# ---- stand_mode_exit_controller ----
Fig. 1: stand_mode_exit_controller, cell area per tile
Bar = 20 microns. The die is cut into 10 by 10 equal tiles; black is low, pale yellow is high, 0 to 100% covered.
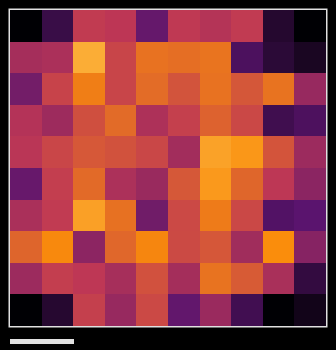
Fig. 2: stand_mode_exit_controller, PDN straps and rails
Bar = 20 microns. Pins as bars on the die edge.
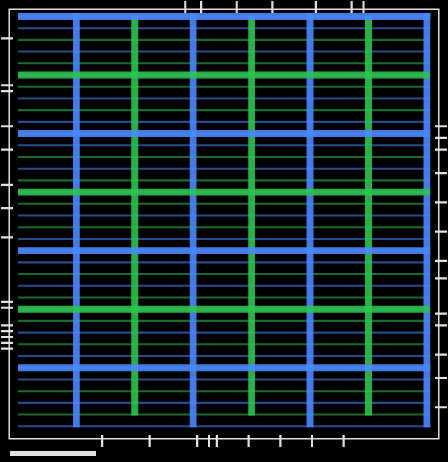
Fig. 3: stand_mode_exit_controller, port wiring
Bar = 20 microns.
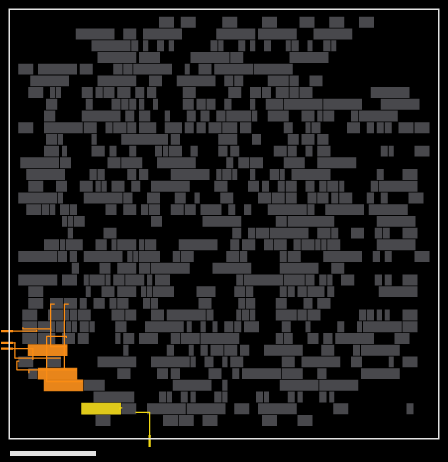
$ cat src/rtl/stand_mode_exit_controller_pkg.sv
// Shared definitions for the standby-exit controller: hood mode codes,
// the default mode-code width and the controller state type.
package stand_mode_exit_controller_pkg;

  localparam int unsigned SMEC_MODE_WIDTH = 3;

  localparam logic [SMEC_MODE_WIDTH-1:0] STANDBY_MODE = 3'd0;
  localparam logic [SMEC_MODE_WIDTH-1:0] FIRST_MODE   = 3'd1;
  localparam logic [SMEC_MODE_WIDTH-1:0] SECOND_MODE  = 3'd2;
  localparam logic [SMEC_MODE_WIDTH-1:0] THIRD_MODE   = 3'd3;

  typedef enum logic [1:0] {
    ST_IDLE,
    ST_PENDING,
    ST_FIRE,
    ST_LOCKOUT
  } smec_state_t;

endpackage

$ cat src/rtl/stand_mode_exit_controller_toggle_edge_detect.sv
// Rising-edge detector for the debounced toggle level.
// The history register resets high so a level already high when reset
// releases is not mistaken for a fresh press.
// Ports:
//   clk   - clock
//   rstn  - asynchronous active-low reset
//   level - debounced toggle level
//   rise  - high while level is 1 and was 0 on the previous clock
module stand_mode_exit_controller_toggle_edge_detect (
  input  logic clk,
  input  logic rstn,
  input  logic level,
  output logic rise
);

  logic level_d;

  always_ff @(posedge clk or negedge rstn) begin
    if (!rstn) begin
      level_d <= 1'b1;
    end else begin
      level_d <= level;
    end
  end

  assign rise = level & ~level_d;

endmodule

$ cat src/rtl/stand_mode_exit_controller.sv
// Turns a debounced power toggle into a one-cycle "return to standby"
// request from any enabled hood mode. Selected modes get a fan run-on
// delay that a second toggle or a mode change aborts; every fire or abort
// is followed by a lockout window in which toggles are ignored.
// Ports:
//   clk            - 100 MHz clock
//   rstn           - asynchronous active-low reset
//   toggle_signal  - debounced toggle level
//   current_mode   - current mode from the mode FSM
//   standby_toggle - one-cycle pulse: go to standby
//   cancel_pulse   - one-cycle pulse: pending exit aborted
//   pending        - run-on delay in progress
//   remaining      - cycles left in run-on delay, 0 otherwise
//   source_mode    - mode latched when the request was accepted
module stand_mode_exit_controller
  import stand_mode_exit_controller_pkg::*;
#(
  parameter int unsigned           MODE_WIDTH     = SMEC_MODE_WIDTH,
  parameter int unsigned           NUM_MODES      = 4,
  parameter logic [NUM_MODES-1:0]  ENABLE_MASK    = 4'b1110,
  parameter logic [NUM_MODES-1:0]  DELAY_MASK     = 4'b1000,
  parameter int unsigned           CNT_WIDTH      = 32,
  parameter int unsigned           DELAY_CYCLES   = 500_000_000,
  parameter int unsigned           LOCKOUT_CYCLES = 10_000_000
) (
  input  logic                  clk,
  input  logic                  rstn,
  input  logic                  toggle_signal,
  input  logic [MODE_WIDTH-1:0] current_mode,
  output logic                  standby_toggle,
  output logic                  cancel_pulse,
  output logic                  pending,
  output logic [CNT_WIDTH-1:0]  remaining,
  output logic [MODE_WIDTH-1:0] source_mode
);

  // Masks widened to every encodable mode code so they can be indexed
  // directly by current_mode; codes beyond NUM_MODES read as 0.
  localparam int unsigned MODE_SPAN = 1 << MODE_WIDTH;
  localparam logic [MODE_SPAN-1:0] EN_FULL  = MODE_SPAN'(ENABLE_MASK);
  localparam logic [MODE_SPAN-1:0] DLY_FULL = MODE_SPAN'(DELAY_MASK);

  localparam logic [CNT_WIDTH-1:0] DELAY_LOAD = CNT_WIDTH'(DELAY_CYCLES);
  localparam logic [CNT_WIDTH-1:0] LOCK_LOAD  = CNT_WIDTH'(LOCKOUT_CYCLES);
  localparam logic [CNT_WIDTH-1:0] CNT_ONE    = CNT_WIDTH'(1);
  localparam bit USE_DELAY = (DELAY_CYCLES > 0);
  localparam bit USE_LOCK  = (LOCKOUT_CYCLES > 0);

  smec_state_t          state;
  logic [CNT_WIDTH-1:0] timer;
  logic                 rise;
  logic [31:0]          mode_ext;
  logic                 in_range;
  logic                 request;
  logic                 wants_delay;
  logic                 abort;

  stand_mode_exit_controller_toggle_edge_detect u_edge (
    .clk   (clk),
    .rstn  (rstn),
    .level (toggle_signal),
    .rise  (rise)
  );

  assign mode_ext    = 32'(current_mode);
  assign in_range    = (mode_ext < NUM_MODES);
  assign request     = rise & in_range & EN_FULL[current_mode];
  assign wants_delay = USE_DELAY & DLY_FULL[current_mode];
  assign abort       = rise | (current_mode != source_mode);

  always_ff @(posedge clk or negedge rstn) begin
    if (!rstn) begin
      state          <= ST_IDLE;
      timer          <= '0;
      standby_toggle <= 1'b0;
      cancel_pulse   <= 1'b0;
      pending        <= 1'b0;
      remaining      <= '0;
      source_mode    <= '0;
    end else begin
      standby_toggle <= 1'b0;
      cancel_pulse   <= 1'b0;
      case (state)
        ST_IDLE: begin
          if (request) begin
            source_mode <= current_mode;
            if (wants_delay) begin
              state     <= ST_PENDING;
              timer     <= DELAY_LOAD;
              pending   <= 1'b1;
              remaining <= DELAY_LOAD;
            end else begin
              state          <= ST_FIRE;
              standby_toggle <= 1'b1;
            end
          end
        end
        ST_PENDING: begin
          // Abort is checked before expiry so a coincident abort wins.
          if (abort) begin
            cancel_pulse <= 1'b1;
            pending      <= 1'b0;
            remaining    <= '0;
            if (USE_LOCK) begin
              state <= ST_LOCKOUT;
              timer <= LOCK_LOAD;
            end else begin
              state <= ST_IDLE;
            end
          end else if (timer == CNT_ONE) begin
            state          <= ST_FIRE;
            standby_toggle <= 1'b1;
            pending        <= 1'b0;
            remaining      <= '0;
          end else begin
            timer     <= timer - CNT_ONE;
            remaining <= timer - CNT_ONE;
          end
        end
        ST_FIRE: begin
          if (USE_LOCK) begin
            state <= ST_LOCKOUT;
            timer <= LOCK_LOAD;
          end else begin
            state <= ST_IDLE;
          end
        end
        ST_LOCKOUT: begin
          if (timer == CNT_ONE) begin
            state <= ST_IDLE;
          end else begin
            timer <= timer - CNT_ONE;
          end
        end
        default: state <= ST_IDLE;
      endcase
    end
  end

endmodule

$ cat config.mk
export PLATFORM = sky130hd
export DESIGN_NAME = stand_mode_exit_controller
export DESIGN_NICKNAME = d
export VERILOG_FILES = /design/src/rtl/stand_mode_exit_controller_pkg.sv /design/src/rtl/stand_mode_exit_controller_toggle_edge_detect.sv /design/src/rtl/stand_mode_exit_controller.sv
export SDC_FILE = /design/constraint.sdc
export NUM_CORES = 1
export LEC_CHECK = 0
export ABC_CLOCK_PERIOD_IN_PS = 3400
export CORE_MARGIN = 1.5
export CORE_UTILIZATION = 43
export DETAILED_ROUTE_END_ITERATION = 8
export HOLD_SLACK_MARGIN = 0.05
export PLACE_DENSITY_LB_ADDON = 0.1
export SLEW_MARGIN = 10
export SYNTH_ARGS = -nofsm -noshare
export SYNTH_HDL_FRONTEND = slang
export SYNTH_HIERARCHICAL = 1
export SYNTH_SLANG_ARGS = --single-unit
$ cat constraint.sdc
create_clock -name clk -period 3.4 [get_ports clk]
set_input_delay 0.85 -clock clk [delete_from_list [all_inputs] [get_ports clk]]
set_output_delay 0.85 -clock clk [all_outputs]
set_load 0.02 [all_outputs]
==> flow_metrics.py <==
# Auto-generated metrics
metrics = {
    "floorplan": {
        "fp.dieH_microns": 99.4,
        "core_sq_mm": 0.00911,
    },
    "synth": {
        "syn_inst": 424,
    },
    "sta": {
        "fin_hold_ws_ns": 0.448,
    },
    "layout": {
        "dominant_cells": "multi-input combinational cells",
        "comb_area_share_pct": 42.2,
        "drive_gt1_share_pct": 9.53,
        "nClkBuffers": 12,
    },
    "setup_path": {
        "worst_path_max_delay_cell": "or4_1",
        "crit_end": "timer[9]",
    },
    "drt": {
        "drc": 0,
    },
    "run_status": {
        "status": "completed",
    },
    "global_routing": {
        "grt_pass1_wl_mm": 16.9,
        "grt_pass1_vias": 3332,
    },
    "placement": {
        "dpl.cell_count": 567,
    },
}
Notes on Fig. 1 above:
tiles over 75% full: 6.0%
nearly empty tiles: 4.0%
fullest tile: 82%
mean over tiles: 47%

Notes on Fig. 2 above:
[VSS] blue
[VDD] green
met5 straps: 7
signal pins: 44
met4 straps: 7
met1 rails: 36
rows: 35

Notes on Fig. 3 above:
[source_mode] orange | bits: 3 | direction: output | edge: left | end cells: 3 | buffers: 3 | wire: 107 microns
[cancel_pulse] yellow | bits: 1 | direction: output | edge: bottom | end cells: 1 | buffers: 1 | wire: 9.60 microns


# ---- router_ingress_fifo_flat ----
`src/rtl/router_ingress_fifo_if.sv`:
```
// router_ingress_fifo_if: groups the producer and consumer signals of the ingress FIFO.
//   din/push/grant : NIN-channel write side (grant is one-hot or zero)
//   pop/dout/empty : show-ahead read side
//   full/almost_full/count/ovf_err/unf_err : occupancy and sticky error status
// Modports: slave (the FIFO), master (producers/consumer driving it).
interface router_ingress_fifo_if #(
  parameter int unsigned DW    = 32,
  parameter int unsigned DEPTH = 16,
  parameter int unsigned NIN   = 8
) ();
  logic [NIN*DW-1:0]        din;
  logic [NIN-1:0]           push;
  logic [NIN-1:0]           grant;
  logic                     pop;
  logic [DW-1:0]            dout;
  logic                     empty;
  logic                     full;
  logic                     almost_full;
  logic [$clog2(DEPTH):0]   count;
  logic                     ovf_err;
  logic                     unf_err;

  modport slave (
    input  din, push, pop,
    output grant, dout, empty, full, almost_full, count, ovf_err, unf_err
  );

  modport master (
    output din, push, pop,
    input  grant, dout, empty, full, almost_full, count, ovf_err, unf_err
  );
endinterface

```
`src/rtl/router_ingress_fifo.sv`:
```
// router_ingress_fifo: arbitrated multi-input ingress queue with a DEPTH-entry circular buffer
// and a show-ahead pop interface.
// Ports:
//   clk    : sole clock, rising edge
//   resetn : asynchronous active-low reset
//   bus    : router_ingress_fifo_if.slave (din, push, grant, pop, dout, empty, full,
//            almost_full, count, ovf_err, unf_err)
// Configuration macro ROUTER_FIFO_RR_EN: defined selects round-robin arbitration starting at
// rr_ptr; undefined selects fixed priority (lowest channel index wins).
module router_ingress_fifo #(
  parameter int unsigned DW       = 32,
  parameter int unsigned DEPTH    = 16,
  parameter int unsigned NIN      = 8,
  parameter int unsigned AFULL_TH = DEPTH - 2
) (
  input logic                  clk,
  input logic                  resetn,
  router_ingress_fifo_if.slave bus
);
  localparam int unsigned AW = $clog2(DEPTH);
  localparam int unsigned CW = AW + 1;
  localparam int unsigned IW = (NIN > 1) ? $clog2(NIN) : 1;

  logic [DW-1:0] mem [DEPTH];

  logic [AW-1:0] wr_ptr_q, wr_ptr_d;
  logic [AW-1:0] rd_ptr_q, rd_ptr_d;
  logic [CW-1:0] count_q, count_d;
  logic          ovf_q, ovf_d;
  logic          unf_q, unf_d;

  logic          full, empty;
  logic          wr_en, rd_en;
  logic [IW-1:0] winner;
  logic [NIN-1:0] grant;
  int unsigned   idx;

`ifdef ROUTER_FIFO_RR_EN
  logic [IW-1:0] rr_ptr_q, rr_ptr_d;
`endif

  // Status is decoded from count only; pointer equality is ambiguous at full/empty.
  assign full  = (count_q == CW'(DEPTH));
  assign empty = (count_q == '0);

  // Arbiter: depends only on push, full and rr_ptr, never on pop.
  always_comb begin
    wr_en  = 1'b0;
    winner = '0;
    grant  = '0;
    idx    = 0;
    if (!full) begin
      for (int unsigned i = 0; i < NIN; i++) begin
`ifdef ROUTER_FIFO_RR_EN
        idx = (int'(rr_ptr_q) + i) % NIN;
`else
        idx = i;
`endif
        if (!wr_en && bus.push[idx]) begin
          wr_en  = 1'b1;
          winner = IW'(idx);
        end
      end
    end
    if (wr_en) grant[winner] = 1'b1;
  end

  assign rd_en = bus.pop && !empty;

  always_comb begin
    wr_ptr_d = wr_ptr_q;
    rd_ptr_d = rd_ptr_q;
    count_d  = count_q;
    ovf_d    = ovf_q;
    unf_d    = unf_q;
    if (wr_en) wr_ptr_d = wr_ptr_q + AW'(1);
    if (rd_en) rd_ptr_d = rd_ptr_q + AW'(1);
    unique case ({wr_en, rd_en})
      2'b10:   count_d = count_q + CW'(1);
      2'b01:   count_d = count_q - CW'(1);
      default: count_d = count_q;
    endcase
    // Overflow: someone requested but the buffer refused everything because it was full.
    if ((|bus.push) && full) ovf_d = 1'b1;
    if (bus.pop && empty)    unf_d = 1'b1;
  end

`ifdef ROUTER_FIFO_RR_EN
  always_comb begin
    rr_ptr_d = rr_ptr_q;
    if (wr_en) rr_ptr_d = (winner == IW'(NIN - 1)) ? '0 : winner + IW'(1);
  end
`endif

  always_ff @(posedge clk or negedge resetn) begin
    if (!resetn) begin
      wr_ptr_q <= '0;
      rd_ptr_q <= '0;
      count_q  <= '0;
      ovf_q    <= 1'b0;
      unf_q    <= 1'b0;
`ifdef ROUTER_FIFO_RR_EN
      rr_ptr_q <= '0;
`endif
    end else begin
      wr_ptr_q <= wr_ptr_d;
      rd_ptr_q <= rd_ptr_d;
      count_q  <= count_d;
      ovf_q    <= ovf_d;
      unf_q    <= unf_d;
`ifdef ROUTER_FIFO_RR_EN
      rr_ptr_q <= rr_ptr_d;
`endif
    end
  end

  // Storage is deliberately not reset.
  always_ff @(posedge clk) begin
    if (wr_en) mem[wr_ptr_q] <= bus.din[winner*DW +: DW];
  end

  assign bus.grant       = grant;
  assign bus.dout        = mem[rd_ptr_q];
  assign bus.empty       = empty;
  assign bus.full        = full;
  assign bus.almost_full = (count_q >= CW'(AFULL_TH));
  assign bus.count       = count_q;
  assign bus.ovf_err     = ovf_q;
  assign bus.unf_err     = unf_q;
endmodule

```
`src/flat_wrapper.sv`:
```
// flat-port wrapper written by rule: the top's interface ports become plain ports
module router_ingress_fifo_flat 
#(
  parameter int unsigned DW       = 32,
  parameter int unsigned DEPTH    = 16,
  parameter int unsigned NIN      = 8,
  parameter int unsigned AFULL_TH = DEPTH - 2
)
  (clk, resetn, bus_din, bus_push, bus_pop, bus_grant, bus_dout, bus_empty, bus_full, bus_almost_full, bus_count, bus_ovf_err, bus_unf_err);
  router_ingress_fifo_if #(.DW(DW), .DEPTH(DEPTH), .NIN(NIN)) bus_i ();
  input logic clk;
  input logic resetn;
  input wire logic [$bits(bus_i.din)-1:0] bus_din;
  input wire logic [$bits(bus_i.push)-1:0] bus_push;
  input wire logic [$bits(bus_i.pop)-1:0] bus_pop;
  output wire logic [$bits(bus_i.grant)-1:0] bus_grant;
  output wire logic [$bits(bus_i.dout)-1:0] bus_dout;
  output wire logic [$bits(bus_i.empty)-1:0] bus_empty;
  output wire logic [$bits(bus_i.full)-1:0] bus_full;
  output wire logic [$bits(bus_i.almost_full)-1:0] bus_almost_full;
  output wire logic [$bits(bus_i.count)-1:0] bus_count;
  output wire logic [$bits(bus_i.ovf_err)-1:0] bus_ovf_err;
  output wire logic [$bits(bus_i.unf_err)-1:0] bus_unf_err;
  assign bus_i.din = bus_din;
  assign bus_i.push = bus_push;
  assign bus_i.pop = bus_pop;
  assign bus_grant = bus_i.grant;
  assign bus_dout = bus_i.dout;
  assign bus_empty = bus_i.empty;
  assign bus_full = bus_i.full;
  assign bus_almost_full = bus_i.almost_full;
  assign bus_count = bus_i.count;
  assign bus_ovf_err = bus_i.ovf_err;
  assign bus_unf_err = bus_i.unf_err;
  router_ingress_fifo #(.DW(DW), .DEPTH(DEPTH), .NIN(NIN), .AFULL_TH(AFULL_TH)) u_core (.clk(clk), .resetn(resetn), .bus(bus_i));
endmodule
```
`config.mk`:
```
export PLATFORM = sky130hd
export DESIGN_NAME = router_ingress_fifo_flat
export DESIGN_NICKNAME = d
export VERILOG_FILES = /design/src/rtl/router_ingress_fifo_if.sv /design/src/rtl/router_ingress_fifo.sv /design/src/flat_wrapper.sv
export SDC_FILE = /design/constraint.sdc
export NUM_CORES = 1
export LEC_CHECK = 0
export CAP_MARGIN = 20
export CORE_ASPECT_RATIO = 0.5
export CORE_MARGIN = 1
export CORE_UTILIZATION = 50
export CTS_CLUSTER_DIAMETER = 120
export CTS_CLUSTER_SIZE = 30
export DETAILED_ROUTE_END_ITERATION = 16
export MAX_ROUTING_LAYER = met4
export PLACE_DENSITY = 0.75
export SLEW_MARGIN = 20
export SYNTH_ARGS = -nofsm -noshare
export SYNTH_HDL_FRONTEND = slang
export SYNTH_SLANG_ARGS = --single-unit
```
`constraint.sdc`:
```
create_clock -name clk -period 3.8 [get_ports clk]
set_input_delay 0.76 -clock clk [delete_from_list [all_inputs] [get_ports clk]]
set_output_delay 0.76 -clock clk [all_outputs]
set_load 0.02 [all_outputs]
```
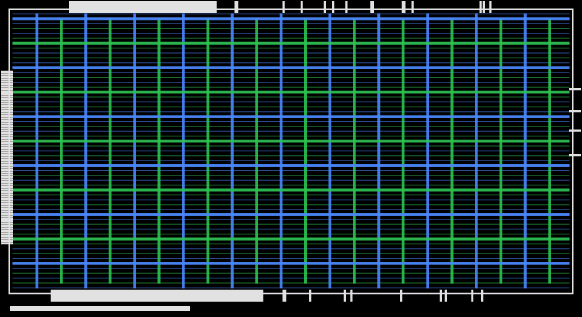
Fig. 4. PDN straps and rails (router_ingress_fifo_flat).
Bar = 100 microns. Pins as bars on the die edge.
[VSS] blue
[VDD] green
met5 straps: 11
met1 rails: 57

==> flow_metrics.py <==
# Auto-generated metrics
metrics = {
    "run_status": {
        "status": "completed",
    },
    "global_routing": {
        "grt_util_met3_pct": 4.18,
        "met1_usage_pct": 38.6,
        "grt_max_degree": 65,
        "grt_usage_pct": 27.4,
        "grt-ovfl-total": 0,
        "top_usage_layer": "met2",
    },
    "layout": {
        "register_area_sq_mm": 0.0158,
        "nClkBuffers": 27,
        "comb_area_share_pct": 25.7,
        "n_all_buffers": 457,
        "logic_area_sq_mm": 0.00765,
    },
    "floorplan": {
        "core_sq_mm": 0.0472,
        "die_area_sq_mm": 0.0491,
    },
    "run": {
        "warning_count": 30,
    },
    "synth": {
        "logic_family": "multiplexers",
        "async_reset_ff_share_pct": 2.85,
        "netlist_top_cells_count": "edfxtp_1 (512), nand2_1 (204), mux4_2 (160)",
        "most_common_cell": "edfxtp_1",
        "ys_sh_adder_pct": 0.468,
        "syn_inst": 1508,
        "xor_area_share_pct": 0.436,
        "top_area_cell": "edfxtp_1",
    },
    "clocking": {
        "cts_tree": "yes",
    },
    "setup_path": {
        "regToRegStartpoint": "u_core.bus.count[0]",
        "end_kind": "output pin",
        "critPathLaunchType": "register",
        "reg2reg_depth": 9,
        "crit_fanout": 11,
    },
    "power": {
        "p_seq_mw": 8.47,
        "p_seq_share_pct": 42.6,
    },
    "drt": {
        "met2_length_mm": 32.2,
        "ant_nets": 0,
        "firstDrtPassIters": 7,
    },
    "sta": {
        "setup_slack_ns": 0.0708,
        "fin_worst_skew_ns": 0.0123,
        "max_slew.worst_pin.slew_ns": 0.893,
    },
    "placement": {
        "dpl_cell_area_sq_mm": 0.0290,
    },
    "hold_path": {
        "holdPathEnd": "u_core.bus.unf_err",
    },
}
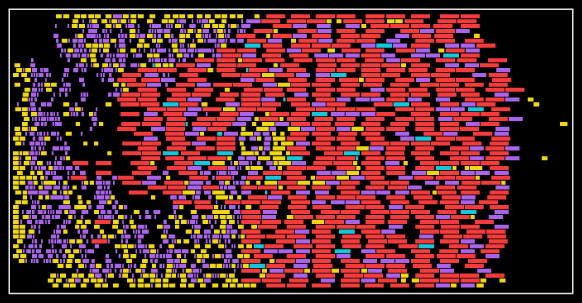
Fig. 5. Cell classes on the final placement (router_ingress_fifo_flat).
[flip-flops] red | cells: 527 | share of their area: 54%
[all other logic] purple | cells: 864 | share of their area: 28%
[other buffers and delay cells] yellow | cells: 457 | share of their area: 16%
[clock drivers and dummy loads] cyan | cells: 29 | share of their area: 2.0%


# ---- booth_multiplier_flat ----
Fig. 6: booth_multiplier_flat, port wiring
Bar = 20 microns.
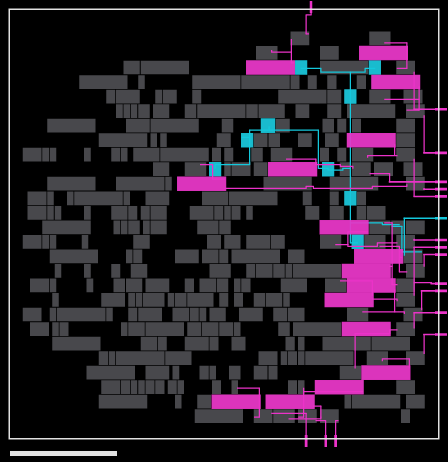
Fig. 7: booth_multiplier_flat, routing congestion map
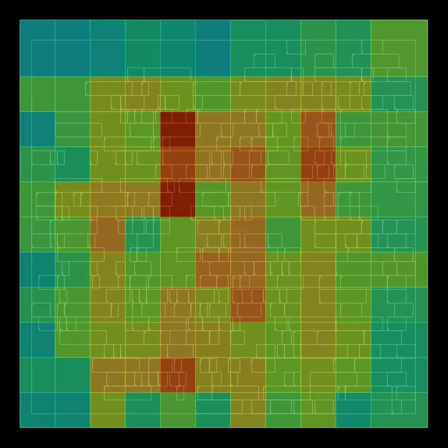
<file path="src/rtl/booth_pkg.sv">
// Shared types and constants for the sequential radix-2 Booth multiplier.
package booth_pkg;

    localparam int DEFAULT_WIDTH = 8;
    localparam int CNT_W = $clog2(DEFAULT_WIDTH + 1);

    typedef enum logic [1:0] {
        IDLE,
        RUN,
        FINISH
    } state_t;

    // Iteration counter must hold WIDTH itself, not just WIDTH-1.
    function automatic int cnt_width(input int width);
        return $clog2(width + 1);
    endfunction

endpackage

</file>
<file path="src/rtl/booth_multiplier_if.sv">
// Start/done handshake and operand/product bus of the Booth multiplier.
interface booth_multiplier_if
    import booth_pkg::*;
#(
    parameter int WIDTH = DEFAULT_WIDTH
);

    logic                 start;
    logic [WIDTH-1:0]     a;
    logic [WIDTH-1:0]     b;
    logic [2*WIDTH-1:0]   c;
    logic                 done;
    logic                 busy;

    modport master (
        output start, a, b,
        input  c, done, busy
    );

    modport slave (
        input  start, a, b,
        output c, done, busy
    );

endinterface

</file>
<file path="src/rtl/booth_multiplier_step.sv">
// One Booth iteration: conditional add/subtract of M, then arithmetic right shift of {A,Q,q_1}.
module booth_step
    import booth_pkg::*;
#(
    parameter int WIDTH = DEFAULT_WIDTH
) (
    input  logic [WIDTH:0]   acc,
    input  logic [WIDTH:0]   m,
    input  logic [WIDTH-1:0] q,
    input  logic             q_1,
    output logic [WIDTH:0]   acc_next,
    output logic [WIDTH-1:0] q_next,
    output logic             q_1_next
);

    logic [WIDTH:0] sum;

    always_comb begin
        sum = acc;
        case ({q[0], q_1})
            2'b01:   sum = acc + m;
            2'b10:   sum = acc - m;
            default: sum = acc;
        endcase
        acc_next = {sum[WIDTH], sum[WIDTH:1]};
        q_next   = {sum[0], q[WIDTH-1:1]};
        q_1_next = q[0];
    end

endmodule

</file>
<file path="src/rtl/booth_multiplier.sv">
// Sequential radix-2 Booth multiplier top: FSM, operand registers and handshake.
// Optional BOOTH_ZERO_SKIP_EN: a zero operand jumps straight to FINISH with a zero product.
module booth_multiplier
    import booth_pkg::*;
#(
    parameter int WIDTH = DEFAULT_WIDTH
) (
    input logic               clk,
    input logic               rst_n,
    booth_multiplier_if.slave bus
);

    localparam int CW = cnt_width(WIDTH);

    state_t state, state_next;

    logic [WIDTH:0]     acc, m, acc_step;
    logic [WIDTH-1:0]   q, q_step;
    logic               q_1, q_1_step;
    logic [CW-1:0]      count;
    logic [2*WIDTH-1:0] c_reg;
    logic               done_reg;
    logic               zero_op;
    logic               accept;

`ifdef BOOTH_ZERO_SKIP_EN
    assign zero_op = (bus.a == '0) || (bus.b == '0);
`else
    assign zero_op = 1'b0;
`endif

    assign accept = (state == IDLE) && bus.start;

    booth_step #(.WIDTH(WIDTH)) u_step (
        .acc      (acc),
        .m        (m),
        .q        (q),
        .q_1      (q_1),
        .acc_next (acc_step),
        .q_next   (q_step),
        .q_1_next (q_1_step)
    );

    always_ff @(posedge clk or negedge rst_n) begin
        if (!rst_n) begin
            state <= IDLE;
        end else begin
            state <= state_next;
        end
    end

    always_comb begin
        state_next = state;
        case (state)
            IDLE: begin
                if (bus.start) begin
                    state_next = zero_op ? FINISH : RUN;
                end
            end
            RUN: begin
                if (count == CW'(1)) begin
                    state_next = FINISH;
                end
            end
            FINISH:  state_next = IDLE;
            default: state_next = IDLE;
        endcase
    end

    // Q is forced to zero on a skipped operand so FINISH assembles a zero product.
    always_ff @(posedge clk or negedge rst_n) begin
        if (!rst_n) begin
            acc   <= '0;
            m     <= '0;
            q     <= '0;
            q_1   <= 1'b0;
            count <= '0;
        end else if (accept) begin
            acc   <= '0;
            m     <= {bus.a[WIDTH-1], bus.a};
            q     <= zero_op ? '0 : bus.b;
            q_1   <= 1'b0;
            count <= CW'(WIDTH);
        end else if (state == RUN) begin
            acc   <= acc_step;
            q     <= q_step;
            q_1   <= q_1_step;
            count <= count - CW'(1);
        end
    end

    always_ff @(posedge clk or negedge rst_n) begin
        if (!rst_n) begin
            c_reg    <= '0;
            done_reg <= 1'b0;
        end else begin
            done_reg <= (state == FINISH);
            if (state == FINISH) begin
                c_reg <= {acc[WIDTH-1:0], q};
            end
        end
    end

    assign bus.c    = c_reg;
    assign bus.done = done_reg;
    assign bus.busy = (state != IDLE);

endmodule

</file>
<file path="src/flat_wrapper.sv">
// flat-port wrapper written by rule: the top's interface ports become plain ports
module booth_multiplier_flat import booth_pkg::*;
#(
    parameter int WIDTH = DEFAULT_WIDTH
)
  (clk, rst_n, bus_start, bus_a, bus_b, bus_c, bus_done, bus_busy);
  booth_multiplier_if #(.WIDTH(WIDTH)) bus_i ();
  input logic clk;
  input logic rst_n;
  input wire logic [$bits(bus_i.start)-1:0] bus_start;
  input wire logic [$bits(bus_i.a)-1:0] bus_a;
  input wire logic [$bits(bus_i.b)-1:0] bus_b;
  output wire logic [$bits(bus_i.c)-1:0] bus_c;
  output wire logic [$bits(bus_i.done)-1:0] bus_done;
  output wire logic [$bits(bus_i.busy)-1:0] bus_busy;
  assign bus_i.start = bus_start;
  assign bus_i.a = bus_a;
  assign bus_i.b = bus_b;
  assign bus_c = bus_i.c;
  assign bus_done = bus_i.done;
  assign bus_busy = bus_i.busy;
  booth_multiplier #(.WIDTH(WIDTH)) u_core (.clk(clk), .rst_n(rst_n), .bus(bus_i));
endmodule
</file>
<file path="config.mk">
export PLATFORM = sky130hd
export DESIGN_NAME = booth_multiplier_flat
export DESIGN_NICKNAME = d
export VERILOG_FILES = /design/src/rtl/booth_pkg.sv /design/src/rtl/booth_multiplier_if.sv /design/src/rtl/booth_multiplier_step.sv /design/src/rtl/booth_multiplier.sv /design/src/flat_wrapper.sv
export SDC_FILE = /design/constraint.sdc
export NUM_CORES = 1
export LEC_CHECK = 0
export CAP_MARGIN = 20
export CORE_MARGIN = 2
export CORE_UTILIZATION = 44
export DETAILED_ROUTE_END_ITERATION = 6
export HOLD_SLACK_MARGIN = 0.05
export PLACE_DENSITY = 0.67
export SLEW_MARGIN = 10
export SYNTH_ARGS = -nofsm -noshare
export SYNTH_HDL_FRONTEND = slang
export SYNTH_SLANG_ARGS = --single-unit
</file>
<file path="constraint.sdc">
create_clock -name clk -period 3 [get_ports clk]
set_input_delay 0.45 -clock clk [delete_from_list [all_inputs] [get_ports clk]]
set_output_delay 0.45 -clock clk [all_outputs]
set_load 0.03 [all_outputs]
</file>
==> flow_metrics.py <==
# Auto-generated metrics
metrics = {
    "sta": {
        "hold_viol": 0,
        "period_minus_slack_ns": 2.74,
    },
    "layout": {
        "nFlopsAndLatches": 48,
        "largest_reg_flops": 16,
        "diodes": 0,
    },
    "clocking": {
        "numCtsBuffers": 5,
        "cts_root_buf": "clkbuf_8",
    },
    "synth": {
        "ys_sh_adder_pct": 6.67,
        "synth_top_area_share_pct": 47.1,
        "most_common_cell": "dfrtp_1",
        "synth_area_per_cell_sq_um": 9.92,
    },
    "global_routing": {
        "grt_pass1_wl_mm": 8.91,
        "use_met2_pct": 28.0,
    },
    "setup_path": {
        "worstSetupPathType": "reg -> reg",
        "crit_fanout": 9,
        "crit_end": "u_core.acc[5]",
        "crit_cells": 9,
        "r2r_setup_slack_ns": 0.26,
    },
    "run_status": {
        "status": "completed",
    },
}
About Fig. 6:
[bus_c] magenta | bits: 16 | direction: output | edge: 12 right, 3 bottom, 1 top | end cells: 16 | buffers: 16 | wire: 341 microns
[bus_start] cyan | bits: 1 | direction: input | edge: right | end cells: 9 | buffers: 2 | wire: 123 microns

About Fig. 7:
GRT busiest layer: met2
final core occ: 55.6%
met3 Usage GRT: 3.71%
GR Util met1: 25.0%


# ---- pe_array_ctrl_flat ----
Fig. 8: pe_array_ctrl_flat, cell area per tile
Bar = 20 microns. The die is cut into 12 by 12 equal tiles; black is low, pale yellow is high, 0 to 100% covered.
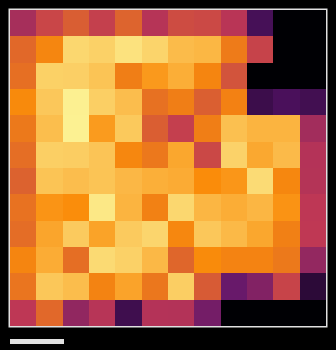
Fig. 9: pe_array_ctrl_flat, port wiring
Bar = 20 microns.
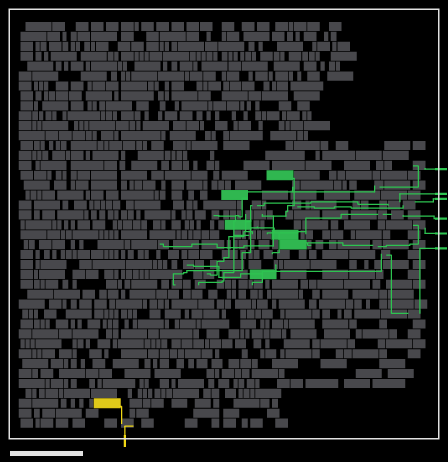
Fig. 10: pe_array_ctrl_flat, PDN straps and rails
Bar = 20 microns. Pins as bars on the die edge.
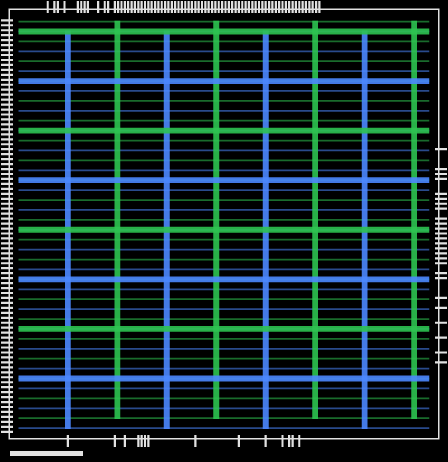
## config.mk

```make
export PLATFORM = sky130hd
export DESIGN_NAME = pe_array_ctrl_flat
export DESIGN_NICKNAME = d
export VERILOG_FILES = /design/src/rtl/pe_array_pkg.sv /design/src/rtl/pe_array_ctrl_if.sv /design/src/rtl/ctrl_delay_line.sv /design/src/rtl/pe_array_ctrl.sv /design/src/flat_wrapper.sv
export SDC_FILE = /design/constraint.sdc
export NUM_CORES = 1
export LEC_CHECK = 0
export CAP_MARGIN = 20
export CORE_MARGIN = 2
export CORE_UTILIZATION = 50
export DETAILED_ROUTE_END_ITERATION = 10
export GPL_TIMING_DRIVEN = 0
export HOLD_SLACK_MARGIN = 0.1
export PLACE_DENSITY = 0.9
export SYNTH_ARGS = -nofsm -noshare
export SYNTH_HDL_FRONTEND = slang
export SYNTH_SLANG_ARGS = --single-unit
```

## constraint.sdc

```tcl
create_clock -name clk -period 4.05 [get_ports clk]
set_input_delay 0.81 -clock clk [delete_from_list [all_inputs] [get_ports clk]]
set_output_delay 0.81 -clock clk [all_outputs]
set_load 0.02 [all_outputs]
```

## src/rtl/pe_array_pkg.sv

```systemverilog
// Shared types for the 3x3 conv PE array sequencer.
// Array geometry, weight type and controller state encoding.
package pe_array_pkg;

    localparam int KSIZE = 3;
    localparam int N_IN  = 6;
    localparam int N_OUT = 4;

    typedef logic [7:0] weight_t;

    typedef enum logic [2:0] {
        IDLE,
        ERR,
        LOAD_K,
        WK,
        STREAM,
        DRAIN
    } ctrl_state_t;

endpackage

```

## src/rtl/pe_array_ctrl_if.sv

```systemverilog
// Handshake and data bundle between the sequencer and its neighbours.
// master = controller side, slave = kernel source / line buffer / array side.
interface pe_array_ctrl_if #(
    parameter int W_BITS = 8,
    parameter int S_BITS = 6
);
    import pe_array_pkg::*;

    logic                          start;
    logic [W_BITS-1:0]             cfg_width;
    logic [S_BITS-1:0]             cfg_strips;
    logic                          busy;
    logic                          done;
    logic                          cfg_err;
    logic                          k_valid;
    logic                          k_ready;
    weight_t [KSIZE*KSIZE-1:0]     k_data;
    weight_t [KSIZE*KSIZE-1:0]     weights;
    logic                          write_kernel;
    logic                          ifm_req;
    logic [S_BITS-1:0]             ifm_strip;
    logic [W_BITS-1:0]             ifm_col;
    logic                          out_valid;
    logic [S_BITS-1:0]             out_strip;
    logic [W_BITS-1:0]             out_col;

    modport master (
        input  start, cfg_width, cfg_strips,
        input  k_valid, k_data,
        output busy, done, cfg_err,
        output k_ready, weights, write_kernel,
        output ifm_req, ifm_strip, ifm_col,
        output out_valid, out_strip, out_col
    );

    modport slave (
        output start, cfg_width, cfg_strips,
        output k_valid, k_data,
        input  busy, done, cfg_err,
        input  k_ready, weights, write_kernel,
        input  ifm_req, ifm_strip, ifm_col,
        input  out_valid, out_strip, out_col
    );

endinterface

```

## src/rtl/ctrl_delay_line.sv

```systemverilog
// Clearable shift register; aligns the request sideband with array latency.
// Output is the last register stage, so it is already registered.
module ctrl_delay_line #(
    parameter int DEPTH = 4,
    parameter int WIDTH = 8
) (
    input  logic             clk,
    input  logic             clr,
    input  logic [WIDTH-1:0] din,
    output logic [WIDTH-1:0] dout
);

    logic [WIDTH-1:0] sr [DEPTH];

    always_ff @(posedge clk) begin
        if (clr) begin
            for (int i = 0; i < DEPTH; i++) begin
                sr[i] <= '0;
            end
        end else begin
            sr[0] <= din;
            for (int i = 1; i < DEPTH; i++) begin
                sr[i] <= sr[i-1];
            end
        end
    end

    assign dout = sr[DEPTH-1];

endmodule

```

## src/rtl/pe_array_ctrl.sv

```systemverilog
// Sequencer for the 3x3 conv PE array: kernel load, strip-wise ifmap
// streaming and output tagging aligned to line-buffer + array latency.
module pe_array_ctrl
    import pe_array_pkg::*;
#(
    parameter int W_BITS   = 8,
    parameter int S_BITS   = 6,
    parameter int RD_LAT   = 1,
    parameter int PIPE_LAT = 3
) (
    input logic           clk,
    input logic           rst,
    pe_array_ctrl_if.master bus
);

    localparam int DLY   = RD_LAT + PIPE_LAT;
    localparam int SB_W  = 1 + S_BITS + W_BITS;
    localparam int CNT_W = $clog2(DLY + 1);

    ctrl_state_t       state;
    logic [W_BITS-1:0] w_cfg;
    logic [S_BITS-1:0] s_cfg;
    logic [CNT_W-1:0]  drain_cnt;
    logic              last_col;
    logic              last_strip;
    logic              col_ok;
    logic              cfg_bad;
    logic [SB_W-1:0]   sb_in;
    logic [SB_W-1:0]   sb_out;

    assign last_col   = bus.ifm_col == w_cfg - W_BITS'(1);
    assign last_strip = bus.ifm_strip == s_cfg - S_BITS'(1);
    assign cfg_bad    = (bus.cfg_width < W_BITS'(3))
                      || (bus.cfg_strips == '0);

    always_ff @(posedge clk) begin
        if (rst) begin
            state            <= IDLE;
            w_cfg            <= '0;
            s_cfg            <= '0;
            drain_cnt        <= '0;
            bus.busy         <= 1'b0;
            bus.done         <= 1'b0;
            bus.cfg_err      <= 1'b0;
            bus.k_ready      <= 1'b0;
            bus.weights      <= '0;
            bus.write_kernel <= 1'b0;
            bus.ifm_req      <= 1'b0;
            bus.ifm_strip    <= '0;
            bus.ifm_col      <= '0;
        end else begin
            bus.done         <= 1'b0;
            bus.cfg_err      <= 1'b0;
            bus.write_kernel <= 1'b0;
            unique case (state)
                IDLE: begin
                    if (bus.start) begin
                        w_cfg <= bus.cfg_width;
                        s_cfg <= bus.cfg_strips;
                        if (cfg_bad) begin
                            state       <= ERR;
                            bus.done    <= 1'b1;
                            bus.cfg_err <= 1'b1;
                        end else begin
                            state       <= LOAD_K;
                            bus.busy    <= 1'b1;
                            bus.k_ready <= 1'b1;
                        end
                    end
                end
                ERR: begin
                    state <= IDLE;
                end
                LOAD_K: begin
                    if (bus.k_valid && bus.k_ready) begin
                        bus.weights      <= bus.k_data;
                        bus.k_ready      <= 1'b0;
                        bus.write_kernel <= 1'b1;
                        state            <= WK;
                    end
                end
                WK: begin
                    state         <= STREAM;
                    bus.ifm_req   <= 1'b1;
                    bus.ifm_col   <= '0;
                    bus.ifm_strip <= '0;
                end
                STREAM: begin
                    if (last_col) begin
                        bus.ifm_col <= '0;
                        if (last_strip) begin
                            bus.ifm_req <= 1'b0;
                            drain_cnt   <= CNT_W'(DLY - 1);
                            state       <= DRAIN;
                        end else begin
                            bus.ifm_strip <= bus.ifm_strip + S_BITS'(1);
                        end
                    end else begin
                        bus.ifm_col <= bus.ifm_col + W_BITS'(1);
                    end
                end
                DRAIN: begin
                    if (drain_cnt == '0) begin
                        state    <= IDLE;
                        bus.busy <= 1'b0;
                        bus.done <= 1'b1;
                    end else begin
                        drain_cnt <= drain_cnt - CNT_W'(1);
                    end
                end
                default: state <= IDLE;
            endcase
        end
    end

    // Windows ending at col 0/1 would straddle the previous strip.
    assign col_ok = bus.ifm_col >= W_BITS'(2);
    assign sb_in  = {bus.ifm_req && col_ok, bus.ifm_strip,
                     bus.ifm_col - W_BITS'(2)};

    ctrl_delay_line #(
        .DEPTH (DLY),
        .WIDTH (SB_W)
    ) u_dly (
        .clk  (clk),
        .clr  (rst),
        .din  (sb_in),
        .dout (sb_out)
    );

    assign {bus.out_valid, bus.out_strip, bus.out_col} = sb_out;

endmodule

```

## src/flat_wrapper.sv

```systemverilog
// flat-port wrapper written by rule: the top's interface ports become plain ports
module pe_array_ctrl_flat import pe_array_pkg::*;
#(
    parameter int W_BITS   = 8,
    parameter int S_BITS   = 6,
    parameter int RD_LAT   = 1,
    parameter int PIPE_LAT = 3
)
  (clk, rst, bus_start, bus_cfg_width, bus_cfg_strips, bus_k_valid, bus_k_data, bus_busy, bus_done, bus_cfg_err, bus_k_ready, bus_weights, bus_write_kernel, bus_ifm_req, bus_ifm_strip, bus_ifm_col, bus_out_valid, bus_out_strip, bus_out_col);
  pe_array_ctrl_if #(.W_BITS(W_BITS), .S_BITS(S_BITS)) bus_i ();
  input logic clk;
  input logic rst;
  input wire logic [$bits(bus_i.start)-1:0] bus_start;
  input wire logic [$bits(bus_i.cfg_width)-1:0] bus_cfg_width;
  input wire logic [$bits(bus_i.cfg_strips)-1:0] bus_cfg_strips;
  input wire logic [$bits(bus_i.k_valid)-1:0] bus_k_valid;
  input wire logic [$bits(bus_i.k_data)-1:0] bus_k_data;
  output wire logic [$bits(bus_i.busy)-1:0] bus_busy;
  output wire logic [$bits(bus_i.done)-1:0] bus_done;
  output wire logic [$bits(bus_i.cfg_err)-1:0] bus_cfg_err;
  output wire logic [$bits(bus_i.k_ready)-1:0] bus_k_ready;
  output wire logic [$bits(bus_i.weights)-1:0] bus_weights;
  output wire logic [$bits(bus_i.write_kernel)-1:0] bus_write_kernel;
  output wire logic [$bits(bus_i.ifm_req)-1:0] bus_ifm_req;
  output wire logic [$bits(bus_i.ifm_strip)-1:0] bus_ifm_strip;
  output wire logic [$bits(bus_i.ifm_col)-1:0] bus_ifm_col;
  output wire logic [$bits(bus_i.out_valid)-1:0] bus_out_valid;
  output wire logic [$bits(bus_i.out_strip)-1:0] bus_out_strip;
  output wire logic [$bits(bus_i.out_col)-1:0] bus_out_col;
  assign bus_i.start = bus_start;
  assign bus_i.cfg_width = bus_cfg_width;
  assign bus_i.cfg_strips = bus_cfg_strips;
  assign bus_i.k_valid = bus_k_valid;
  assign bus_i.k_data = bus_k_data;
  assign bus_busy = bus_i.busy;
  assign bus_done = bus_i.done;
  assign bus_cfg_err = bus_i.cfg_err;
  assign bus_k_ready = bus_i.k_ready;
  assign bus_weights = bus_i.weights;
  assign bus_write_kernel = bus_i.write_kernel;
  assign bus_ifm_req = bus_i.ifm_req;
  assign bus_ifm_strip = bus_i.ifm_strip;
  assign bus_ifm_col = bus_i.ifm_col;
  assign bus_out_valid = bus_i.out_valid;
  assign bus_out_strip = bus_i.out_strip;
  assign bus_out_col = bus_i.out_col;
  pe_array_ctrl #(.W_BITS(W_BITS), .S_BITS(S_BITS), .RD_LAT(RD_LAT), .PIPE_LAT(PIPE_LAT)) u_core (.clk(clk), .rst(rst), .bus(bus_i));
endmodule
```

==> flow_metrics.py <==
# Auto-generated metrics
metrics = {
    "synth": {
        "synth_area_per_cell_sq_um": 8.62,
        "synth.cellmix.simpleShare_pct": 24.3,
        "ys_area_sq_mm": 0.00643,
    },
    "placement": {
        "place.gp.congestion": 0.840,
    },
    "hold_path": {
        "hold_class": "reg -> reg",
        "hold_start": "u_core.u_dly.sr[2][8]",
        "holdPathStages": 1,
    },
    "power": {
        "intPower_mw": 2.82,
        "combPwrFrac_pct": 9.7,
    },
    "layout": {
        "register_area_sq_mm": 0.00344,
        "n_all_buffers": 253,
        "reg.largest.list": "u_core.bus.weights (72), u_core.u_dly.sr (60)",
        "nClkBuffers": 21,
        "n_all_inverters": 11,
        "syn2layout_area_growth_pct": 42.6,
        "layout_top_cell": "clkdlybuf4s50_1",
        "drive_gt1_share_pct": 5.44,
        "nFlopsAndLatches": 172,
    },
    "sta": {
        "finalSetupTns_ns": 0,
        "slew_headroom_pct": 49.5,
    },
    "drt": {
        "avgViaCountPerCell": 5.08,
        "wl_per_cell_microns": 14.4,
        "drc": 0,
    },
    "global_routing": {
        "top_usage_layer": "met2",
        "grt-ovfl-total": 0,
        "grt_pass1_vias": 5718,
    },
    "setup_path": {
        "path_delay_family": "simple AND/OR/NAND/NOR gates",
        "crit_end": "u_core.bus.ifm_strip[5]",
    },
    "floorplan": {
        "placementRows": 41,
    },
    "run_status": {
        "status": "completed",
    },
    "clocking": {
        "clockBufferDepth": 2,
    },
}
## Picture notes: Fig. 8
fullest tile: 97%
emptiest ninth of the die: upper right
nearly empty tiles: 7.6%

## Picture notes: Fig. 9
[bus_ifm_strip] green | bits: 6 | direction: output | edge: right | end cells: 6 | buffers: 12 | wire: 554 microns
[bus_write_kernel] yellow | bits: 1 | direction: output | edge: bottom | end cells: 1 | buffers: 1 | wire: 10.4 microns

## Picture notes: Fig. 10
[VSS] blue
[VDD] green
rows: 41
met4 straps: 8
met5 straps: 8


# ---- wb_byte_master ----
==> config.mk <==
export PLATFORM = sky130hd
export DESIGN_NAME = wb_byte_master
export DESIGN_NICKNAME = d
export VERILOG_FILES = /design/src/rtl/bridge_pkg.sv /design/src/rtl/wb_byte_master_resp.sv /design/src/rtl/wb_byte_master.sv
export SDC_FILE = /design/constraint.sdc
export NUM_CORES = 1
export LEC_CHECK = 0
export CAP_MARGIN = 20
export CORE_ASPECT_RATIO = 0.75
export CORE_MARGIN = 2
export CORE_UTILIZATION = 30
export CTS_BUF_LIST = sky130_fd_sc_hd__clkbuf_8 sky130_fd_sc_hd__clkbuf_16
export DETAILED_ROUTE_END_ITERATION = 10
export PLACE_DENSITY = 0.62
export SLEW_MARGIN = 25
export SYNTH_ARGS = -nofsm -noshare
export SYNTH_HDL_FRONTEND = slang
export SYNTH_SLANG_ARGS = --single-unit
==> constraint.sdc <==
create_clock -name clk -period 5.05 [get_ports clk]
set_clock_uncertainty 0.2 [all_clocks]
set_input_delay 0.505 -clock clk [delete_from_list [all_inputs] [get_ports clk]]
set_output_delay 0.505 -clock clk [all_outputs]
set_load 0.02 [all_outputs]
==> src/rtl/bridge_pkg.sv <==
// Shared definitions for the byte-stream Wishbone master.
// Holds the command and response byte codes of the host protocol and the
// parser/bus-engine state encoding used by wb_byte_master.
package bridge_pkg;

   // Host protocol byte codes
   localparam logic [7:0] CMD_WR  = 8'h57;   // 'W': cmd + 4 addr + 4 data
   localparam logic [7:0] CMD_RD  = 8'h52;   // 'R': cmd + 4 addr
   localparam logic [7:0] RSP_OK  = 8'h4B;   // 'K': write acknowledged
   localparam logic [7:0] RSP_ERR = 8'h45;   // 'E': bus cycle timed out

   // State encoding
   localparam logic [2:0] ST_IDLE_C = 3'd0;
   localparam logic [2:0] ST_ADDR_C = 3'd1;
   localparam logic [2:0] ST_DATA_C = 3'd2;
   localparam logic [2:0] ST_BUS_C  = 3'd3;
   localparam logic [2:0] ST_RESP_C = 3'd4;

   typedef enum logic [2:0] {
      ST_IDLE = ST_IDLE_C,
      ST_ADDR = ST_ADDR_C,
      ST_DATA = ST_DATA_C,
      ST_BUS  = ST_BUS_C,
      ST_RESP = ST_RESP_C
   } state_e;

endpackage

==> src/rtl/wb_byte_master_resp.sv <==
// Response serializer: sends 1 or 4 bytes of a 32-bit word, MSB first,
// over a valid/ready byte handshake.
// Ports:
//   clk, reset   : clock, asynchronous active-high reset
//   load_i       : one-cycle request to start sending word_i
//   len4_i       : 1 -> send all four bytes, 0 -> send only word_i[31:24]
//   word_i       : response word
//   tx_ready_i   : sink accepts the presented byte
//   tx_data_o    : presented byte (registered)
//   tx_valid_o   : presented byte valid (registered), held until accepted
//   done_o       : the last byte is being accepted this cycle
module wb_byte_master_resp
   import bridge_pkg::*;
(
   input  logic        clk,
   input  logic        reset,
   input  logic        load_i,
   input  logic        len4_i,
   input  logic [31:0] word_i,
   input  logic        tx_ready_i,
   output logic [7:0]  tx_data_o,
   output logic        tx_valid_o,
   output logic        done_o
);

   logic [31:0] shreg_q, shreg_d;
   logic [1:0]  left_q, left_d;    // bytes still to follow the presented one
   logic        valid_q, valid_d;

   // Next-state: load a new word, or advance one byte per accepted handshake
   always_comb begin
      shreg_d = shreg_q;
      left_d  = left_q;
      valid_d = valid_q;
      if (load_i) begin
         shreg_d = word_i;
         left_d  = len4_i ? 2'd3 : 2'd0;
         valid_d = 1'b1;
      end else if (valid_q && tx_ready_i) begin
         if (left_q == 2'd0) begin
            valid_d = 1'b0;
         end else begin
            shreg_d = {shreg_q[23:0], 8'h00};
            left_d  = left_q - 2'd1;
         end
      end else begin
         valid_d = valid_q;
      end
   end

   // Serializer state registers
   always_ff @(posedge clk or posedge reset) begin
      if (reset) begin
         shreg_q <= 32'h0000_0000;
         left_q  <= 2'd0;
         valid_q <= 1'b0;
      end else begin
         shreg_q <= shreg_d;
         left_q  <= left_d;
         valid_q <= valid_d;
      end
   end

   assign tx_data_o  = shreg_q[31:24];
   assign tx_valid_o = valid_q;
   assign done_o     = valid_q & tx_ready_i & (left_q == 2'd0);

endmodule

==> src/rtl/wb_byte_master.sv <==
// Byte-stream driven Wishbone initiator. Parses 'W'/'R' frames from a byte
// source, runs one classic 32-bit Wishbone cycle per frame and returns a
// status byte or the read data through a valid/ready byte sink.
// Ports:
//   clk, reset           : clock, asynchronous active-high reset
//   rx_data, rx_valid    : incoming bytes, one-cycle strobe, no backpressure
//   tx_data, tx_valid    : outgoing bytes, held until tx_ready
//   tx_ready             : sink ready
//   wb_adr_o .. wb_stb_o : Wishbone master outputs (sel is 4'hF during a cycle)
//   wb_dat_i, wb_ack_i   : Wishbone slave response
//   busy                 : high whenever the engine is not idle
module wb_byte_master
   import bridge_pkg::*;
#(
   parameter int unsigned WB_TIMEOUT    = 1024,
   parameter int unsigned FRAME_TIMEOUT = 1000000
) (
   input  logic        clk,
   input  logic        reset,
   input  logic [7:0]  rx_data,
   input  logic        rx_valid,
   output logic [7:0]  tx_data,
   output logic        tx_valid,
   input  logic        tx_ready,
   output logic [31:0] wb_adr_o,
   output logic [31:0] wb_dat_o,
   input  logic [31:0] wb_dat_i,
   output logic [3:0]  wb_sel_o,
   output logic        wb_we_o,
   output logic        wb_cyc_o,
   output logic        wb_stb_o,
   input  logic        wb_ack_i,
   output logic        busy
);

   localparam int unsigned WBW = $clog2(WB_TIMEOUT);
   localparam int unsigned FTW = $clog2(FRAME_TIMEOUT);
   localparam logic [WBW-1:0] WB_LAST = WBW'(WB_TIMEOUT - 1);
   localparam logic [WBW-1:0] WB_ONE  = WBW'(1);
   localparam logic [FTW-1:0] FT_LAST = FTW'(FRAME_TIMEOUT - 1);
   localparam logic [FTW-1:0] FT_ONE  = FTW'(1);

   state_e          state_q, state_d;
   logic [1:0]      bcnt_q, bcnt_d;
   logic            is_wr_q, is_wr_d;
   logic [31:0]     adr_q, adr_d;
   logic [31:0]     dat_q, dat_d;
   logic [WBW-1:0]  wbcnt_q, wbcnt_d;
   logic [FTW-1:0]  ftcnt_q, ftcnt_d;
   logic            cyc_q, cyc_d;
   logic            we_q, we_d;
   logic [3:0]      sel_q, sel_d;
   logic [31:0]     rsp_word_q, rsp_word_d;
   logic            rsp_len4_q, rsp_len4_d;
   logic            rsp_started_q, rsp_started_d;
   logic            busy_q;
   logic            ser_load_s;
   logic            ser_done_s;

   // Frame parser, bus engine and response sequencing
   always_comb begin
      state_d       = state_q;
      bcnt_d        = bcnt_q;
      is_wr_d       = is_wr_q;
      adr_d         = adr_q;
      dat_d         = dat_q;
      wbcnt_d       = wbcnt_q;
      ftcnt_d       = ftcnt_q;
      cyc_d         = cyc_q;
      we_d          = we_q;
      sel_d         = sel_q;
      rsp_word_d    = rsp_word_q;
      rsp_len4_d    = rsp_len4_q;
      rsp_started_d = rsp_started_q;
      ser_load_s    = 1'b0;

      case (state_q)
         ST_IDLE: begin
            if (rx_valid && ((rx_data == CMD_WR) || (rx_data == CMD_RD))) begin
               is_wr_d = (rx_data == CMD_WR);
               bcnt_d  = 2'd0;
               ftcnt_d = {FTW{1'b0}};
               state_d = ST_ADDR;
            end else begin
               state_d = ST_IDLE;
            end
         end
         ST_ADDR, ST_DATA: begin
            if (ftcnt_q == FT_LAST) begin
               // Stale partial frame; a byte arriving now is dropped too
               ftcnt_d = {FTW{1'b0}};
               bcnt_d  = 2'd0;
               state_d = ST_IDLE;
            end else if (rx_valid) begin
               ftcnt_d = {FTW{1'b0}};
               bcnt_d  = bcnt_q + 2'd1;
               if (state_q == ST_ADDR) begin
                  adr_d = {adr_q[23:0], rx_data};
               end else begin
                  dat_d = {dat_q[23:0], rx_data};
               end
               if (bcnt_q == 2'd3) begin
                  if ((state_q == ST_ADDR) && is_wr_q) begin
                     state_d = ST_DATA;
                  end else begin
                     state_d = ST_BUS;
                     cyc_d   = 1'b1;
                     we_d    = is_wr_q;
                     sel_d   = 4'hF;
                     wbcnt_d = {WBW{1'b0}};
                  end
               end else begin
                  state_d = state_q;
               end
            end else begin
               ftcnt_d = ftcnt_q + FT_ONE;
            end
         end
         ST_BUS: begin
            // A same-cycle ack takes priority over the timeout
            if (wb_ack_i || (wbcnt_q == WB_LAST)) begin
               cyc_d         = 1'b0;
               we_d          = 1'b0;
               sel_d         = 4'h0;
               rsp_started_d = 1'b0;
               state_d       = ST_RESP;
               if (!wb_ack_i) begin
                  rsp_word_d = {RSP_ERR, 24'h00_0000};
                  rsp_len4_d = 1'b0;
               end else if (is_wr_q) begin
                  rsp_word_d = {RSP_OK, 24'h00_0000};
                  rsp_len4_d = 1'b0;
               end else begin
                  rsp_word_d = wb_dat_i;
                  rsp_len4_d = 1'b1;
               end
            end else begin
               wbcnt_d = wbcnt_q + WB_ONE;
            end
         end
         ST_RESP: begin
            // One idle cycle in RESP before the serializer loads
            if (!rsp_started_q) begin
               ser_load_s    = 1'b1;
               rsp_started_d = 1'b1;
            end else if (ser_done_s) begin
               state_d = ST_IDLE;
            end else begin
               state_d = ST_RESP;
            end
         end
         default: begin
            state_d = ST_IDLE;
            cyc_d   = 1'b0;
            we_d    = 1'b0;
            sel_d   = 4'h0;
         end
      endcase
   end

   // State and datapath registers
   always_ff @(posedge clk or posedge reset) begin
      if (reset) begin
         state_q       <= ST_IDLE;
         bcnt_q        <= 2'd0;
         is_wr_q       <= 1'b0;
         adr_q         <= 32'h0000_0000;
         dat_q         <= 32'h0000_0000;
         wbcnt_q       <= {WBW{1'b0}};
         ftcnt_q       <= {FTW{1'b0}};
         cyc_q         <= 1'b0;
         we_q          <= 1'b0;
         sel_q         <= 4'h0;
         rsp_word_q    <= 32'h0000_0000;
         rsp_len4_q    <= 1'b0;
         rsp_started_q <= 1'b0;
         busy_q        <= 1'b0;
      end else begin
         state_q       <= state_d;
         bcnt_q        <= bcnt_d;
         is_wr_q       <= is_wr_d;
         adr_q         <= adr_d;
         dat_q         <= dat_d;
         wbcnt_q       <= wbcnt_d;
         ftcnt_q       <= ftcnt_d;
         cyc_q         <= cyc_d;
         we_q          <= we_d;
         sel_q         <= sel_d;
         rsp_word_q    <= rsp_word_d;
         rsp_len4_q    <= rsp_len4_d;
         rsp_started_q <= rsp_started_d;
         busy_q        <= (state_d != ST_IDLE);
      end
   end

   wb_byte_master_resp u_resp (
      .clk        (clk),
      .reset      (reset),
      .load_i     (ser_load_s),
      .len4_i     (rsp_len4_q),
      .word_i     (rsp_word_q),
      .tx_ready_i (tx_ready),
      .tx_data_o  (tx_data),
      .tx_valid_o (tx_valid),
      .done_o     (ser_done_s)
   );

   assign wb_adr_o = adr_q;
   assign wb_dat_o = dat_q;
   assign wb_sel_o = sel_q;
   assign wb_we_o  = we_q;
   assign wb_cyc_o = cyc_q;
   assign wb_stb_o = cyc_q;
   assign busy     = busy_q;

endmodule
==> flow_metrics.py <==
# Auto-generated metrics
metrics = {
    "sta": {
        "max_slew.worst_pin.slew_ns": 0.928,
        "max_freq_mhz": 348,
        "fin_hold_ws_ns": 0.285,
        "setup_slack_ns": 2.18,
    },
    "synth": {
        "async_reset_ff_share_pct": 100,
        "most_common_cell": "dfrtp_1",
        "ys_seq_share_pct": 56.5,
        "synth_top_area_share_pct": 56.5,
        "mux_share_pct": 14.4,
    },
    "run_status": {
        "status": "completed",
    },
    "power": {
        "ir_drop_mv": 0.220,
        "comb_power_uw": 353,
        "pwr-share-clk_pct": 40.8,
    },
    "layout": {
        "final_core_util_pct": 38.9,
    },
    "clocking": {
        "post_cts_resized": 0,
    },
    "global_routing": {
        "top_usage_layer": "met1",
        "grt_util_met3_pct": 2.96,
        "grt_max_degree": 141,
    },
    "setup_path": {
        "r2r_setup_slack_ns": 2.18,
        "worstSetupPathType": "reg -> reg",
        "startpoint": "ftcnt_q[8]",
    },
    "floorplan": {
        "core_sq_mm": 0.0250,
    },
    "drt": {
        "firstDrtPassIters": 4,
    },
}
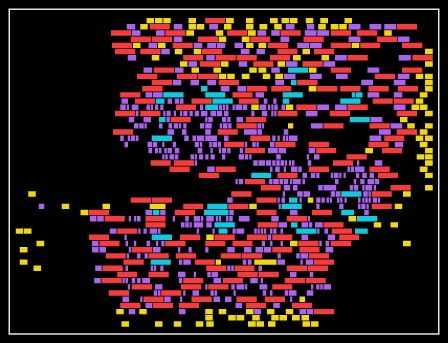
Fig. 11. Cell classes on the final placement (wb_byte_master).
[all other logic] purple | cells: 433 | share of their area: 33%
[other buffers and delay cells] yellow | cells: 131 | share of their area: 14%
[clock drivers and dummy loads] cyan | cells: 32 | share of their area: 6.5%
[flip-flops] red | cells: 172 | share of their area: 46%


# ---- input_ram_ctrl ----
Fig. 12: input_ram_ctrl, PDN straps and rails
Bar = 20 microns. Pins as bars on the die edge.
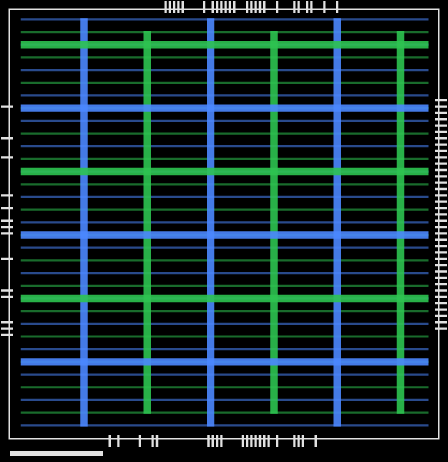
Fig. 13: input_ram_ctrl, routing congestion map
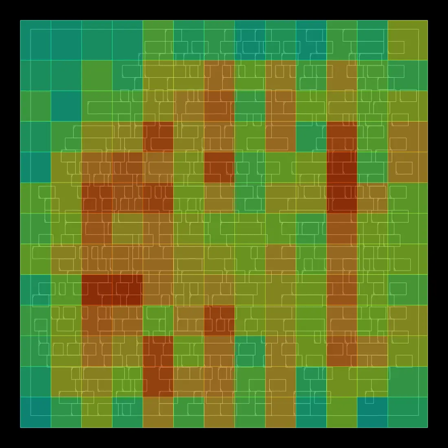
Fig. 14: input_ram_ctrl, cell area per tile
Bar = 20 microns. The die is cut into 9 by 9 equal tiles; black is low, pale yellow is high, 0 to 100% covered.
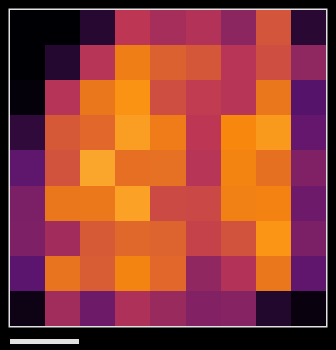
<file path="config.mk">
export PLATFORM = sky130hd
export DESIGN_NAME = input_ram_ctrl
export DESIGN_NICKNAME = d
export VERILOG_FILES = /design/src/rtl/input_ram_ctrl.sv
export SDC_FILE = /design/constraint.sdc
export NUM_CORES = 1
export LEC_CHECK = 0
export CELL_PAD_IN_SITES_DETAIL_PLACEMENT = 1
export CELL_PAD_IN_SITES_GLOBAL_PLACEMENT = 1
export CORE_MARGIN = 2
export CORE_UTILIZATION = 27
export DETAILED_ROUTE_END_ITERATION = 12
export PLACE_DENSITY = 0.81
export SYNTH_ARGS = -nofsm -noshare
export SYNTH_HDL_FRONTEND = slang
export SYNTH_SLANG_ARGS = --single-unit
</file>
<file path="constraint.sdc">
create_clock -name Clk -period 1.62 [get_ports Clk]
set_clock_uncertainty 0.2 [all_clocks]
set_input_delay 0.162 -clock Clk [delete_from_list [all_inputs] [get_ports Clk]]
set_output_delay 0.162 -clock Clk [all_outputs]
set_load 0.005 [all_outputs]
</file>
<file path="src/rtl/input_ram_ctrl.sv">
// Drives port A of the input-sample RAM: captures one frame of samples, then lends the port to the FFT engine.
// RAM-side outputs are registered (one cycle after the causing input); there is no backpressure, samples outside FILL are dropped.
module input_ram_ctrl #(
    parameter int ADDR_W  = 10,
    parameter int DATA_W  = 18,
    parameter int BIT_REV = 1
) (
    input  logic              Clk,
    input  logic              reset,
    input  logic              start,
    input  logic              sample_valid,
    input  logic [DATA_W-1:0] sample_data,
    input  logic              fft_go,
    input  logic              fft_done,
    input  logic [ADDR_W-1:0] fft_addr,
    input  logic [DATA_W-1:0] fft_din,
    input  logic              fft_we,
    output logic [ADDR_W-1:0] ram_addrA,
    output logic [DATA_W-1:0] ram_DinA,
    output logic              ram_weA,
    output logic              frame_ready,
    output logic              busy,
    output logic              overrun,
    output logic [ADDR_W:0]   sample_count
);

    localparam logic [1:0] IDLE  = 2'd0;
    localparam logic [1:0] FILL  = 2'd1;
    localparam logic [1:0] READY = 2'd2;
    localparam logic [1:0] BUSY  = 2'd3;

    logic [1:0]        state;
    logic [ADDR_W:0]   count;
    logic [ADDR_W-1:0] wr_addr;

    function automatic logic [ADDR_W-1:0] bitrev(input logic [ADDR_W-1:0] a);
        logic [ADDR_W-1:0] r;
        r = '0;
        for (int i = 0; i < ADDR_W; i++) begin
            r[i] = a[ADDR_W-1-i];
        end
        return r;
    endfunction

    assign wr_addr      = (BIT_REV != 0) ? bitrev(count[ADDR_W-1:0]) : count[ADDR_W-1:0];
    assign frame_ready  = (state == READY);
    assign busy         = (state == FILL) || (state == BUSY);
    assign sample_count = count;

    always_ff @(posedge Clk or posedge reset) begin
        if (reset) begin
            state     <= IDLE;
            count     <= '0;
            overrun   <= 1'b0;
            ram_addrA <= '0;
            ram_DinA  <= '0;
            ram_weA   <= 1'b0;
        end else begin
            ram_weA <= 1'b0;
            case (state)
                IDLE: begin
                    if (start) begin
                        state   <= FILL;
                        count   <= '0;
                        overrun <= 1'b0;
                    end
                end
                FILL: begin
                    // A restart drops any sample arriving in the same cycle.
                    if (start) begin
                        count   <= '0;
                        overrun <= 1'b0;
                    end else if (sample_valid) begin
                        ram_addrA <= wr_addr;
                        ram_DinA  <= sample_data;
                        ram_weA   <= 1'b1;
                        count     <= count + (ADDR_W+1)'(1);
                        if (count[ADDR_W-1:0] == '1) begin
                            state <= READY;
                        end
                    end
                end
                READY: begin
                    if (sample_valid) begin
                        overrun <= 1'b1;
                    end
                    if (fft_go) begin
                        state <= BUSY;
                    end else if (start) begin
                        state   <= FILL;
                        count   <= '0;
                        overrun <= 1'b0;
                    end
                end
                BUSY: begin
                    ram_addrA <= fft_addr;
                    ram_DinA  <= fft_din;
                    ram_weA   <= fft_we & ~fft_done;
                    if (sample_valid) begin
                        overrun <= 1'b1;
                    end
                    if (fft_done) begin
                        state <= IDLE;
                    end
                end
                default: state <= IDLE;
            endcase
        end
    end

endmodule

</file>
==> flow_metrics.py <==
# Auto-generated metrics
metrics = {
    "placement": {
        "dpl.cell_count": 428,
        "dpl_cell_area_sq_mm": 0.00341,
    },
    "power": {
        "p_per_area_mw_per_mm2": 652,
    },
    "run_status": {
        "status": "finished with violations",
        "violations": "negative setup slack",
    },
    "clocking": {
        "clk_pin_slew_ns": 0.09,
        "clock_sinks": 43,
    },
    "floorplan": {
        "fp.dieH_microns": 91.8,
    },
    "drt": {
        "routed.top_layer": "met4",
    },
    "sta": {
        "setup_viol": 35,
        "finalSetupTns_ns": -3.71,
        "setup_slack_ns": -0.204,
    },
    "layout": {
        "nFlopsAndLatches": 43,
        "logic_area_sq_mm": 0.00115,
        "fin_cells": 470,
        "top_register": "ram_DinA",
        "dominant_cells": "buffers",
    },
    "synth": {
        "syn_inst": 212,
    },
    "run": {
        "cap_violations": 0,
    },
}
## Picture notes: Fig. 12
[VDD] green
[VSS] blue
rows: 32
met1 rails: 33
signal pins: 96

## Picture notes: Fig. 13
GRT busiest layer: met2
GR Util met1: 20.4%
met2 GRT Util: 31.5%

## Picture notes: Fig. 14
mean over tiles: 48%
tiles over 75% full: 7.4%
fullest tile: 80%


# ---- uart_tx_sched ----
===== src/rtl/uart_tx_sched_pkg.sv =====
// Shared constants for the UART transmit scheduler: FSM encodings, grant width, pointer helper.
package uart_tx_sched_pkg;

  localparam int unsigned GrantW = 2;

  localparam logic [0:0] StIdle = 1'b0;
  localparam logic [0:0] StLoad = 1'b1;

  // Round-robin successor of a grant index, wrapping at num_req.
  function automatic logic [GrantW-1:0] rr_next(input logic [GrantW-1:0] id,
                                                input int unsigned      num_req);
    if (32'(id) == num_req - 1) begin
      return '0;
    end
    return id + 1'b1;
  endfunction

endpackage


===== src/rtl/uart_tx_rr_pick.sv =====
// Combinational round-robin picker: first set bit of (valid & lock mask) at or after the pointer.
module uart_tx_rr_pick
  import uart_tx_sched_pkg::*;
#(
  parameter int unsigned NumReq = 3
) (
  input  logic [NumReq-1:0] valid_i,
  input  logic [GrantW-1:0] ptr_i,
  input  logic [NumReq-1:0] lock_mask_i,
  output logic [NumReq-1:0] onehot_o,
  output logic [GrantW-1:0] idx_o,
  output logic              found_o
);

  localparam logic [GrantW:0] NumReqW = (GrantW + 1)'(NumReq);

  logic [NumReq-1:0]   cand;
  logic [2*NumReq-1:0] dbl;
  logic [NumReq-1:0]   rot;
  logic [GrantW-1:0]   off;
  logic [GrantW:0]     sum;
  logic                found;

  always_comb begin
    cand  = valid_i & lock_mask_i;
    // Rotate so that the pointer position lands on bit 0.
    dbl   = {cand, cand} >> ptr_i;
    rot   = dbl[NumReq-1:0];
    found = 1'b0;
    off   = '0;
    for (int unsigned i = 0; i < NumReq; i++) begin
      if (!found && rot[i]) begin
        found = 1'b1;
        off   = GrantW'(i);
      end
    end
    sum = {1'b0, ptr_i} + {1'b0, off};
    if (sum >= NumReqW) begin
      sum = sum - NumReqW;
    end
    idx_o    = sum[GrantW-1:0];
    onehot_o = found ? (NumReq'(1) << idx_o) : '0;
    found_o  = found;
  end

endmodule


===== src/rtl/uart_tx_sched.sv =====
// Round-robin byte scheduler feeding a UART transmitter through a one-entry holding register.
// Define UART_TX_SCHED_LOCK_EN to compile in burst locking with an idle timeout.
module uart_tx_sched
  import uart_tx_sched_pkg::*;
#(
  parameter int unsigned NUM_REQ      = 3,
  parameter int unsigned LOCK_TIMEOUT = 4096
) (
  input  logic                 clk,
  input  logic                 rst,
  input  logic [8*NUM_REQ-1:0] req_data,
  input  logic [NUM_REQ-1:0]   req_valid,
  input  logic [NUM_REQ-1:0]   req_lock,
  output logic [NUM_REQ-1:0]   req_ready,
  output logic [7:0]           tx_data,
  output logic                 tx_avail,
  input  logic                 tx_ready,
  output logic [GrantW-1:0]    grant_id,
  output logic                 lock_active
);

  logic [0:0]         state_q, state_d;
  logic [7:0]         tx_data_q, tx_data_d;
  logic [GrantW-1:0]  grant_q, grant_d;
  logic [GrantW-1:0]  ptr, pick_idx;
  logic [NUM_REQ-1:0] lock_mask, pick_oh;
  logic               found, accept;
  logic [7:0]         pick_byte;

  assign ptr = rr_next(grant_q, NUM_REQ);

  uart_tx_rr_pick #(
    .NumReq (NUM_REQ)
  ) u_pick (
    .valid_i     (req_valid),
    .ptr_i       (ptr),
    .lock_mask_i (lock_mask),
    .onehot_o    (pick_oh),
    .idx_o       (pick_idx),
    .found_o     (found)
  );

  assign accept = !rst && (state_q == StIdle) && found;

  always_comb begin
    pick_byte = '0;
    for (int unsigned i = 0; i < NUM_REQ; i++) begin
      if (pick_oh[i]) begin
        pick_byte = pick_byte | req_data[8*i +: 8];
      end
    end
  end

  always_comb begin
    state_d   = state_q;
    tx_data_d = tx_data_q;
    grant_d   = grant_q;
    if (state_q == StIdle) begin
      if (accept) begin
        state_d   = StLoad;
        tx_data_d = pick_byte;
        grant_d   = pick_idx;
      end
    end else if (tx_ready) begin
      state_d = StIdle;
    end
  end

  always_ff @(posedge clk) begin
    if (rst) begin
      state_q   <= StIdle;
      tx_data_q <= 8'h00;
      grant_q   <= GrantW'(NUM_REQ - 1);
    end else begin
      state_q   <= state_d;
      tx_data_q <= tx_data_d;
      grant_q   <= grant_d;
    end
  end

`ifdef UART_TX_SCHED_LOCK_EN
  localparam int unsigned CntW = (LOCK_TIMEOUT > 1) ? $clog2(LOCK_TIMEOUT) : 1;

  logic [NUM_REQ-1:0] grant_oh;
  logic               lock_q, lock_d;
  logic [CntW-1:0]    cnt_q, cnt_d;
  logic               lock_hold, grant_valid;

  assign grant_oh    = NUM_REQ'(1) << grant_q;
  // A lock only narrows arbitration while its owner still asserts req_lock.
  assign lock_hold   = lock_q && |(req_lock & grant_oh);
  assign grant_valid = |(req_valid & grant_oh);
  assign lock_mask   = lock_hold ? grant_oh : '1;

  always_comb begin
    lock_d = lock_q;
    cnt_d  = cnt_q;
    if (state_q == StIdle) begin
      if (accept) begin
        lock_d = |(req_lock & pick_oh);
        cnt_d  = '0;
      end else if (lock_q && !lock_hold) begin
        lock_d = 1'b0;
        cnt_d  = '0;
      end else if (lock_q && !grant_valid) begin
        if (cnt_q == CntW'(LOCK_TIMEOUT - 1)) begin
          lock_d = 1'b0;
          cnt_d  = '0;
        end else begin
          cnt_d = cnt_q + 1'b1;
        end
      end
    end
  end

  always_ff @(posedge clk) begin
    if (rst) begin
      lock_q <= 1'b0;
      cnt_q  <= '0;
    end else begin
      lock_q <= lock_d;
      cnt_q  <= cnt_d;
    end
  end

  assign lock_active = lock_q;
`else
  logic unused_cfg;

  assign unused_cfg  = ^req_lock ^ (LOCK_TIMEOUT == 0);
  assign lock_mask   = '1;
  assign lock_active = 1'b0;
`endif

  assign req_ready = accept ? pick_oh : '0;
  assign tx_avail  = (state_q == StLoad);
  assign tx_data   = tx_data_q;
  assign grant_id  = grant_q;

endmodule


===== config.mk =====
export PLATFORM = sky130hd
export DESIGN_NAME = uart_tx_sched
export DESIGN_NICKNAME = d
export VERILOG_FILES = /design/src/rtl/uart_tx_sched_pkg.sv /design/src/rtl/uart_tx_rr_pick.sv /design/src/rtl/uart_tx_sched.sv
export SDC_FILE = /design/constraint.sdc
export NUM_CORES = 1
export LEC_CHECK = 0
export ABC_AREA = 1
export CAP_MARGIN = 10
export CORE_MARGIN = 3
export CORE_UTILIZATION = 43
export CTS_BUF_LIST = sky130_fd_sc_hd__clkbuf_4 sky130_fd_sc_hd__clkbuf_8
export CTS_CLUSTER_SIZE = 20
export DETAILED_ROUTE_END_ITERATION = 8
export GPL_ROUTABILITY_DRIVEN = 1
export PLACE_DENSITY = 0.95
export SLEW_MARGIN = 20
export SYNTH_ARGS = -nofsm -noshare
export SYNTH_HDL_FRONTEND = slang
export SYNTH_SLANG_ARGS = --single-unit

===== constraint.sdc =====
create_clock -name clk -period 10.7 [get_ports clk]
set_clock_uncertainty 0.1 [all_clocks]
set_input_delay 3.21 -clock clk [delete_from_list [all_inputs] [get_ports clk]]
set_output_delay 3.21 -clock clk [all_outputs]
set_load 0.05 [all_outputs]

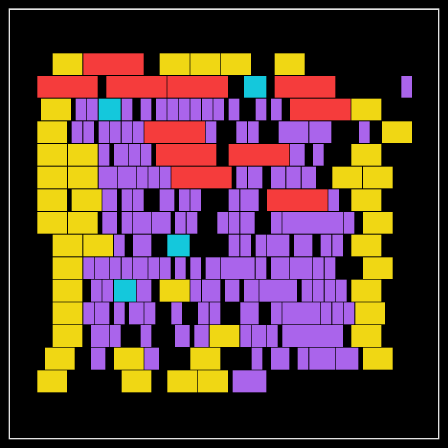
Fig. 15. Cell classes on the final placement (uart_tx_sched).
[all other logic] purple | cells: 131 | share of their area: 49%
[clock drivers and dummy loads] cyan | cells: 4 | share of their area: 2.3%
[other buffers and delay cells] yellow | cells: 43 | share of their area: 33%
[flip-flops] red | cells: 11 | share of their area: 17%

==> flow_metrics.py <==
# Auto-generated metrics
metrics = {
    "drt": {
        "wl_per_cell_microns": 11.6,
        "routed.top_layer": "met4",
        "met2_length_mm": 1.19,
        "ant_nets": 0,
        "vias": 1093,
    },
    "power": {
        "ir_drop_mv": 0.207,
        "comb_power_uw": 385,
        "pwr-share-clk_pct": 6.4,
        "maxPowerGroup": "combinational cells",
        "power.total_uw": 486,
        "p_leak_nw": 0.711,
        "powerClk_uw": 31.3,
    },
    "hold_path": {
        "holdPathStages": 2,
        "hold_class": "reg -> reg",
    },
    "synth": {
        "ys_seq_share_pct": 24.9,
        "logic_family": "simple AND/OR/NAND/NOR gates",
        "synth_area_per_cell_sq_um": 6.11,
        "yosys_warnings": 0,
        "xor_area_share_pct": 0,
    },
    "layout": {
        "final_core_util_pct": 73.6,
        "comb_area_share_pct": 39.6,
    },
    "sta": {
        "slew_headroom_pct": 66.4,
        "period_minus_slack_ns": 10.16,
        "finalSetupTns_ns": 0,
        "setup_viol": 0,
        "fin_hold_ws_ns": 0.402,
    },
    "clocking": {
        "clk_latency_ns": 0.27,
    },
    "setup_path": {
        "reg2reg_depth": 15,
        "cp.arrival_ns": 6.85,
        "end_kind": "output pin",
    },
    "floorplan": {
        "placementRows": 15,
        "fp.dieH_microns": 51.4,
        "die_area_sq_mm": 0.00264,
    },
    "placement": {
        "place.gp.congestion": 0.762,
        "dp_hpwl_mm": 1.96,
    },
    "run_status": {
        "status": "completed",
    },
    "global_routing": {
        "grt_pass1_wl_mm": 3.94,
    },
    "run": {
        "cap_violations": 0,
    },
}

# ---- alu_secuenciador_entrada ----
Fig. 16: alu_secuenciador_entrada, cell area per tile
Bar = 20 microns. The die is cut into 6 by 6 equal tiles; black is low, pale yellow is high, 0 to 100% covered.
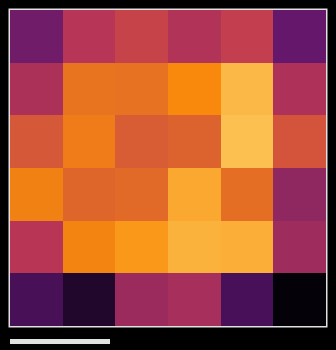
Fig. 17: alu_secuenciador_entrada, PDN straps and rails
Bar = 20 microns. Pins as bars on the die edge.
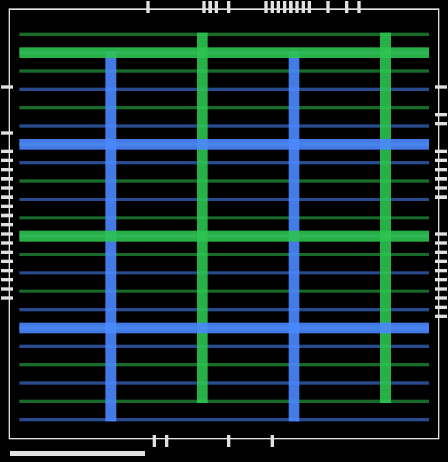
Fig. 18: alu_secuenciador_entrada, port wiring
Bar = 20 microns.
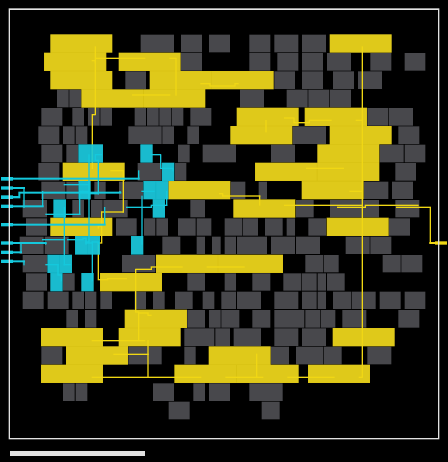
### src/rtl/alu_secuenciador_entrada.sv
// ---------------------------------------------------------------------------
// alu_secuenciador_entrada
//
// Operand/operation entry stage that sits directly in front of the
// generalized ALU. Each press of the debounced button captures the next item
// from the board switches: first operand A, then operand B, then the opcode.
// The captured values are held stable on the ALU inputs. One cycle later the
// ALU's combinational result and overflow are registered for the VGA stage.
//
// Build option:
//   ACUMULADOR_EN  when defined, a press while a result is shown loads that
//                  result into operand A and jumps straight to loading B.
//                  This allows chained operations. When undefined, a press
//                  while a result is shown returns to loading A.
//
// Parameters:
//   N_BITS          operand/result width (must match the ALU's n_bits)
//
// Ports:
//   clk             system clock, rising edge
//   reset_n         asynchronous active-low reset
//   dato_in         switch value, captured as A or B
//   op_in           switch opcode, captured as the operation
//   ingresar        debounced button level, synchronous to clk
//   limpiar         synchronous clear, level sensitive
//   entrada_a       registered operand A to the ALU
//   entrada_b       registered operand B to the ALU
//   operacion       registered opcode to the ALU
//   resultado_alu   ALU combinational result
//   overflow_alu    ALU combinational overflow
//   resultado_reg   latched result for the display
//   overflow_reg    latched overflow for the display
//   valido          high while resultado_reg belongs to the current operands
//   nuevo_resultado one-cycle pulse when resultado_reg has just been updated
//   op_invalida     one-cycle pulse when an unsupported opcode is rejected
//   estado          current FSM state encoding (debug/display)
//
// Output handshake: the display stage has no back-pressure. valido is a
// level that says resultado_reg/overflow_reg are meaningful. nuevo_resultado
// rises in the same cycle that valido first rises for a new result, and it
// lasts exactly one cycle. Both signals change only on clk edges, or on
// reset.
// ---------------------------------------------------------------------------
module alu_secuenciador_entrada #(
    parameter int N_BITS = 8
) (
    input  logic              clk,
    input  logic              reset_n,
    input  logic [N_BITS-1:0] dato_in,
    input  logic [2:0]        op_in,
    input  logic              ingresar,
    input  logic              limpiar,
    output logic [N_BITS-1:0] entrada_a,
    output logic [N_BITS-1:0] entrada_b,
    output logic [2:0]        operacion,
    input  logic [N_BITS-1:0] resultado_alu,
    input  logic              overflow_alu,
    output logic [N_BITS-1:0] resultado_reg,
    output logic              overflow_reg,
    output logic              valido,
    output logic              nuevo_resultado,
    output logic              op_invalida,
    output logic [2:0]        estado
);

    typedef enum logic [2:0] {
        CARGA_A  = 3'd0,
        CARGA_B  = 3'd1,
        CARGA_OP = 3'd2,
        CALCULO  = 3'd3,
        MOSTRAR  = 3'd4
    } estado_t;

    estado_t estado_q, estado_sig;

    logic              ingresar_prev;
    logic              evento;

    logic [N_BITS-1:0] entrada_a_sig;
    logic [N_BITS-1:0] entrada_b_sig;
    logic [2:0]        operacion_sig;
    logic [N_BITS-1:0] resultado_sig;
    logic              overflow_sig;
    logic              valido_sig;
    logic              nuevo_sig;
    logic              invalida_sig;

    // Only the rising edge of the button level counts. Holding the button
    // down therefore produces a single capture.
    assign evento = ingresar & ~ingresar_prev;

    assign estado = estado_q;

    // Opcodes that the downstream ALU implements.
    function automatic logic op_soportada(input logic [2:0] op);
        case (op)
            3'b000, 3'b001, 3'b010, 3'b100, 3'b101: op_soportada = 1'b1;
            default:                                op_soportada = 1'b0;
        endcase
    endfunction

    // -----------------------------------------------------------------------
    // Next-state and next-register logic. Every register holds by default.
    // The two pulse outputs default to low.
    // -----------------------------------------------------------------------
    always_comb begin
        estado_sig    = estado_q;
        entrada_a_sig = entrada_a;
        entrada_b_sig = entrada_b;
        operacion_sig = operacion;
        resultado_sig = resultado_reg;
        overflow_sig  = overflow_reg;
        valido_sig    = valido;
        nuevo_sig     = 1'b0;
        invalida_sig  = 1'b0;

        if (limpiar) begin
            // Clear beats any press on the same edge, in every state.
            estado_sig    = CARGA_A;
            entrada_a_sig = '0;
            entrada_b_sig = '0;
            operacion_sig = '0;
            resultado_sig = '0;
            overflow_sig  = 1'b0;
            valido_sig    = 1'b0;
        end else begin
            case (estado_q)
                CARGA_A: begin
                    if (evento) begin
                        entrada_a_sig = dato_in;
                        valido_sig    = 1'b0;
                        estado_sig    = CARGA_B;
                    end
                end
                CARGA_B: begin
                    if (evento) begin
                        entrada_b_sig = dato_in;
                        estado_sig    = CARGA_OP;
                    end
                end
                CARGA_OP: begin
                    if (evento) begin
                        if (op_soportada(op_in)) begin
                            operacion_sig = op_in;
                            estado_sig    = CALCULO;
                        end else begin
                            invalida_sig  = 1'b1;
                        end
                    end
                end
                CALCULO: begin
                    // The operands have been stable on the ALU inputs for a
                    // full cycle, so its combinational output has settled.
                    // Presses here are ignored.
                    resultado_sig = resultado_alu;
                    overflow_sig  = overflow_alu;
                    valido_sig    = 1'b1;
                    nuevo_sig     = 1'b1;
                    estado_sig    = MOSTRAR;
                end
                MOSTRAR: begin
                    if (evento) begin
                        valido_sig = 1'b0;
`ifdef ACUMULADOR_EN
                        entrada_a_sig = resultado_reg;
                        estado_sig    = CARGA_B;
`else
                        estado_sig    = CARGA_A;
`endif
                    end
                end
                default: begin
                    estado_sig = CARGA_A;
                end
            endcase
        end
    end

    // -----------------------------------------------------------------------
    // State and data registers.
    // -----------------------------------------------------------------------
    always_ff @(posedge clk or negedge reset_n) begin
        if (!reset_n) begin
            estado_q        <= CARGA_A;
            ingresar_prev   <= 1'b0;
            entrada_a       <= '0;
            entrada_b       <= '0;
            operacion       <= '0;
            resultado_reg   <= '0;
            overflow_reg    <= 1'b0;
            valido          <= 1'b0;
            nuevo_resultado <= 1'b0;
            op_invalida     <= 1'b0;
        end else begin
            estado_q        <= estado_sig;
            ingresar_prev   <= ingresar;
            entrada_a       <= entrada_a_sig;
            entrada_b       <= entrada_b_sig;
            operacion       <= operacion_sig;
            resultado_reg   <= resultado_sig;
            overflow_reg    <= overflow_sig;
            valido          <= valido_sig;
            nuevo_resultado <= nuevo_sig;
            op_invalida     <= invalida_sig;
        end
    end

endmodule

### config.mk
export PLATFORM = sky130hd
export DESIGN_NAME = alu_secuenciador_entrada
export DESIGN_NICKNAME = d
export VERILOG_FILES = /design/src/rtl/alu_secuenciador_entrada.sv
export SDC_FILE = /design/constraint.sdc
export NUM_CORES = 1
export LEC_CHECK = 0
export CAP_MARGIN = 0
export CORE_UTILIZATION = 40
export CTS_BUF_LIST = sky130_fd_sc_hd__clkbuf_4 sky130_fd_sc_hd__clkbuf_8
export DETAILED_ROUTE_END_ITERATION = 6
export PLACE_DENSITY = 0.83
export SLEW_MARGIN = 5
export SYNTH_ARGS = -nofsm -noshare
export SYNTH_HDL_FRONTEND = slang
export SYNTH_SLANG_ARGS = --single-unit
### constraint.sdc
create_clock -name clk -period 1.6 [get_ports clk]
set_clock_uncertainty 0.05 [all_clocks]
set_input_delay 0.4 -clock clk [delete_from_list [all_inputs] [get_ports clk]]
set_output_delay 0.4 -clock clk [all_outputs]
set_load 0.03 [all_outputs]
==> flow_metrics.py <==
# Auto-generated metrics
metrics = {
    "layout": {
        "logic_area_sq_um": 579,
        "syn2layout_area_growth_pct": 49.8,
        "comb_area_share_pct": 25.6,
        "comb_cells": 93,
        "seq_share_pct": 38.8,
    },
    "drt": {
        "wl_met1_mm": 1.65,
        "firstDrtPassIters": 4,
        "avgViaCountPerCell": 5.43,
    },
    "sta": {
        "setup_slack_ns": 0.0319,
        "fin_hold_ws_ns": 0.348,
        "finalSetupTns_ns": 0,
        "setup_viol": 0,
    },
    "floorplan": {
        "placementRows": 21,
        "io-pin-count": 58,
    },
    "power": {
        "comb_power_uw": 259,
        "ir_drop_mv": 0.431,
        "power.total_mw": 1.89,
        "intPower_mw": 1.41,
        "p_seq_share_pct": 48.6,
        "p_leak_nw": 1.14,
    },
    "run_status": {
        "status": "completed",
    },
    "clocking": {
        "cts_setup_buffers": 0,
        "cts_root_buf": "clkbuf_8",
        "cts_tree": "yes",
    },
    "synth": {
        "most_common_cell": "dfrtp_1",
        "fp_nets": 164,
    },
    "setup_path": {
        "regToRegStartpoint": "ingresar_prev",
        "end_kind": "register",
        "cp_data_required_time_ns": 1.72,
    },
    "global_routing": {
        "antenna_found_initial": 0,
        "grt_util_met3_pct": 8.70,
    },
}
## Picture notes: Fig. 16
fullest tile: 86%
tiles over 75% full: 17%
nearly empty tiles: 2.8%

## Picture notes: Fig. 17
[VDD] green
[VSS] blue
met4 straps: 4
met5 straps: 4
met1 rails: 22
signal pins: 58
rows: 21

## Picture notes: Fig. 18
[reset_n] yellow | bits: 1 | direction: input | edge: right | end cells: 35 | buffers: 2 | wire: 258 microns
[dato_in] cyan | bits: 8 | direction: input | edge: left | end cells: 16 | buffers: 8 | wire: 162 microns


# ---- sqrt_rom_arbiter ----
<file path="config.mk">
export PLATFORM = sky130hd
export DESIGN_NAME = sqrt_rom_arbiter
export DESIGN_NICKNAME = d
export VERILOG_FILES = /design/src/rtl/sqrt_rom_pkg.sv /design/src/rtl/rr_arbiter.sv /design/src/rtl/sqrt_rom_arbiter.sv
export SDC_FILE = /design/constraint.sdc
export NUM_CORES = 1
export LEC_CHECK = 0
export CORE_MARGIN = 3
export CORE_UTILIZATION = 42
export CTS_CLUSTER_DIAMETER = 150
export DETAILED_ROUTE_END_ITERATION = 10
export PLACE_DENSITY = 0.77
export SETUP_SLACK_MARGIN = 0.15
export SKIP_LAST_GASP = 1
export SLEW_MARGIN = 5
export SYNTH_ARGS = -nofsm -noshare
export SYNTH_HDL_FRONTEND = slang
export SYNTH_SLANG_ARGS = --single-unit
</file>
<file path="constraint.sdc">
create_clock -name clk -period 4.2 [get_ports clk]
set_input_delay 0.84 -clock clk [delete_from_list [all_inputs] [get_ports clk]]
set_output_delay 0.84 -clock clk [all_outputs]
set_load 0.05 [all_outputs]
</file>
<file path="src/rtl/sqrt_rom_pkg.sv">
// -----------------------------------------------------------------------------
// sqrt_rom_pkg
// Shared constants for the square-root ROM arbiter slice.
//
// Configuration macro: SQRT_ROM_ARB_OUT_REG_EN
//   defined     -> ROM built with its output register, lookup latency LAT = 2
//   not defined -> ROM unregistered (synchronous read only), LAT = 1
//
// Contents:
//   ADDR_WIDTH_DEF / DATA_WIDTH_DEF : default ROM port widths
//   NUM_REQ_MIN / NUM_REQ_MAX       : legal range of requester count
//   LAT                             : clocks from grant to ROM data valid
//   rr_next_idx()                   : round-robin successor of an index
// -----------------------------------------------------------------------------
package sqrt_rom_pkg;

    localparam int ADDR_WIDTH_DEF = 8;
    localparam int DATA_WIDTH_DEF = 8;

    localparam int NUM_REQ_MIN = 2;
    localparam int NUM_REQ_MAX = 8;

`ifdef SQRT_ROM_ARB_OUT_REG_EN
    // Address register plus output register inside the ROM.
    localparam int LAT = 2;
`else
    // Address register only inside the ROM.
    localparam int LAT = 1;
`endif

    // Successor of idx in a ring of n entries (wraps n-1 -> 0).
    function automatic int unsigned rr_next_idx(input int unsigned idx,
                                                input int unsigned n);
        int unsigned nxt;
        if ((idx + 32'd1) >= n) begin
            nxt = 32'd0;
        end else begin
            nxt = idx + 32'd1;
        end
        return nxt;
    endfunction

endpackage : sqrt_rom_pkg

</file>
<file path="src/rtl/rr_arbiter.sv">
// -----------------------------------------------------------------------------
// rr_arbiter
// Purely combinational round-robin grant logic. The search begins at the
// requester indexed by i_ptr and walks upward with wrap-around; the first
// active request found is granted. At most one grant bit is ever set.
//
// Ports:
//   i_req [NUM_REQ-1:0] : request vector
//   i_ptr [PTR_W-1:0]   : index where the search starts (must be < NUM_REQ)
//   o_gnt [NUM_REQ-1:0] : one-hot grant, all zero when i_req is all zero
// -----------------------------------------------------------------------------
module rr_arbiter #(
    parameter int NUM_REQ = 4,
    parameter int PTR_W   = 2
) (
    input  logic [NUM_REQ-1:0] i_req,
    input  logic [PTR_W-1:0]   i_ptr,
    output logic [NUM_REQ-1:0] o_gnt
);

    // One extra bit so ptr + offset never overflows before the wrap.
    logic [PTR_W:0]   w_sum;
    logic [PTR_W-1:0] w_idx;
    logic             w_found;

    // Rotating priority search starting at i_ptr.
    always_comb begin
        o_gnt   = {NUM_REQ{1'b0}};
        w_found = 1'b0;
        w_sum   = {(PTR_W + 1){1'b0}};
        w_idx   = {PTR_W{1'b0}};
        for (int k = 0; k < NUM_REQ; k++) begin
            w_sum = {1'b0, i_ptr} + (PTR_W + 1)'(k);
            if (w_sum >= (PTR_W + 1)'(NUM_REQ)) begin
                w_sum = w_sum - (PTR_W + 1)'(NUM_REQ);
            end else begin
                w_sum = w_sum;
            end
            w_idx = w_sum[PTR_W-1:0];
            if (!w_found && i_req[w_idx]) begin
                o_gnt[w_idx] = 1'b1;
                w_found      = 1'b1;
            end else begin
                w_found = w_found;
            end
        end
    end

endmodule : rr_arbiter

</file>
<file path="src/rtl/sqrt_rom_arbiter.sv">
// -----------------------------------------------------------------------------
// sqrt_rom_arbiter
// Shares one square-root lookup ROM between NUM_REQ requesters. One request
// is granted per cycle in round-robin order; the grant is tracked through an
// in-flight shift register of depth LAT so resp_valid marks the owner of
// resp_data when the ROM returns it. Responses have no backpressure.
//
// Configuration macro: SQRT_ROM_ARB_OUT_REG_EN (selects LAT via sqrt_rom_pkg;
// defined -> LAT = 2 for a ROM with output register, else LAT = 1).
//
// Ports:
//   clk          : clock, rising edge
//   rst_n        : asynchronous active-low reset
//   req_valid    : per-requester lookup request            [NUM_REQ]
//   req_addr     : per-requester address, slice i at [i*ADDR_WIDTH +: ADDR_WIDTH]
//   req_ready    : one-hot grant (combinational)            [NUM_REQ]
//   resp_valid   : one-hot owner of resp_data this cycle    [NUM_REQ]
//   resp_data    : ROM read data shared by all requesters   [DATA_WIDTH]
//   rom_addr     : address driven to the ROM                [ADDR_WIDTH]
//   rom_rd_data  : data returned by the ROM                 [DATA_WIDTH]
//   rom_rst      : active-high ROM reset, ~rst_n
// -----------------------------------------------------------------------------
module sqrt_rom_arbiter
    import sqrt_rom_pkg::*;
#(
    parameter int NUM_REQ    = 4,
    parameter int ADDR_WIDTH = ADDR_WIDTH_DEF,
    parameter int DATA_WIDTH = DATA_WIDTH_DEF
) (
    input  logic                          clk,
    input  logic                          rst_n,
    input  logic [NUM_REQ-1:0]            req_valid,
    input  logic [NUM_REQ*ADDR_WIDTH-1:0] req_addr,
    output logic [NUM_REQ-1:0]            req_ready,
    output logic [NUM_REQ-1:0]            resp_valid,
    output logic [DATA_WIDTH-1:0]         resp_data,
    output logic [ADDR_WIDTH-1:0]         rom_addr,
    input  logic [DATA_WIDTH-1:0]         rom_rd_data,
    output logic                          rom_rst
);

    localparam int PTR_W = $clog2(NUM_REQ);

    generate
        if ((NUM_REQ < NUM_REQ_MIN) || (NUM_REQ > NUM_REQ_MAX)) begin : g_bad_num_req
            $error("sqrt_rom_arbiter: NUM_REQ out of range");
        end
    endgenerate

    logic [PTR_W-1:0]      r_ptr;
    logic [ADDR_WIDTH-1:0] r_rom_addr;
    logic [NUM_REQ-1:0]    r_inflight [LAT];

    logic [NUM_REQ-1:0]    w_req_gated;
    logic [NUM_REQ-1:0]    w_gnt;
    logic                  w_any_gnt;
    logic [PTR_W-1:0]      w_gnt_idx;
    logic [ADDR_WIDTH-1:0] w_gnt_addr;

    // Requests are masked while reset is held so no grant is visible then;
    // this keeps req_ready at zero during reset without a registered stage.
    assign w_req_gated = req_valid & {NUM_REQ{rst_n}};

    rr_arbiter #(
        .NUM_REQ (NUM_REQ),
        .PTR_W   (PTR_W)
    ) u_rr_arbiter (
        .i_req (w_req_gated),
        .i_ptr (r_ptr),
        .o_gnt (w_gnt)
    );

    assign w_any_gnt = |w_gnt;

    // Decode the one-hot grant into an index and select that address.
    always_comb begin
        w_gnt_idx  = {PTR_W{1'b0}};
        w_gnt_addr = {ADDR_WIDTH{1'b0}};
        for (int i = 0; i < NUM_REQ; i++) begin
            if (w_gnt[i]) begin
                w_gnt_idx  = PTR_W'(i);
                w_gnt_addr = req_addr[i*ADDR_WIDTH +: ADDR_WIDTH];
            end else begin
                w_gnt_idx  = w_gnt_idx;
                w_gnt_addr = w_gnt_addr;
            end
        end
    end

    // Round-robin pointer: next search starts after the requester just served.
    // Only an actual grant moves it, so a withdrawn request costs no turn.
    always_ff @(posedge clk or negedge rst_n) begin
        if (!rst_n) begin
            r_ptr <= {PTR_W{1'b0}};
        end else if (w_any_gnt) begin
            r_ptr <= PTR_W'(rr_next_idx(int'(w_gnt_idx), NUM_REQ));
        end else begin
            r_ptr <= r_ptr;
        end
    end

    // Last granted address, replayed onto rom_addr on idle cycles.
    always_ff @(posedge clk or negedge rst_n) begin
        if (!rst_n) begin
            r_rom_addr <= {ADDR_WIDTH{1'b0}};
        end else if (w_any_gnt) begin
            r_rom_addr <= w_gnt_addr;
        end else begin
            r_rom_addr <= r_rom_addr;
        end
    end

    // In-flight tracker: grant vector delayed by the ROM latency.
    always_ff @(posedge clk or negedge rst_n) begin
        if (!rst_n) begin
            for (int s = 0; s < LAT; s++) begin
                r_inflight[s] <= {NUM_REQ{1'b0}};
            end
        end else begin
            r_inflight[0] <= w_gnt;
            for (int s = 1; s < LAT; s++) begin
                r_inflight[s] <= r_inflight[s-1];
            end
        end
    end

    assign req_ready  = w_gnt;
    // Same-cycle address lets the ROM capture it on the grant edge.
    assign rom_addr   = w_any_gnt ? w_gnt_addr : r_rom_addr;
    assign resp_valid = r_inflight[LAT-1];
    // Data is forced to zero when nobody owns it, which also covers reset.
    assign resp_data  = (|r_inflight[LAT-1]) ? rom_rd_data : {DATA_WIDTH{1'b0}};
    assign rom_rst    = ~rst_n;

endmodule : sqrt_rom_arbiter

</file>
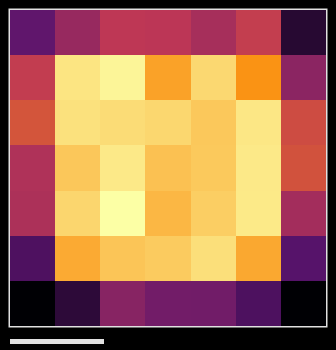
Fig. 19. Cell area per tile (sqrt_rom_arbiter).
Bar = 20 microns. The die is cut into 7 by 7 equal tiles; black is low, pale yellow is high, 0 to 100% covered.
nearly empty tiles: 4.1%
tiles over 75% full: 51%
densest ninth of the die: center
mean over tiles: 63%
fullest tile: 100%

==> flow_metrics.py <==
# Auto-generated metrics
metrics = {
    "drt": {
        "met2_length_mm": 3.26,
        "ant_nets": 0,
    },
    "clocking": {
        "clk_pin_slew_ns": 0.06,
        "h-tree-depth": 1,
        "numCtsBuffers": 3,
    },
    "sta": {
        "hold_viol": 0,
        "setup_slack_ns": 0.180,
        "slew_headroom_pct": 64.6,
        "rsz0062_at_grt": "true",
    },
    "setup_path": {
        "crit_chain": "dlygate4sd2_1 > mux4_2 > nand3_2 > o31ai_4 > or3_4 > buf_4 > o311ai_2 > buf_4 > a21oi_4 > buf_12",
        "cp.arrival_ns": 3.18,
        "end_kind": "output pin",
        "max_stage_delay_ns": 0.55,
    },
    "synth": {
        "synth_top_area_share_pct": 22.4,
        "syn_inst": 170,
        "synth-edff-count": 0,
        "yosys-top-cells-area": "dfrtp_1 (22%), o31ai_1 (7.7%), o41ai_2 (7.3%)",
        "synthFlopType": "dfrtp_1",
        "synth-compound-area-share_pct": 37.5,
        "mux_share_pct": 4.00,
    },
    "run": {
        "cap_violations": 0,
    },
    "global_routing": {
        "use_met2_pct": 47.1,
        "grt-ovfl-total": 0,
    },
    "placement": {
        "dpl_cell_area_sq_mm": 0.00261,
    },
    "layout": {
        "layout_top_cell": "clkdlybuf4s50_1",
        "register_area_sq_um": 350,
        "diodes": 1,
        "largest_reg_flops": 8,
        "seq_share_pct": 12.1,
    },
    "floorplan": {
        "nWellTaps": 46,
        "initCoreUtil_pct": 45.1,
    },
    "hold_path": {
        "hold_start": "r_ptr[1]",
    },
    "run_status": {
        "status": "completed",
    },
}
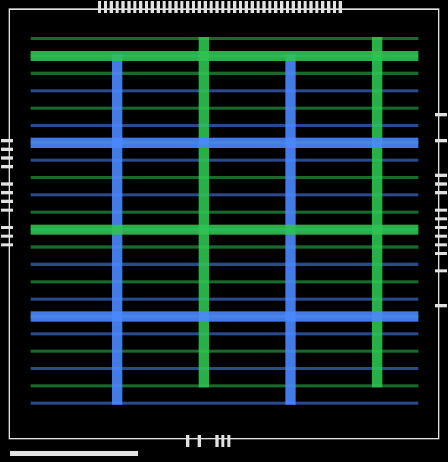
Fig. 20. PDN straps and rails (sqrt_rom_arbiter).
Bar = 20 microns. Pins as bars on the die edge.
[VDD] green
[VSS] blue
rows: 21
signal pins: 71
met5 straps: 4
met4 straps: 4


# ---- sync_fifo_param ----
Fig. 21: sync_fifo_param, routing congestion map
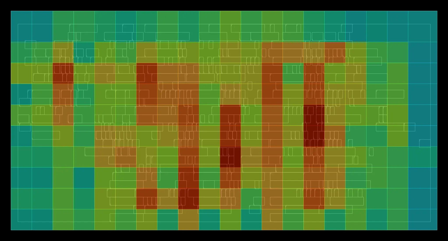
Fig. 22: sync_fifo_param, PDN straps and rails
Bar = 50 microns. Pins as bars on the die edge.
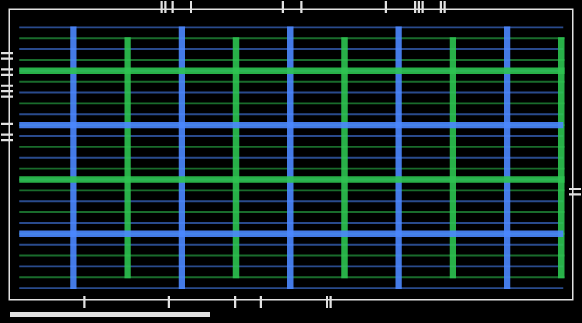
File: config.mk
export PLATFORM = sky130hd
export DESIGN_NAME = sync_fifo_param
export DESIGN_NICKNAME = d
export VERILOG_FILES = /design/src/rtl/sync_fifo_param_pkg.sv /design/src/rtl/sync_fifo_ram.sv /design/src/rtl/sync_fifo_param.sv
export SDC_FILE = /design/constraint.sdc
export NUM_CORES = 1
export LEC_CHECK = 0
export ABC_AREA = 1
export CORE_ASPECT_RATIO = 0.5
export CORE_MARGIN = 2
export CORE_UTILIZATION = 40
export CTS_CLUSTER_DIAMETER = 60
export DETAILED_ROUTE_END_ITERATION = 8
export SYNTH_ARGS = -nofsm -noshare
export SYNTH_HDL_FRONTEND = slang
export SYNTH_SLANG_ARGS = --single-unit
File: constraint.sdc
create_clock -name clk -period 2.83 [get_ports clk]
set_input_delay 0.566 -clock clk [delete_from_list [all_inputs] [get_ports clk]]
set_output_delay 0.566 -clock clk [all_outputs]
set_load 0.005 [all_outputs]
File: src/rtl/sync_fifo_param_pkg.sv
// Shared constants and elaboration helpers for the parametrised synchronous FIFO.
package sync_fifo_param_pkg;

    localparam int unsigned DEF_DATA_W   = 8;
    localparam int unsigned DEF_DEPTH    = 8;
    localparam int unsigned DEF_AF_LEVEL = 6;
    localparam int unsigned DEF_AE_LEVEL = 1;

    // Smallest width able to index 'value' entries.
    function automatic int unsigned clog2(input int unsigned value);
        int unsigned width;
        width = 0;
        while ((32'd1 << width) < value) begin
            width++;
        end
        return width;
    endfunction

    function automatic bit is_pow2(input int unsigned value);
        return (value != 0) && ((value & (value - 1)) == 0);
    endfunction

endpackage

File: src/rtl/sync_fifo_ram.sv
// DEPTH x DATA_W simple dual-port storage: synchronous write, asynchronous read.
module sync_fifo_ram #(
    parameter int unsigned DATA_W = 8,
    parameter int unsigned DEPTH  = 8,
    parameter int unsigned ADDR_W = 3
) (
    input  logic              clk,
    input  logic              we_i,
    input  logic [ADDR_W-1:0] waddr_i,
    input  logic [DATA_W-1:0] wdata_i,
    input  logic [ADDR_W-1:0] raddr_i,
    output logic [DATA_W-1:0] rdata_o
);

    logic [DATA_W-1:0] mem_q [DEPTH];

    // Storage is intentionally not reset.
    always_ff @(posedge clk) begin
        if (we_i) begin
            mem_q[waddr_i] <= wdata_i;
        end
    end

    assign rdata_o = mem_q[raddr_i];

endmodule

File: src/rtl/sync_fifo_param.sv
// Parametrised single-clock FIFO with occupancy flags, overflow/underflow pulses
// and optional first-word-fall-through read mode.
module sync_fifo_param
    import sync_fifo_param_pkg::*;
#(
    parameter int unsigned DATA_W   = DEF_DATA_W,
    parameter int unsigned DEPTH    = DEF_DEPTH,
    parameter int unsigned AF_LEVEL = DEF_AF_LEVEL,
    parameter int unsigned AE_LEVEL = DEF_AE_LEVEL,
    parameter int unsigned FWFT     = 0
) (
    input  logic                      clk,
    input  logic                      reset,
    input  logic                      wr,
    input  logic [DATA_W-1:0]         din,
    input  logic                      rd,
    output logic [DATA_W-1:0]         dout,
    output logic                      full,
    output logic                      empty,
    output logic                      almost_full,
    output logic                      almost_empty,
    output logic                      overflow,
    output logic                      underflow,
    output logic [clog2(DEPTH):0]     fifo_cnt
);

    localparam int unsigned PTR_W = clog2(DEPTH);
    localparam int unsigned CNT_W = PTR_W + 1;

    if (DATA_W < 1) begin : g_bad_width
        $error("sync_fifo_param: DATA_W must be >= 1");
    end
    if (DEPTH < 2 || !is_pow2(DEPTH)) begin : g_bad_depth
        $error("sync_fifo_param: DEPTH must be a power of two >= 2");
    end
    if (AF_LEVEL < 1 || AF_LEVEL > DEPTH) begin : g_bad_af
        $error("sync_fifo_param: AF_LEVEL must be within 1..DEPTH");
    end
    if (AE_LEVEL > DEPTH - 1) begin : g_bad_ae
        $error("sync_fifo_param: AE_LEVEL must be within 0..DEPTH-1");
    end

    logic [PTR_W-1:0]  wr_ptr_q, wr_ptr_d;
    logic [PTR_W-1:0]  rd_ptr_q, rd_ptr_d;
    logic [CNT_W-1:0]  cnt_q, cnt_d;
    logic              overflow_q, underflow_q;
    logic              wr_acc, rd_acc;
    logic [DATA_W-1:0] ram_rdata;

    // Flags decode straight from the registered count.
    assign full         = (cnt_q == CNT_W'(DEPTH));
    assign empty        = (cnt_q == '0);
    assign almost_full  = (cnt_q >= CNT_W'(AF_LEVEL));
    assign almost_empty = (cnt_q <= CNT_W'(AE_LEVEL));
    assign fifo_cnt     = cnt_q;
    assign overflow     = overflow_q;
    assign underflow    = underflow_q;

    assign wr_acc = wr & ~full;
    assign rd_acc = rd & ~empty;

    always_comb begin
        wr_ptr_d = wr_ptr_q;
        rd_ptr_d = rd_ptr_q;
        cnt_d    = cnt_q;
        if (wr_acc) begin
            wr_ptr_d = wr_ptr_q + PTR_W'(1);
        end
        if (rd_acc) begin
            rd_ptr_d = rd_ptr_q + PTR_W'(1);
        end
        case ({wr_acc, rd_acc})
            2'b10:   cnt_d = cnt_q + CNT_W'(1);
            2'b01:   cnt_d = cnt_q - CNT_W'(1);
            default: cnt_d = cnt_q;
        endcase
    end

    // Sole owner of pointers, occupancy and the rejection pulses.
    always_ff @(posedge clk or posedge reset) begin
        if (reset) begin
            wr_ptr_q    <= '0;
            rd_ptr_q    <= '0;
            cnt_q       <= '0;
            overflow_q  <= 1'b0;
            underflow_q <= 1'b0;
        end else begin
            wr_ptr_q    <= wr_ptr_d;
            rd_ptr_q    <= rd_ptr_d;
            cnt_q       <= cnt_d;
            overflow_q  <= wr & full;
            underflow_q <= rd & empty;
        end
    end

    sync_fifo_ram #(
        .DATA_W (DATA_W),
        .DEPTH  (DEPTH),
        .ADDR_W (PTR_W)
    ) u_ram (
        .clk     (clk),
        .we_i    (wr_acc),
        .waddr_i (wr_ptr_q),
        .wdata_i (din),
        .raddr_i (rd_ptr_q),
        .rdata_o (ram_rdata)
    );

    if (FWFT != 0) begin : g_fwft
        // Head word is presented as soon as it is stored; meaningless while empty.
        assign dout = ram_rdata;
    end else begin : g_std
        logic [DATA_W-1:0] dout_q;

        always_ff @(posedge clk or posedge reset) begin
            if (reset) begin
                dout_q <= '0;
            end else if (rd_acc) begin
                dout_q <= ram_rdata;
            end
        end

        assign dout = dout_q;
    end

endmodule

==> flow_metrics.py <==
# Auto-generated metrics
metrics = {
    "run_status": {
        "status": "completed",
    },
    "run": {
        "cap_violations": 0,
    },
    "synth": {
        "fp_nets": 384,
        "ys_sh_adder_pct": 2.34,
        "netlist_top_cells_count": "nand2_1 (111), edfxtp_1 (64), inv_1 (62)",
        "yosys-top-cells-area": "edfxtp_1 (51%), dfrtp_1 (13%), nand2_1 (11%)",
        "ys_seq_share_pct": 64.8,
        "syn_inst": 365,
        "logic_family": "simple AND/OR/NAND/NOR gates",
    },
    "setup_path": {
        "r2r_end": "u_ram.mem_q[3][2]",
        "reg2reg_depth": 7,
        "crit_fanout": 7,
    },
    "global_routing": {
        "grt_max_degree": 35,
    },
    "hold_path": {
        "hold_start": "dout[0]",
        "holdPathStages": 2,
    },
    "drt": {
        "vias": 2492,
        "avgViaCountPerCell": 4.78,
        "drc": 0,
        "drt_iter0_drc": 149,
        "routed.top_layer": "met4",
    },
    "placement": {
        "portBuffers": 29,
        "dp_hpwl_mm": 5.22,
        "dpl.cell_count": 505,
    },
    "sta": {
        "finalSetupTns_ns": 0,
        "slew_headroom_pct": 42.1,
    },
    "layout": {
        "nClkBuffers": 9,
        "final_area_sq_mm": 0.00443,
        "comb_area_share_pct": 22.0,
        "comb_cells": 201,
        "register_area_sq_mm": 0.00242,
        "mostFrequentLayoutCells": "nand2_1 (111), edfxtp_1 (64), inv_1 (62), nand3_1 (49), clkdlybuf4s50_1 (29)",
    },
    "clocking": {
        "post_cts_resized": 0,
        "cts_setup_buffers": 0,
    },
    "power": {
        "intPower_mw": 2.90,
        "p_seq_share_pct": 39.9,
        "pwr-share-clk_pct": 25.5,
        "p_per_area_mw_per_mm2": 1000,
        "power.switching_mw": 1.54,
    },
}
Notes on Fig. 21 above:
GRT busiest layer: met2
met2 GRT Util: 27.8%
All-Layer GR Usage: 16.7%
met3 Usage GRT: 5.94%

Notes on Fig. 22 above:
[VDD] green
[VSS] blue
met4 straps: 10
met1 rails: 25
met5 straps: 4
signal pins: 30


# ---- coord_sequencer ----
<file path="src/rtl/coord_sequencer.sv">
// Column/row drive sequencer: manual single-coordinate or automatic 3x3 scan,
// each column and row selection held for DWELL clock cycles.
module coord_sequencer #(
    parameter int DWELL = 4
) (
    input  logic       clk,
    input  logic       rst,
    input  logic       mode_a,
    input  logic       mode_b,
    input  logic [2:0] col_sel,
    input  logic [2:0] row_sel,
    input  logic       start,
    output logic [2:0] col_out,
    output logic [2:0] row_out,
    output logic [3:0] pos_idx,
    output logic       busy,
    output logic       done,
    output logic       abort,
    output logic       err
);

    typedef enum logic [1:0] {
        S_IDLE,
        S_COL,
        S_ROW,
        S_DONE
    } state_t;

    // A dwell of 0 is treated as 1; the counter is loaded with dwell-1.
    localparam logic [7:0] LP_DW  = (DWELL == 0) ? 8'd1 : 8'(DWELL);
    localparam logic [7:0] LP_RLD = LP_DW - 8'd1;

    localparam logic [1:0] LP_MAN  = 2'b10;
    localparam logic [1:0] LP_AUTO = 2'b01;

    function automatic logic is_oh(input logic [2:0] v);
        return (v == 3'b001) || (v == 3'b010) || (v == 3'b100);
    endfunction

    function automatic logic [1:0] enc(input logic [2:0] v);
        logic [1:0] idx;
        idx = 2'd0;
        case (1'b1)
            v[2]:    idx = 2'd2;
            v[1]:    idx = 2'd1;
            default: idx = 2'd0;
        endcase
        return idx;
    endfunction

    function automatic logic [2:0] dec(input logic [1:0] i);
        return 3'b001 << i;
    endfunction

    state_t     r_state;
    logic [7:0] r_cnt;
    logic [1:0] r_mode;
    logic [1:0] r_col;
    logic [1:0] r_row;
    logic [2:0] r_col_out;
    logic [2:0] r_row_out;
    logic [3:0] r_pos;
    logic       r_busy;
    logic       r_done;
    logic       r_abort;
    logic       r_err;

    logic [1:0] w_mode;
    logic       w_man;
    logic       w_auto;
    logic       w_accept;
    logic [1:0] w_scol;
    logic [1:0] w_srow;
    logic [3:0] w_spos;
    logic       w_last;
    logic [1:0] w_ncol;
    logic [1:0] w_nrow;

    assign w_mode   = {mode_a, mode_b};
    assign w_man    = (w_mode == LP_MAN);
    assign w_auto   = (w_mode == LP_AUTO);
    assign w_accept = w_auto || (w_man && is_oh(col_sel) && is_oh(row_sel));
    assign w_scol   = w_man ? enc(col_sel) : 2'd0;
    assign w_srow   = w_man ? enc(row_sel) : 2'd0;
    assign w_spos   = {2'b00, w_scol} * 4'd3 + {2'b00, w_srow};

    // Scan order: row is the inner index, column the outer one.
    assign w_last   = (r_col == 2'd2) && (r_row == 2'd2);
    assign w_nrow   = (r_row == 2'd2) ? 2'd0 : r_row + 2'd1;
    assign w_ncol   = (r_row == 2'd2) ? r_col + 2'd1 : r_col;

    always_ff @(posedge clk or posedge rst) begin
        if (rst) begin
            r_state   <= S_IDLE;
            r_cnt     <= 8'd0;
            r_mode    <= 2'b00;
            r_col     <= 2'd0;
            r_row     <= 2'd0;
            r_col_out <= 3'b000;
            r_row_out <= 3'b000;
            r_pos     <= 4'd0;
            r_busy    <= 1'b0;
            r_done    <= 1'b0;
            r_abort   <= 1'b0;
            r_err     <= 1'b0;
        end else begin
            r_done  <= 1'b0;
            r_abort <= 1'b0;
            unique case (r_state)
                S_IDLE: begin
                    if (start) begin
                        if (w_accept) begin
                            r_state   <= S_COL;
                            r_mode    <= w_mode;
                            r_col     <= w_scol;
                            r_row     <= w_srow;
                            r_cnt     <= LP_RLD;
                            r_col_out <= dec(w_scol);
                            r_row_out <= 3'b000;
                            r_pos     <= w_spos;
                            r_busy    <= 1'b1;
                            r_err     <= 1'b0;
                        end else begin
                            r_err <= 1'b1;
                        end
                    end
                end
                S_COL, S_ROW: begin
                    // A mode change beats dwell expiry, so no done on abort.
                    if (w_mode != r_mode) begin
                        r_state   <= S_IDLE;
                        r_abort   <= 1'b1;
                        r_busy    <= 1'b0;
                        r_col_out <= 3'b000;
                        r_row_out <= 3'b000;
                        r_pos     <= 4'd0;
                        r_cnt     <= 8'd0;
                    end else if (r_cnt != 8'd0) begin
                        r_cnt <= r_cnt - 8'd1;
                    end else if (r_state == S_COL) begin
                        r_state   <= S_ROW;
                        r_row_out <= dec(r_row);
                        r_cnt     <= LP_RLD;
                    end else if (r_mode == LP_MAN || w_last) begin
                        r_state   <= S_DONE;
                        r_done    <= 1'b1;
                        r_busy    <= 1'b0;
                        r_col_out <= 3'b000;
                        r_row_out <= 3'b000;
                        r_pos     <= 4'd0;
                        r_cnt     <= 8'd0;
                    end else begin
                        r_state   <= S_COL;
                        r_col     <= w_ncol;
                        r_row     <= w_nrow;
                        r_col_out <= dec(w_ncol);
                        r_row_out <= 3'b000;
                        r_pos     <= r_pos + 4'd1;
                        r_cnt     <= LP_RLD;
                    end
                end
                S_DONE: begin
                    r_state <= S_IDLE;
                end
                default: begin
                    r_state <= S_IDLE;
                end
            endcase
        end
    end

    assign col_out = r_col_out;
    assign row_out = r_row_out;
    assign pos_idx = r_pos;
    assign busy    = r_busy;
    assign done    = r_done;
    assign abort   = r_abort;
    assign err     = r_err;

endmodule

</file>
<file path="config.mk">
export PLATFORM = sky130hd
export DESIGN_NAME = coord_sequencer
export DESIGN_NICKNAME = d
export VERILOG_FILES = /design/src/rtl/coord_sequencer.sv
export SDC_FILE = /design/constraint.sdc
export NUM_CORES = 1
export LEC_CHECK = 0
export ABC_AREA = 1
export CORE_MARGIN = 3
export CORE_UTILIZATION = 45
export CTS_CLUSTER_DIAMETER = 150
export DETAILED_ROUTE_END_ITERATION = 8
export HOLD_SLACK_MARGIN = 0.15
export PLACE_DENSITY_LB_ADDON = 0.1
export SYNTH_ARGS = -nofsm -noshare
export SYNTH_HDL_FRONTEND = slang
export SYNTH_SLANG_ARGS = --single-unit
export TNS_END_PERCENT = 5
</file>
<file path="constraint.sdc">
create_clock -name clk -period 1.46 [get_ports clk]
set_input_delay 0.146 -clock clk [delete_from_list [all_inputs] [get_ports clk]]
set_output_delay 0.146 -clock clk [all_outputs]
set_load 0.01 [all_outputs]
</file>
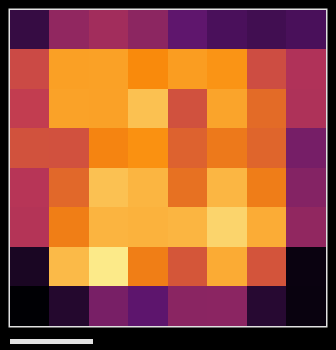
Fig. 23. Cell area per tile (coord_sequencer).
Bar = 20 microns. The die is cut into 8 by 8 equal tiles; black is low, pale yellow is high, 0 to 100% covered.
densest ninth of the die: center
mean over tiles: 55%
nearly empty tiles: 1.6%
tiles over 75% full: 31%
fullest tile: 96%

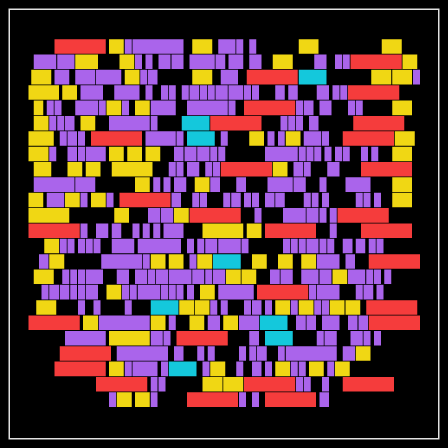
Fig. 24. Cell classes on the final placement (coord_sequencer).
[other buffers and delay cells] yellow | cells: 83 | share of their area: 23%
[clock drivers and dummy loads] cyan | cells: 8 | share of their area: 3.5%
[flip-flops] red | cells: 30 | share of their area: 24%
[all other logic] purple | cells: 271 | share of their area: 50%

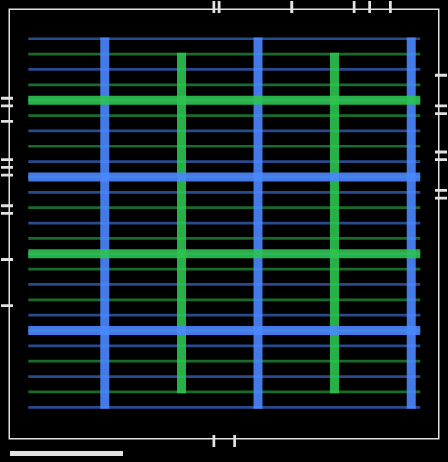
Fig. 25. PDN straps and rails (coord_sequencer).
Bar = 20 microns. Pins as bars on the die edge.
[VSS] blue
[VDD] green
rows: 24
signal pins: 25

==> flow_metrics.py <==
# Auto-generated metrics
metrics = {
    "power": {
        "intPower_mw": 3.99,
        "power.total_mw": 7.47,
    },
    "clocking": {
        "clock_sinks": 30,
    },
    "run_status": {
        "violations": "negative setup slack",
        "status": "finished with violations",
    },
    "synth": {
        "synth.cellmix.simpleShare_pct": 41.2,
        "mux_share_pct": 0,
        "ys_cells": 307,
        "yosys-top-cells-area": "dfrtp_1 (34%), nand2_1 (18%), ha_1 (6.3%)",
        "logic_family": "simple AND/OR/NAND/NOR gates",
    },
    "sta": {
        "hold_viol": 0,
        "finalMaxSlewViolations": 0,
        "setup_slack_ns": -0.368,
        "max_freq_mhz": 547,
        "slew_headroom_pct": 72.4,
        "setup_viol": 15,
    },
    "setup_path": {
        "timing.critical_path.mode_cell": "inv_2",
        "crit_cells": 13,
    },
    "global_routing": {
        "grt_pass1_vias": 2124,
    },
    "placement": {
        "dpl.cell_count": 443,
    },
    "layout": {
        "mostFrequentLayoutCells": "nand2_1 (101), buf_4 (55), dfrtp_1 (30), inv_1 (22), nand3_1 (21)",
        "layout_top_cell": "nand2_1",
    },
    "drt": {
        "wl_met3_microns": 203,
    },
}


==> layout pictures side by side <==
Port wiring.
Plate I
Bar = 20 microns.
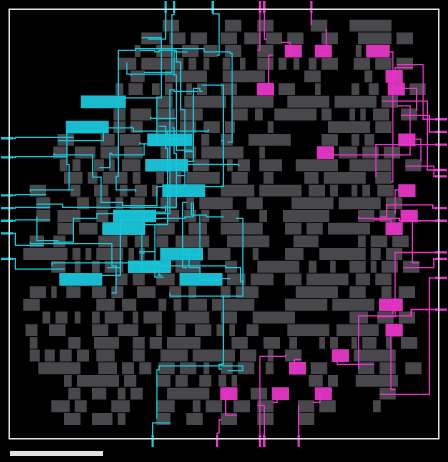
Plate II
Bar = 50 microns.
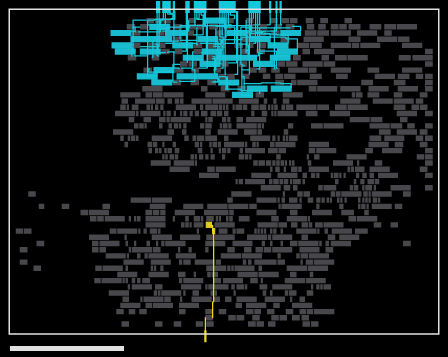
Plate III
Bar = 20 microns.
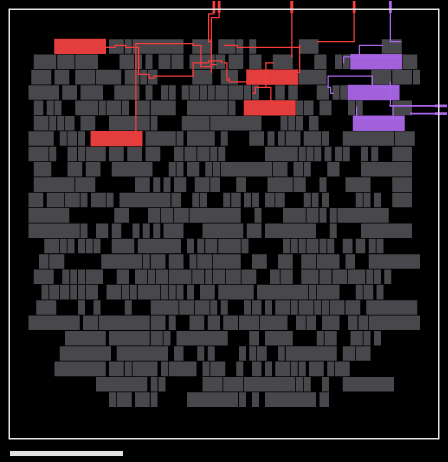
Plate IV
Bar = 20 microns.
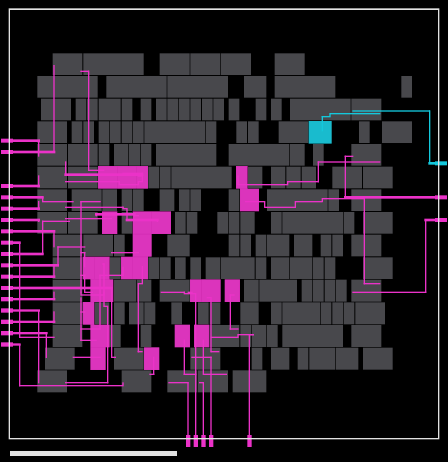
Plate V
Bar = 20 microns.
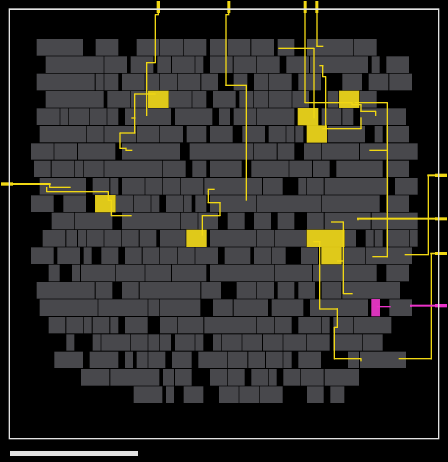
Plate VI
Bar = 50 microns.
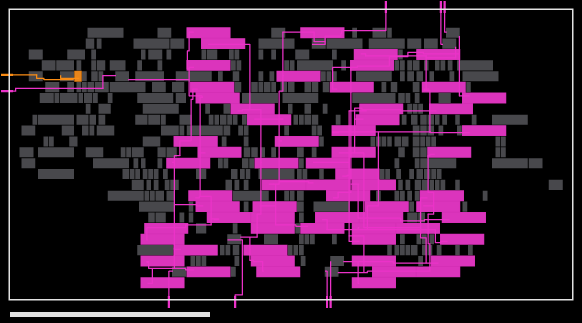
input_ram_ctrl -> Plate I
wb_byte_master -> Plate II
coord_sequencer -> Plate III
sqrt_rom_arbiter -> Plate V
sync_fifo_param -> Plate VI
uart_tx_sched -> Plate IV
Of these, smallest die: Plate IV


==> screenshots <==
Cell classes on the final placement.
(a)
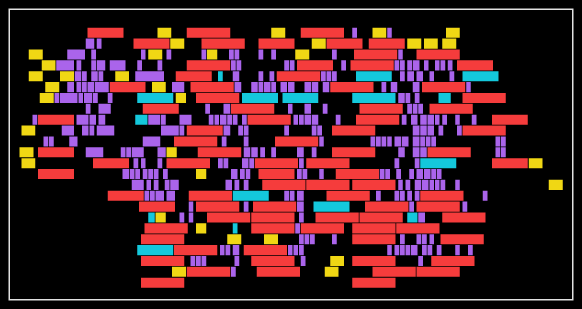
(b)
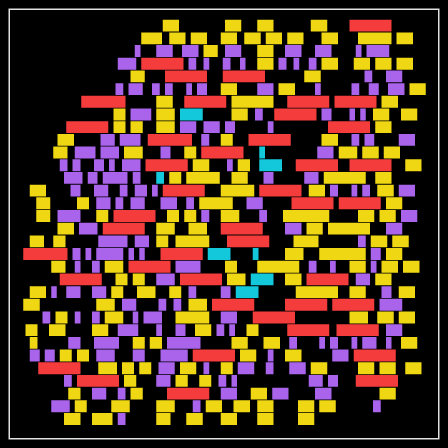
(c)
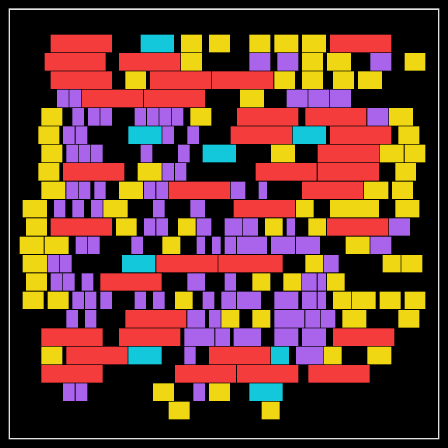
(d)
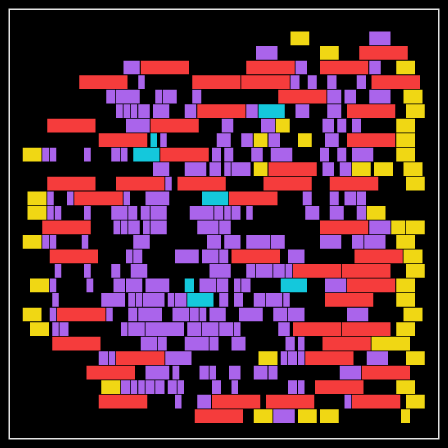
(e)
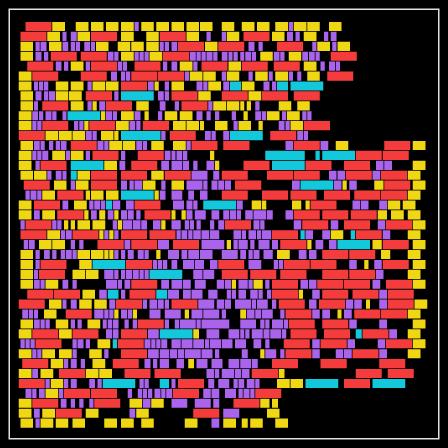
(f)
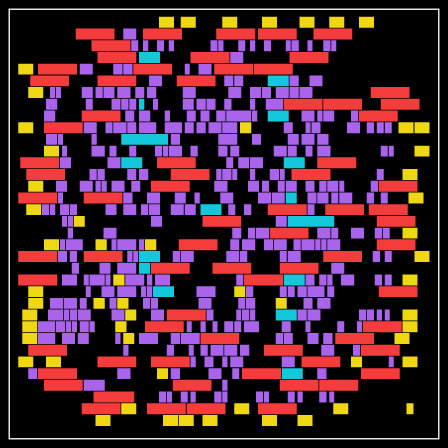
- input_ram_ctrl = (b)
- booth_multiplier_flat = (d)
- sync_fifo_param = (a)
- pe_array_ctrl_flat = (e)
- alu_secuenciador_entrada = (c)
- stand_mode_exit_controller = (f)
Of these, most cells: (e)
Of these, most sequential cells: (e)

Power figures rest on the tool's default switching activity, not on a simulated workload.
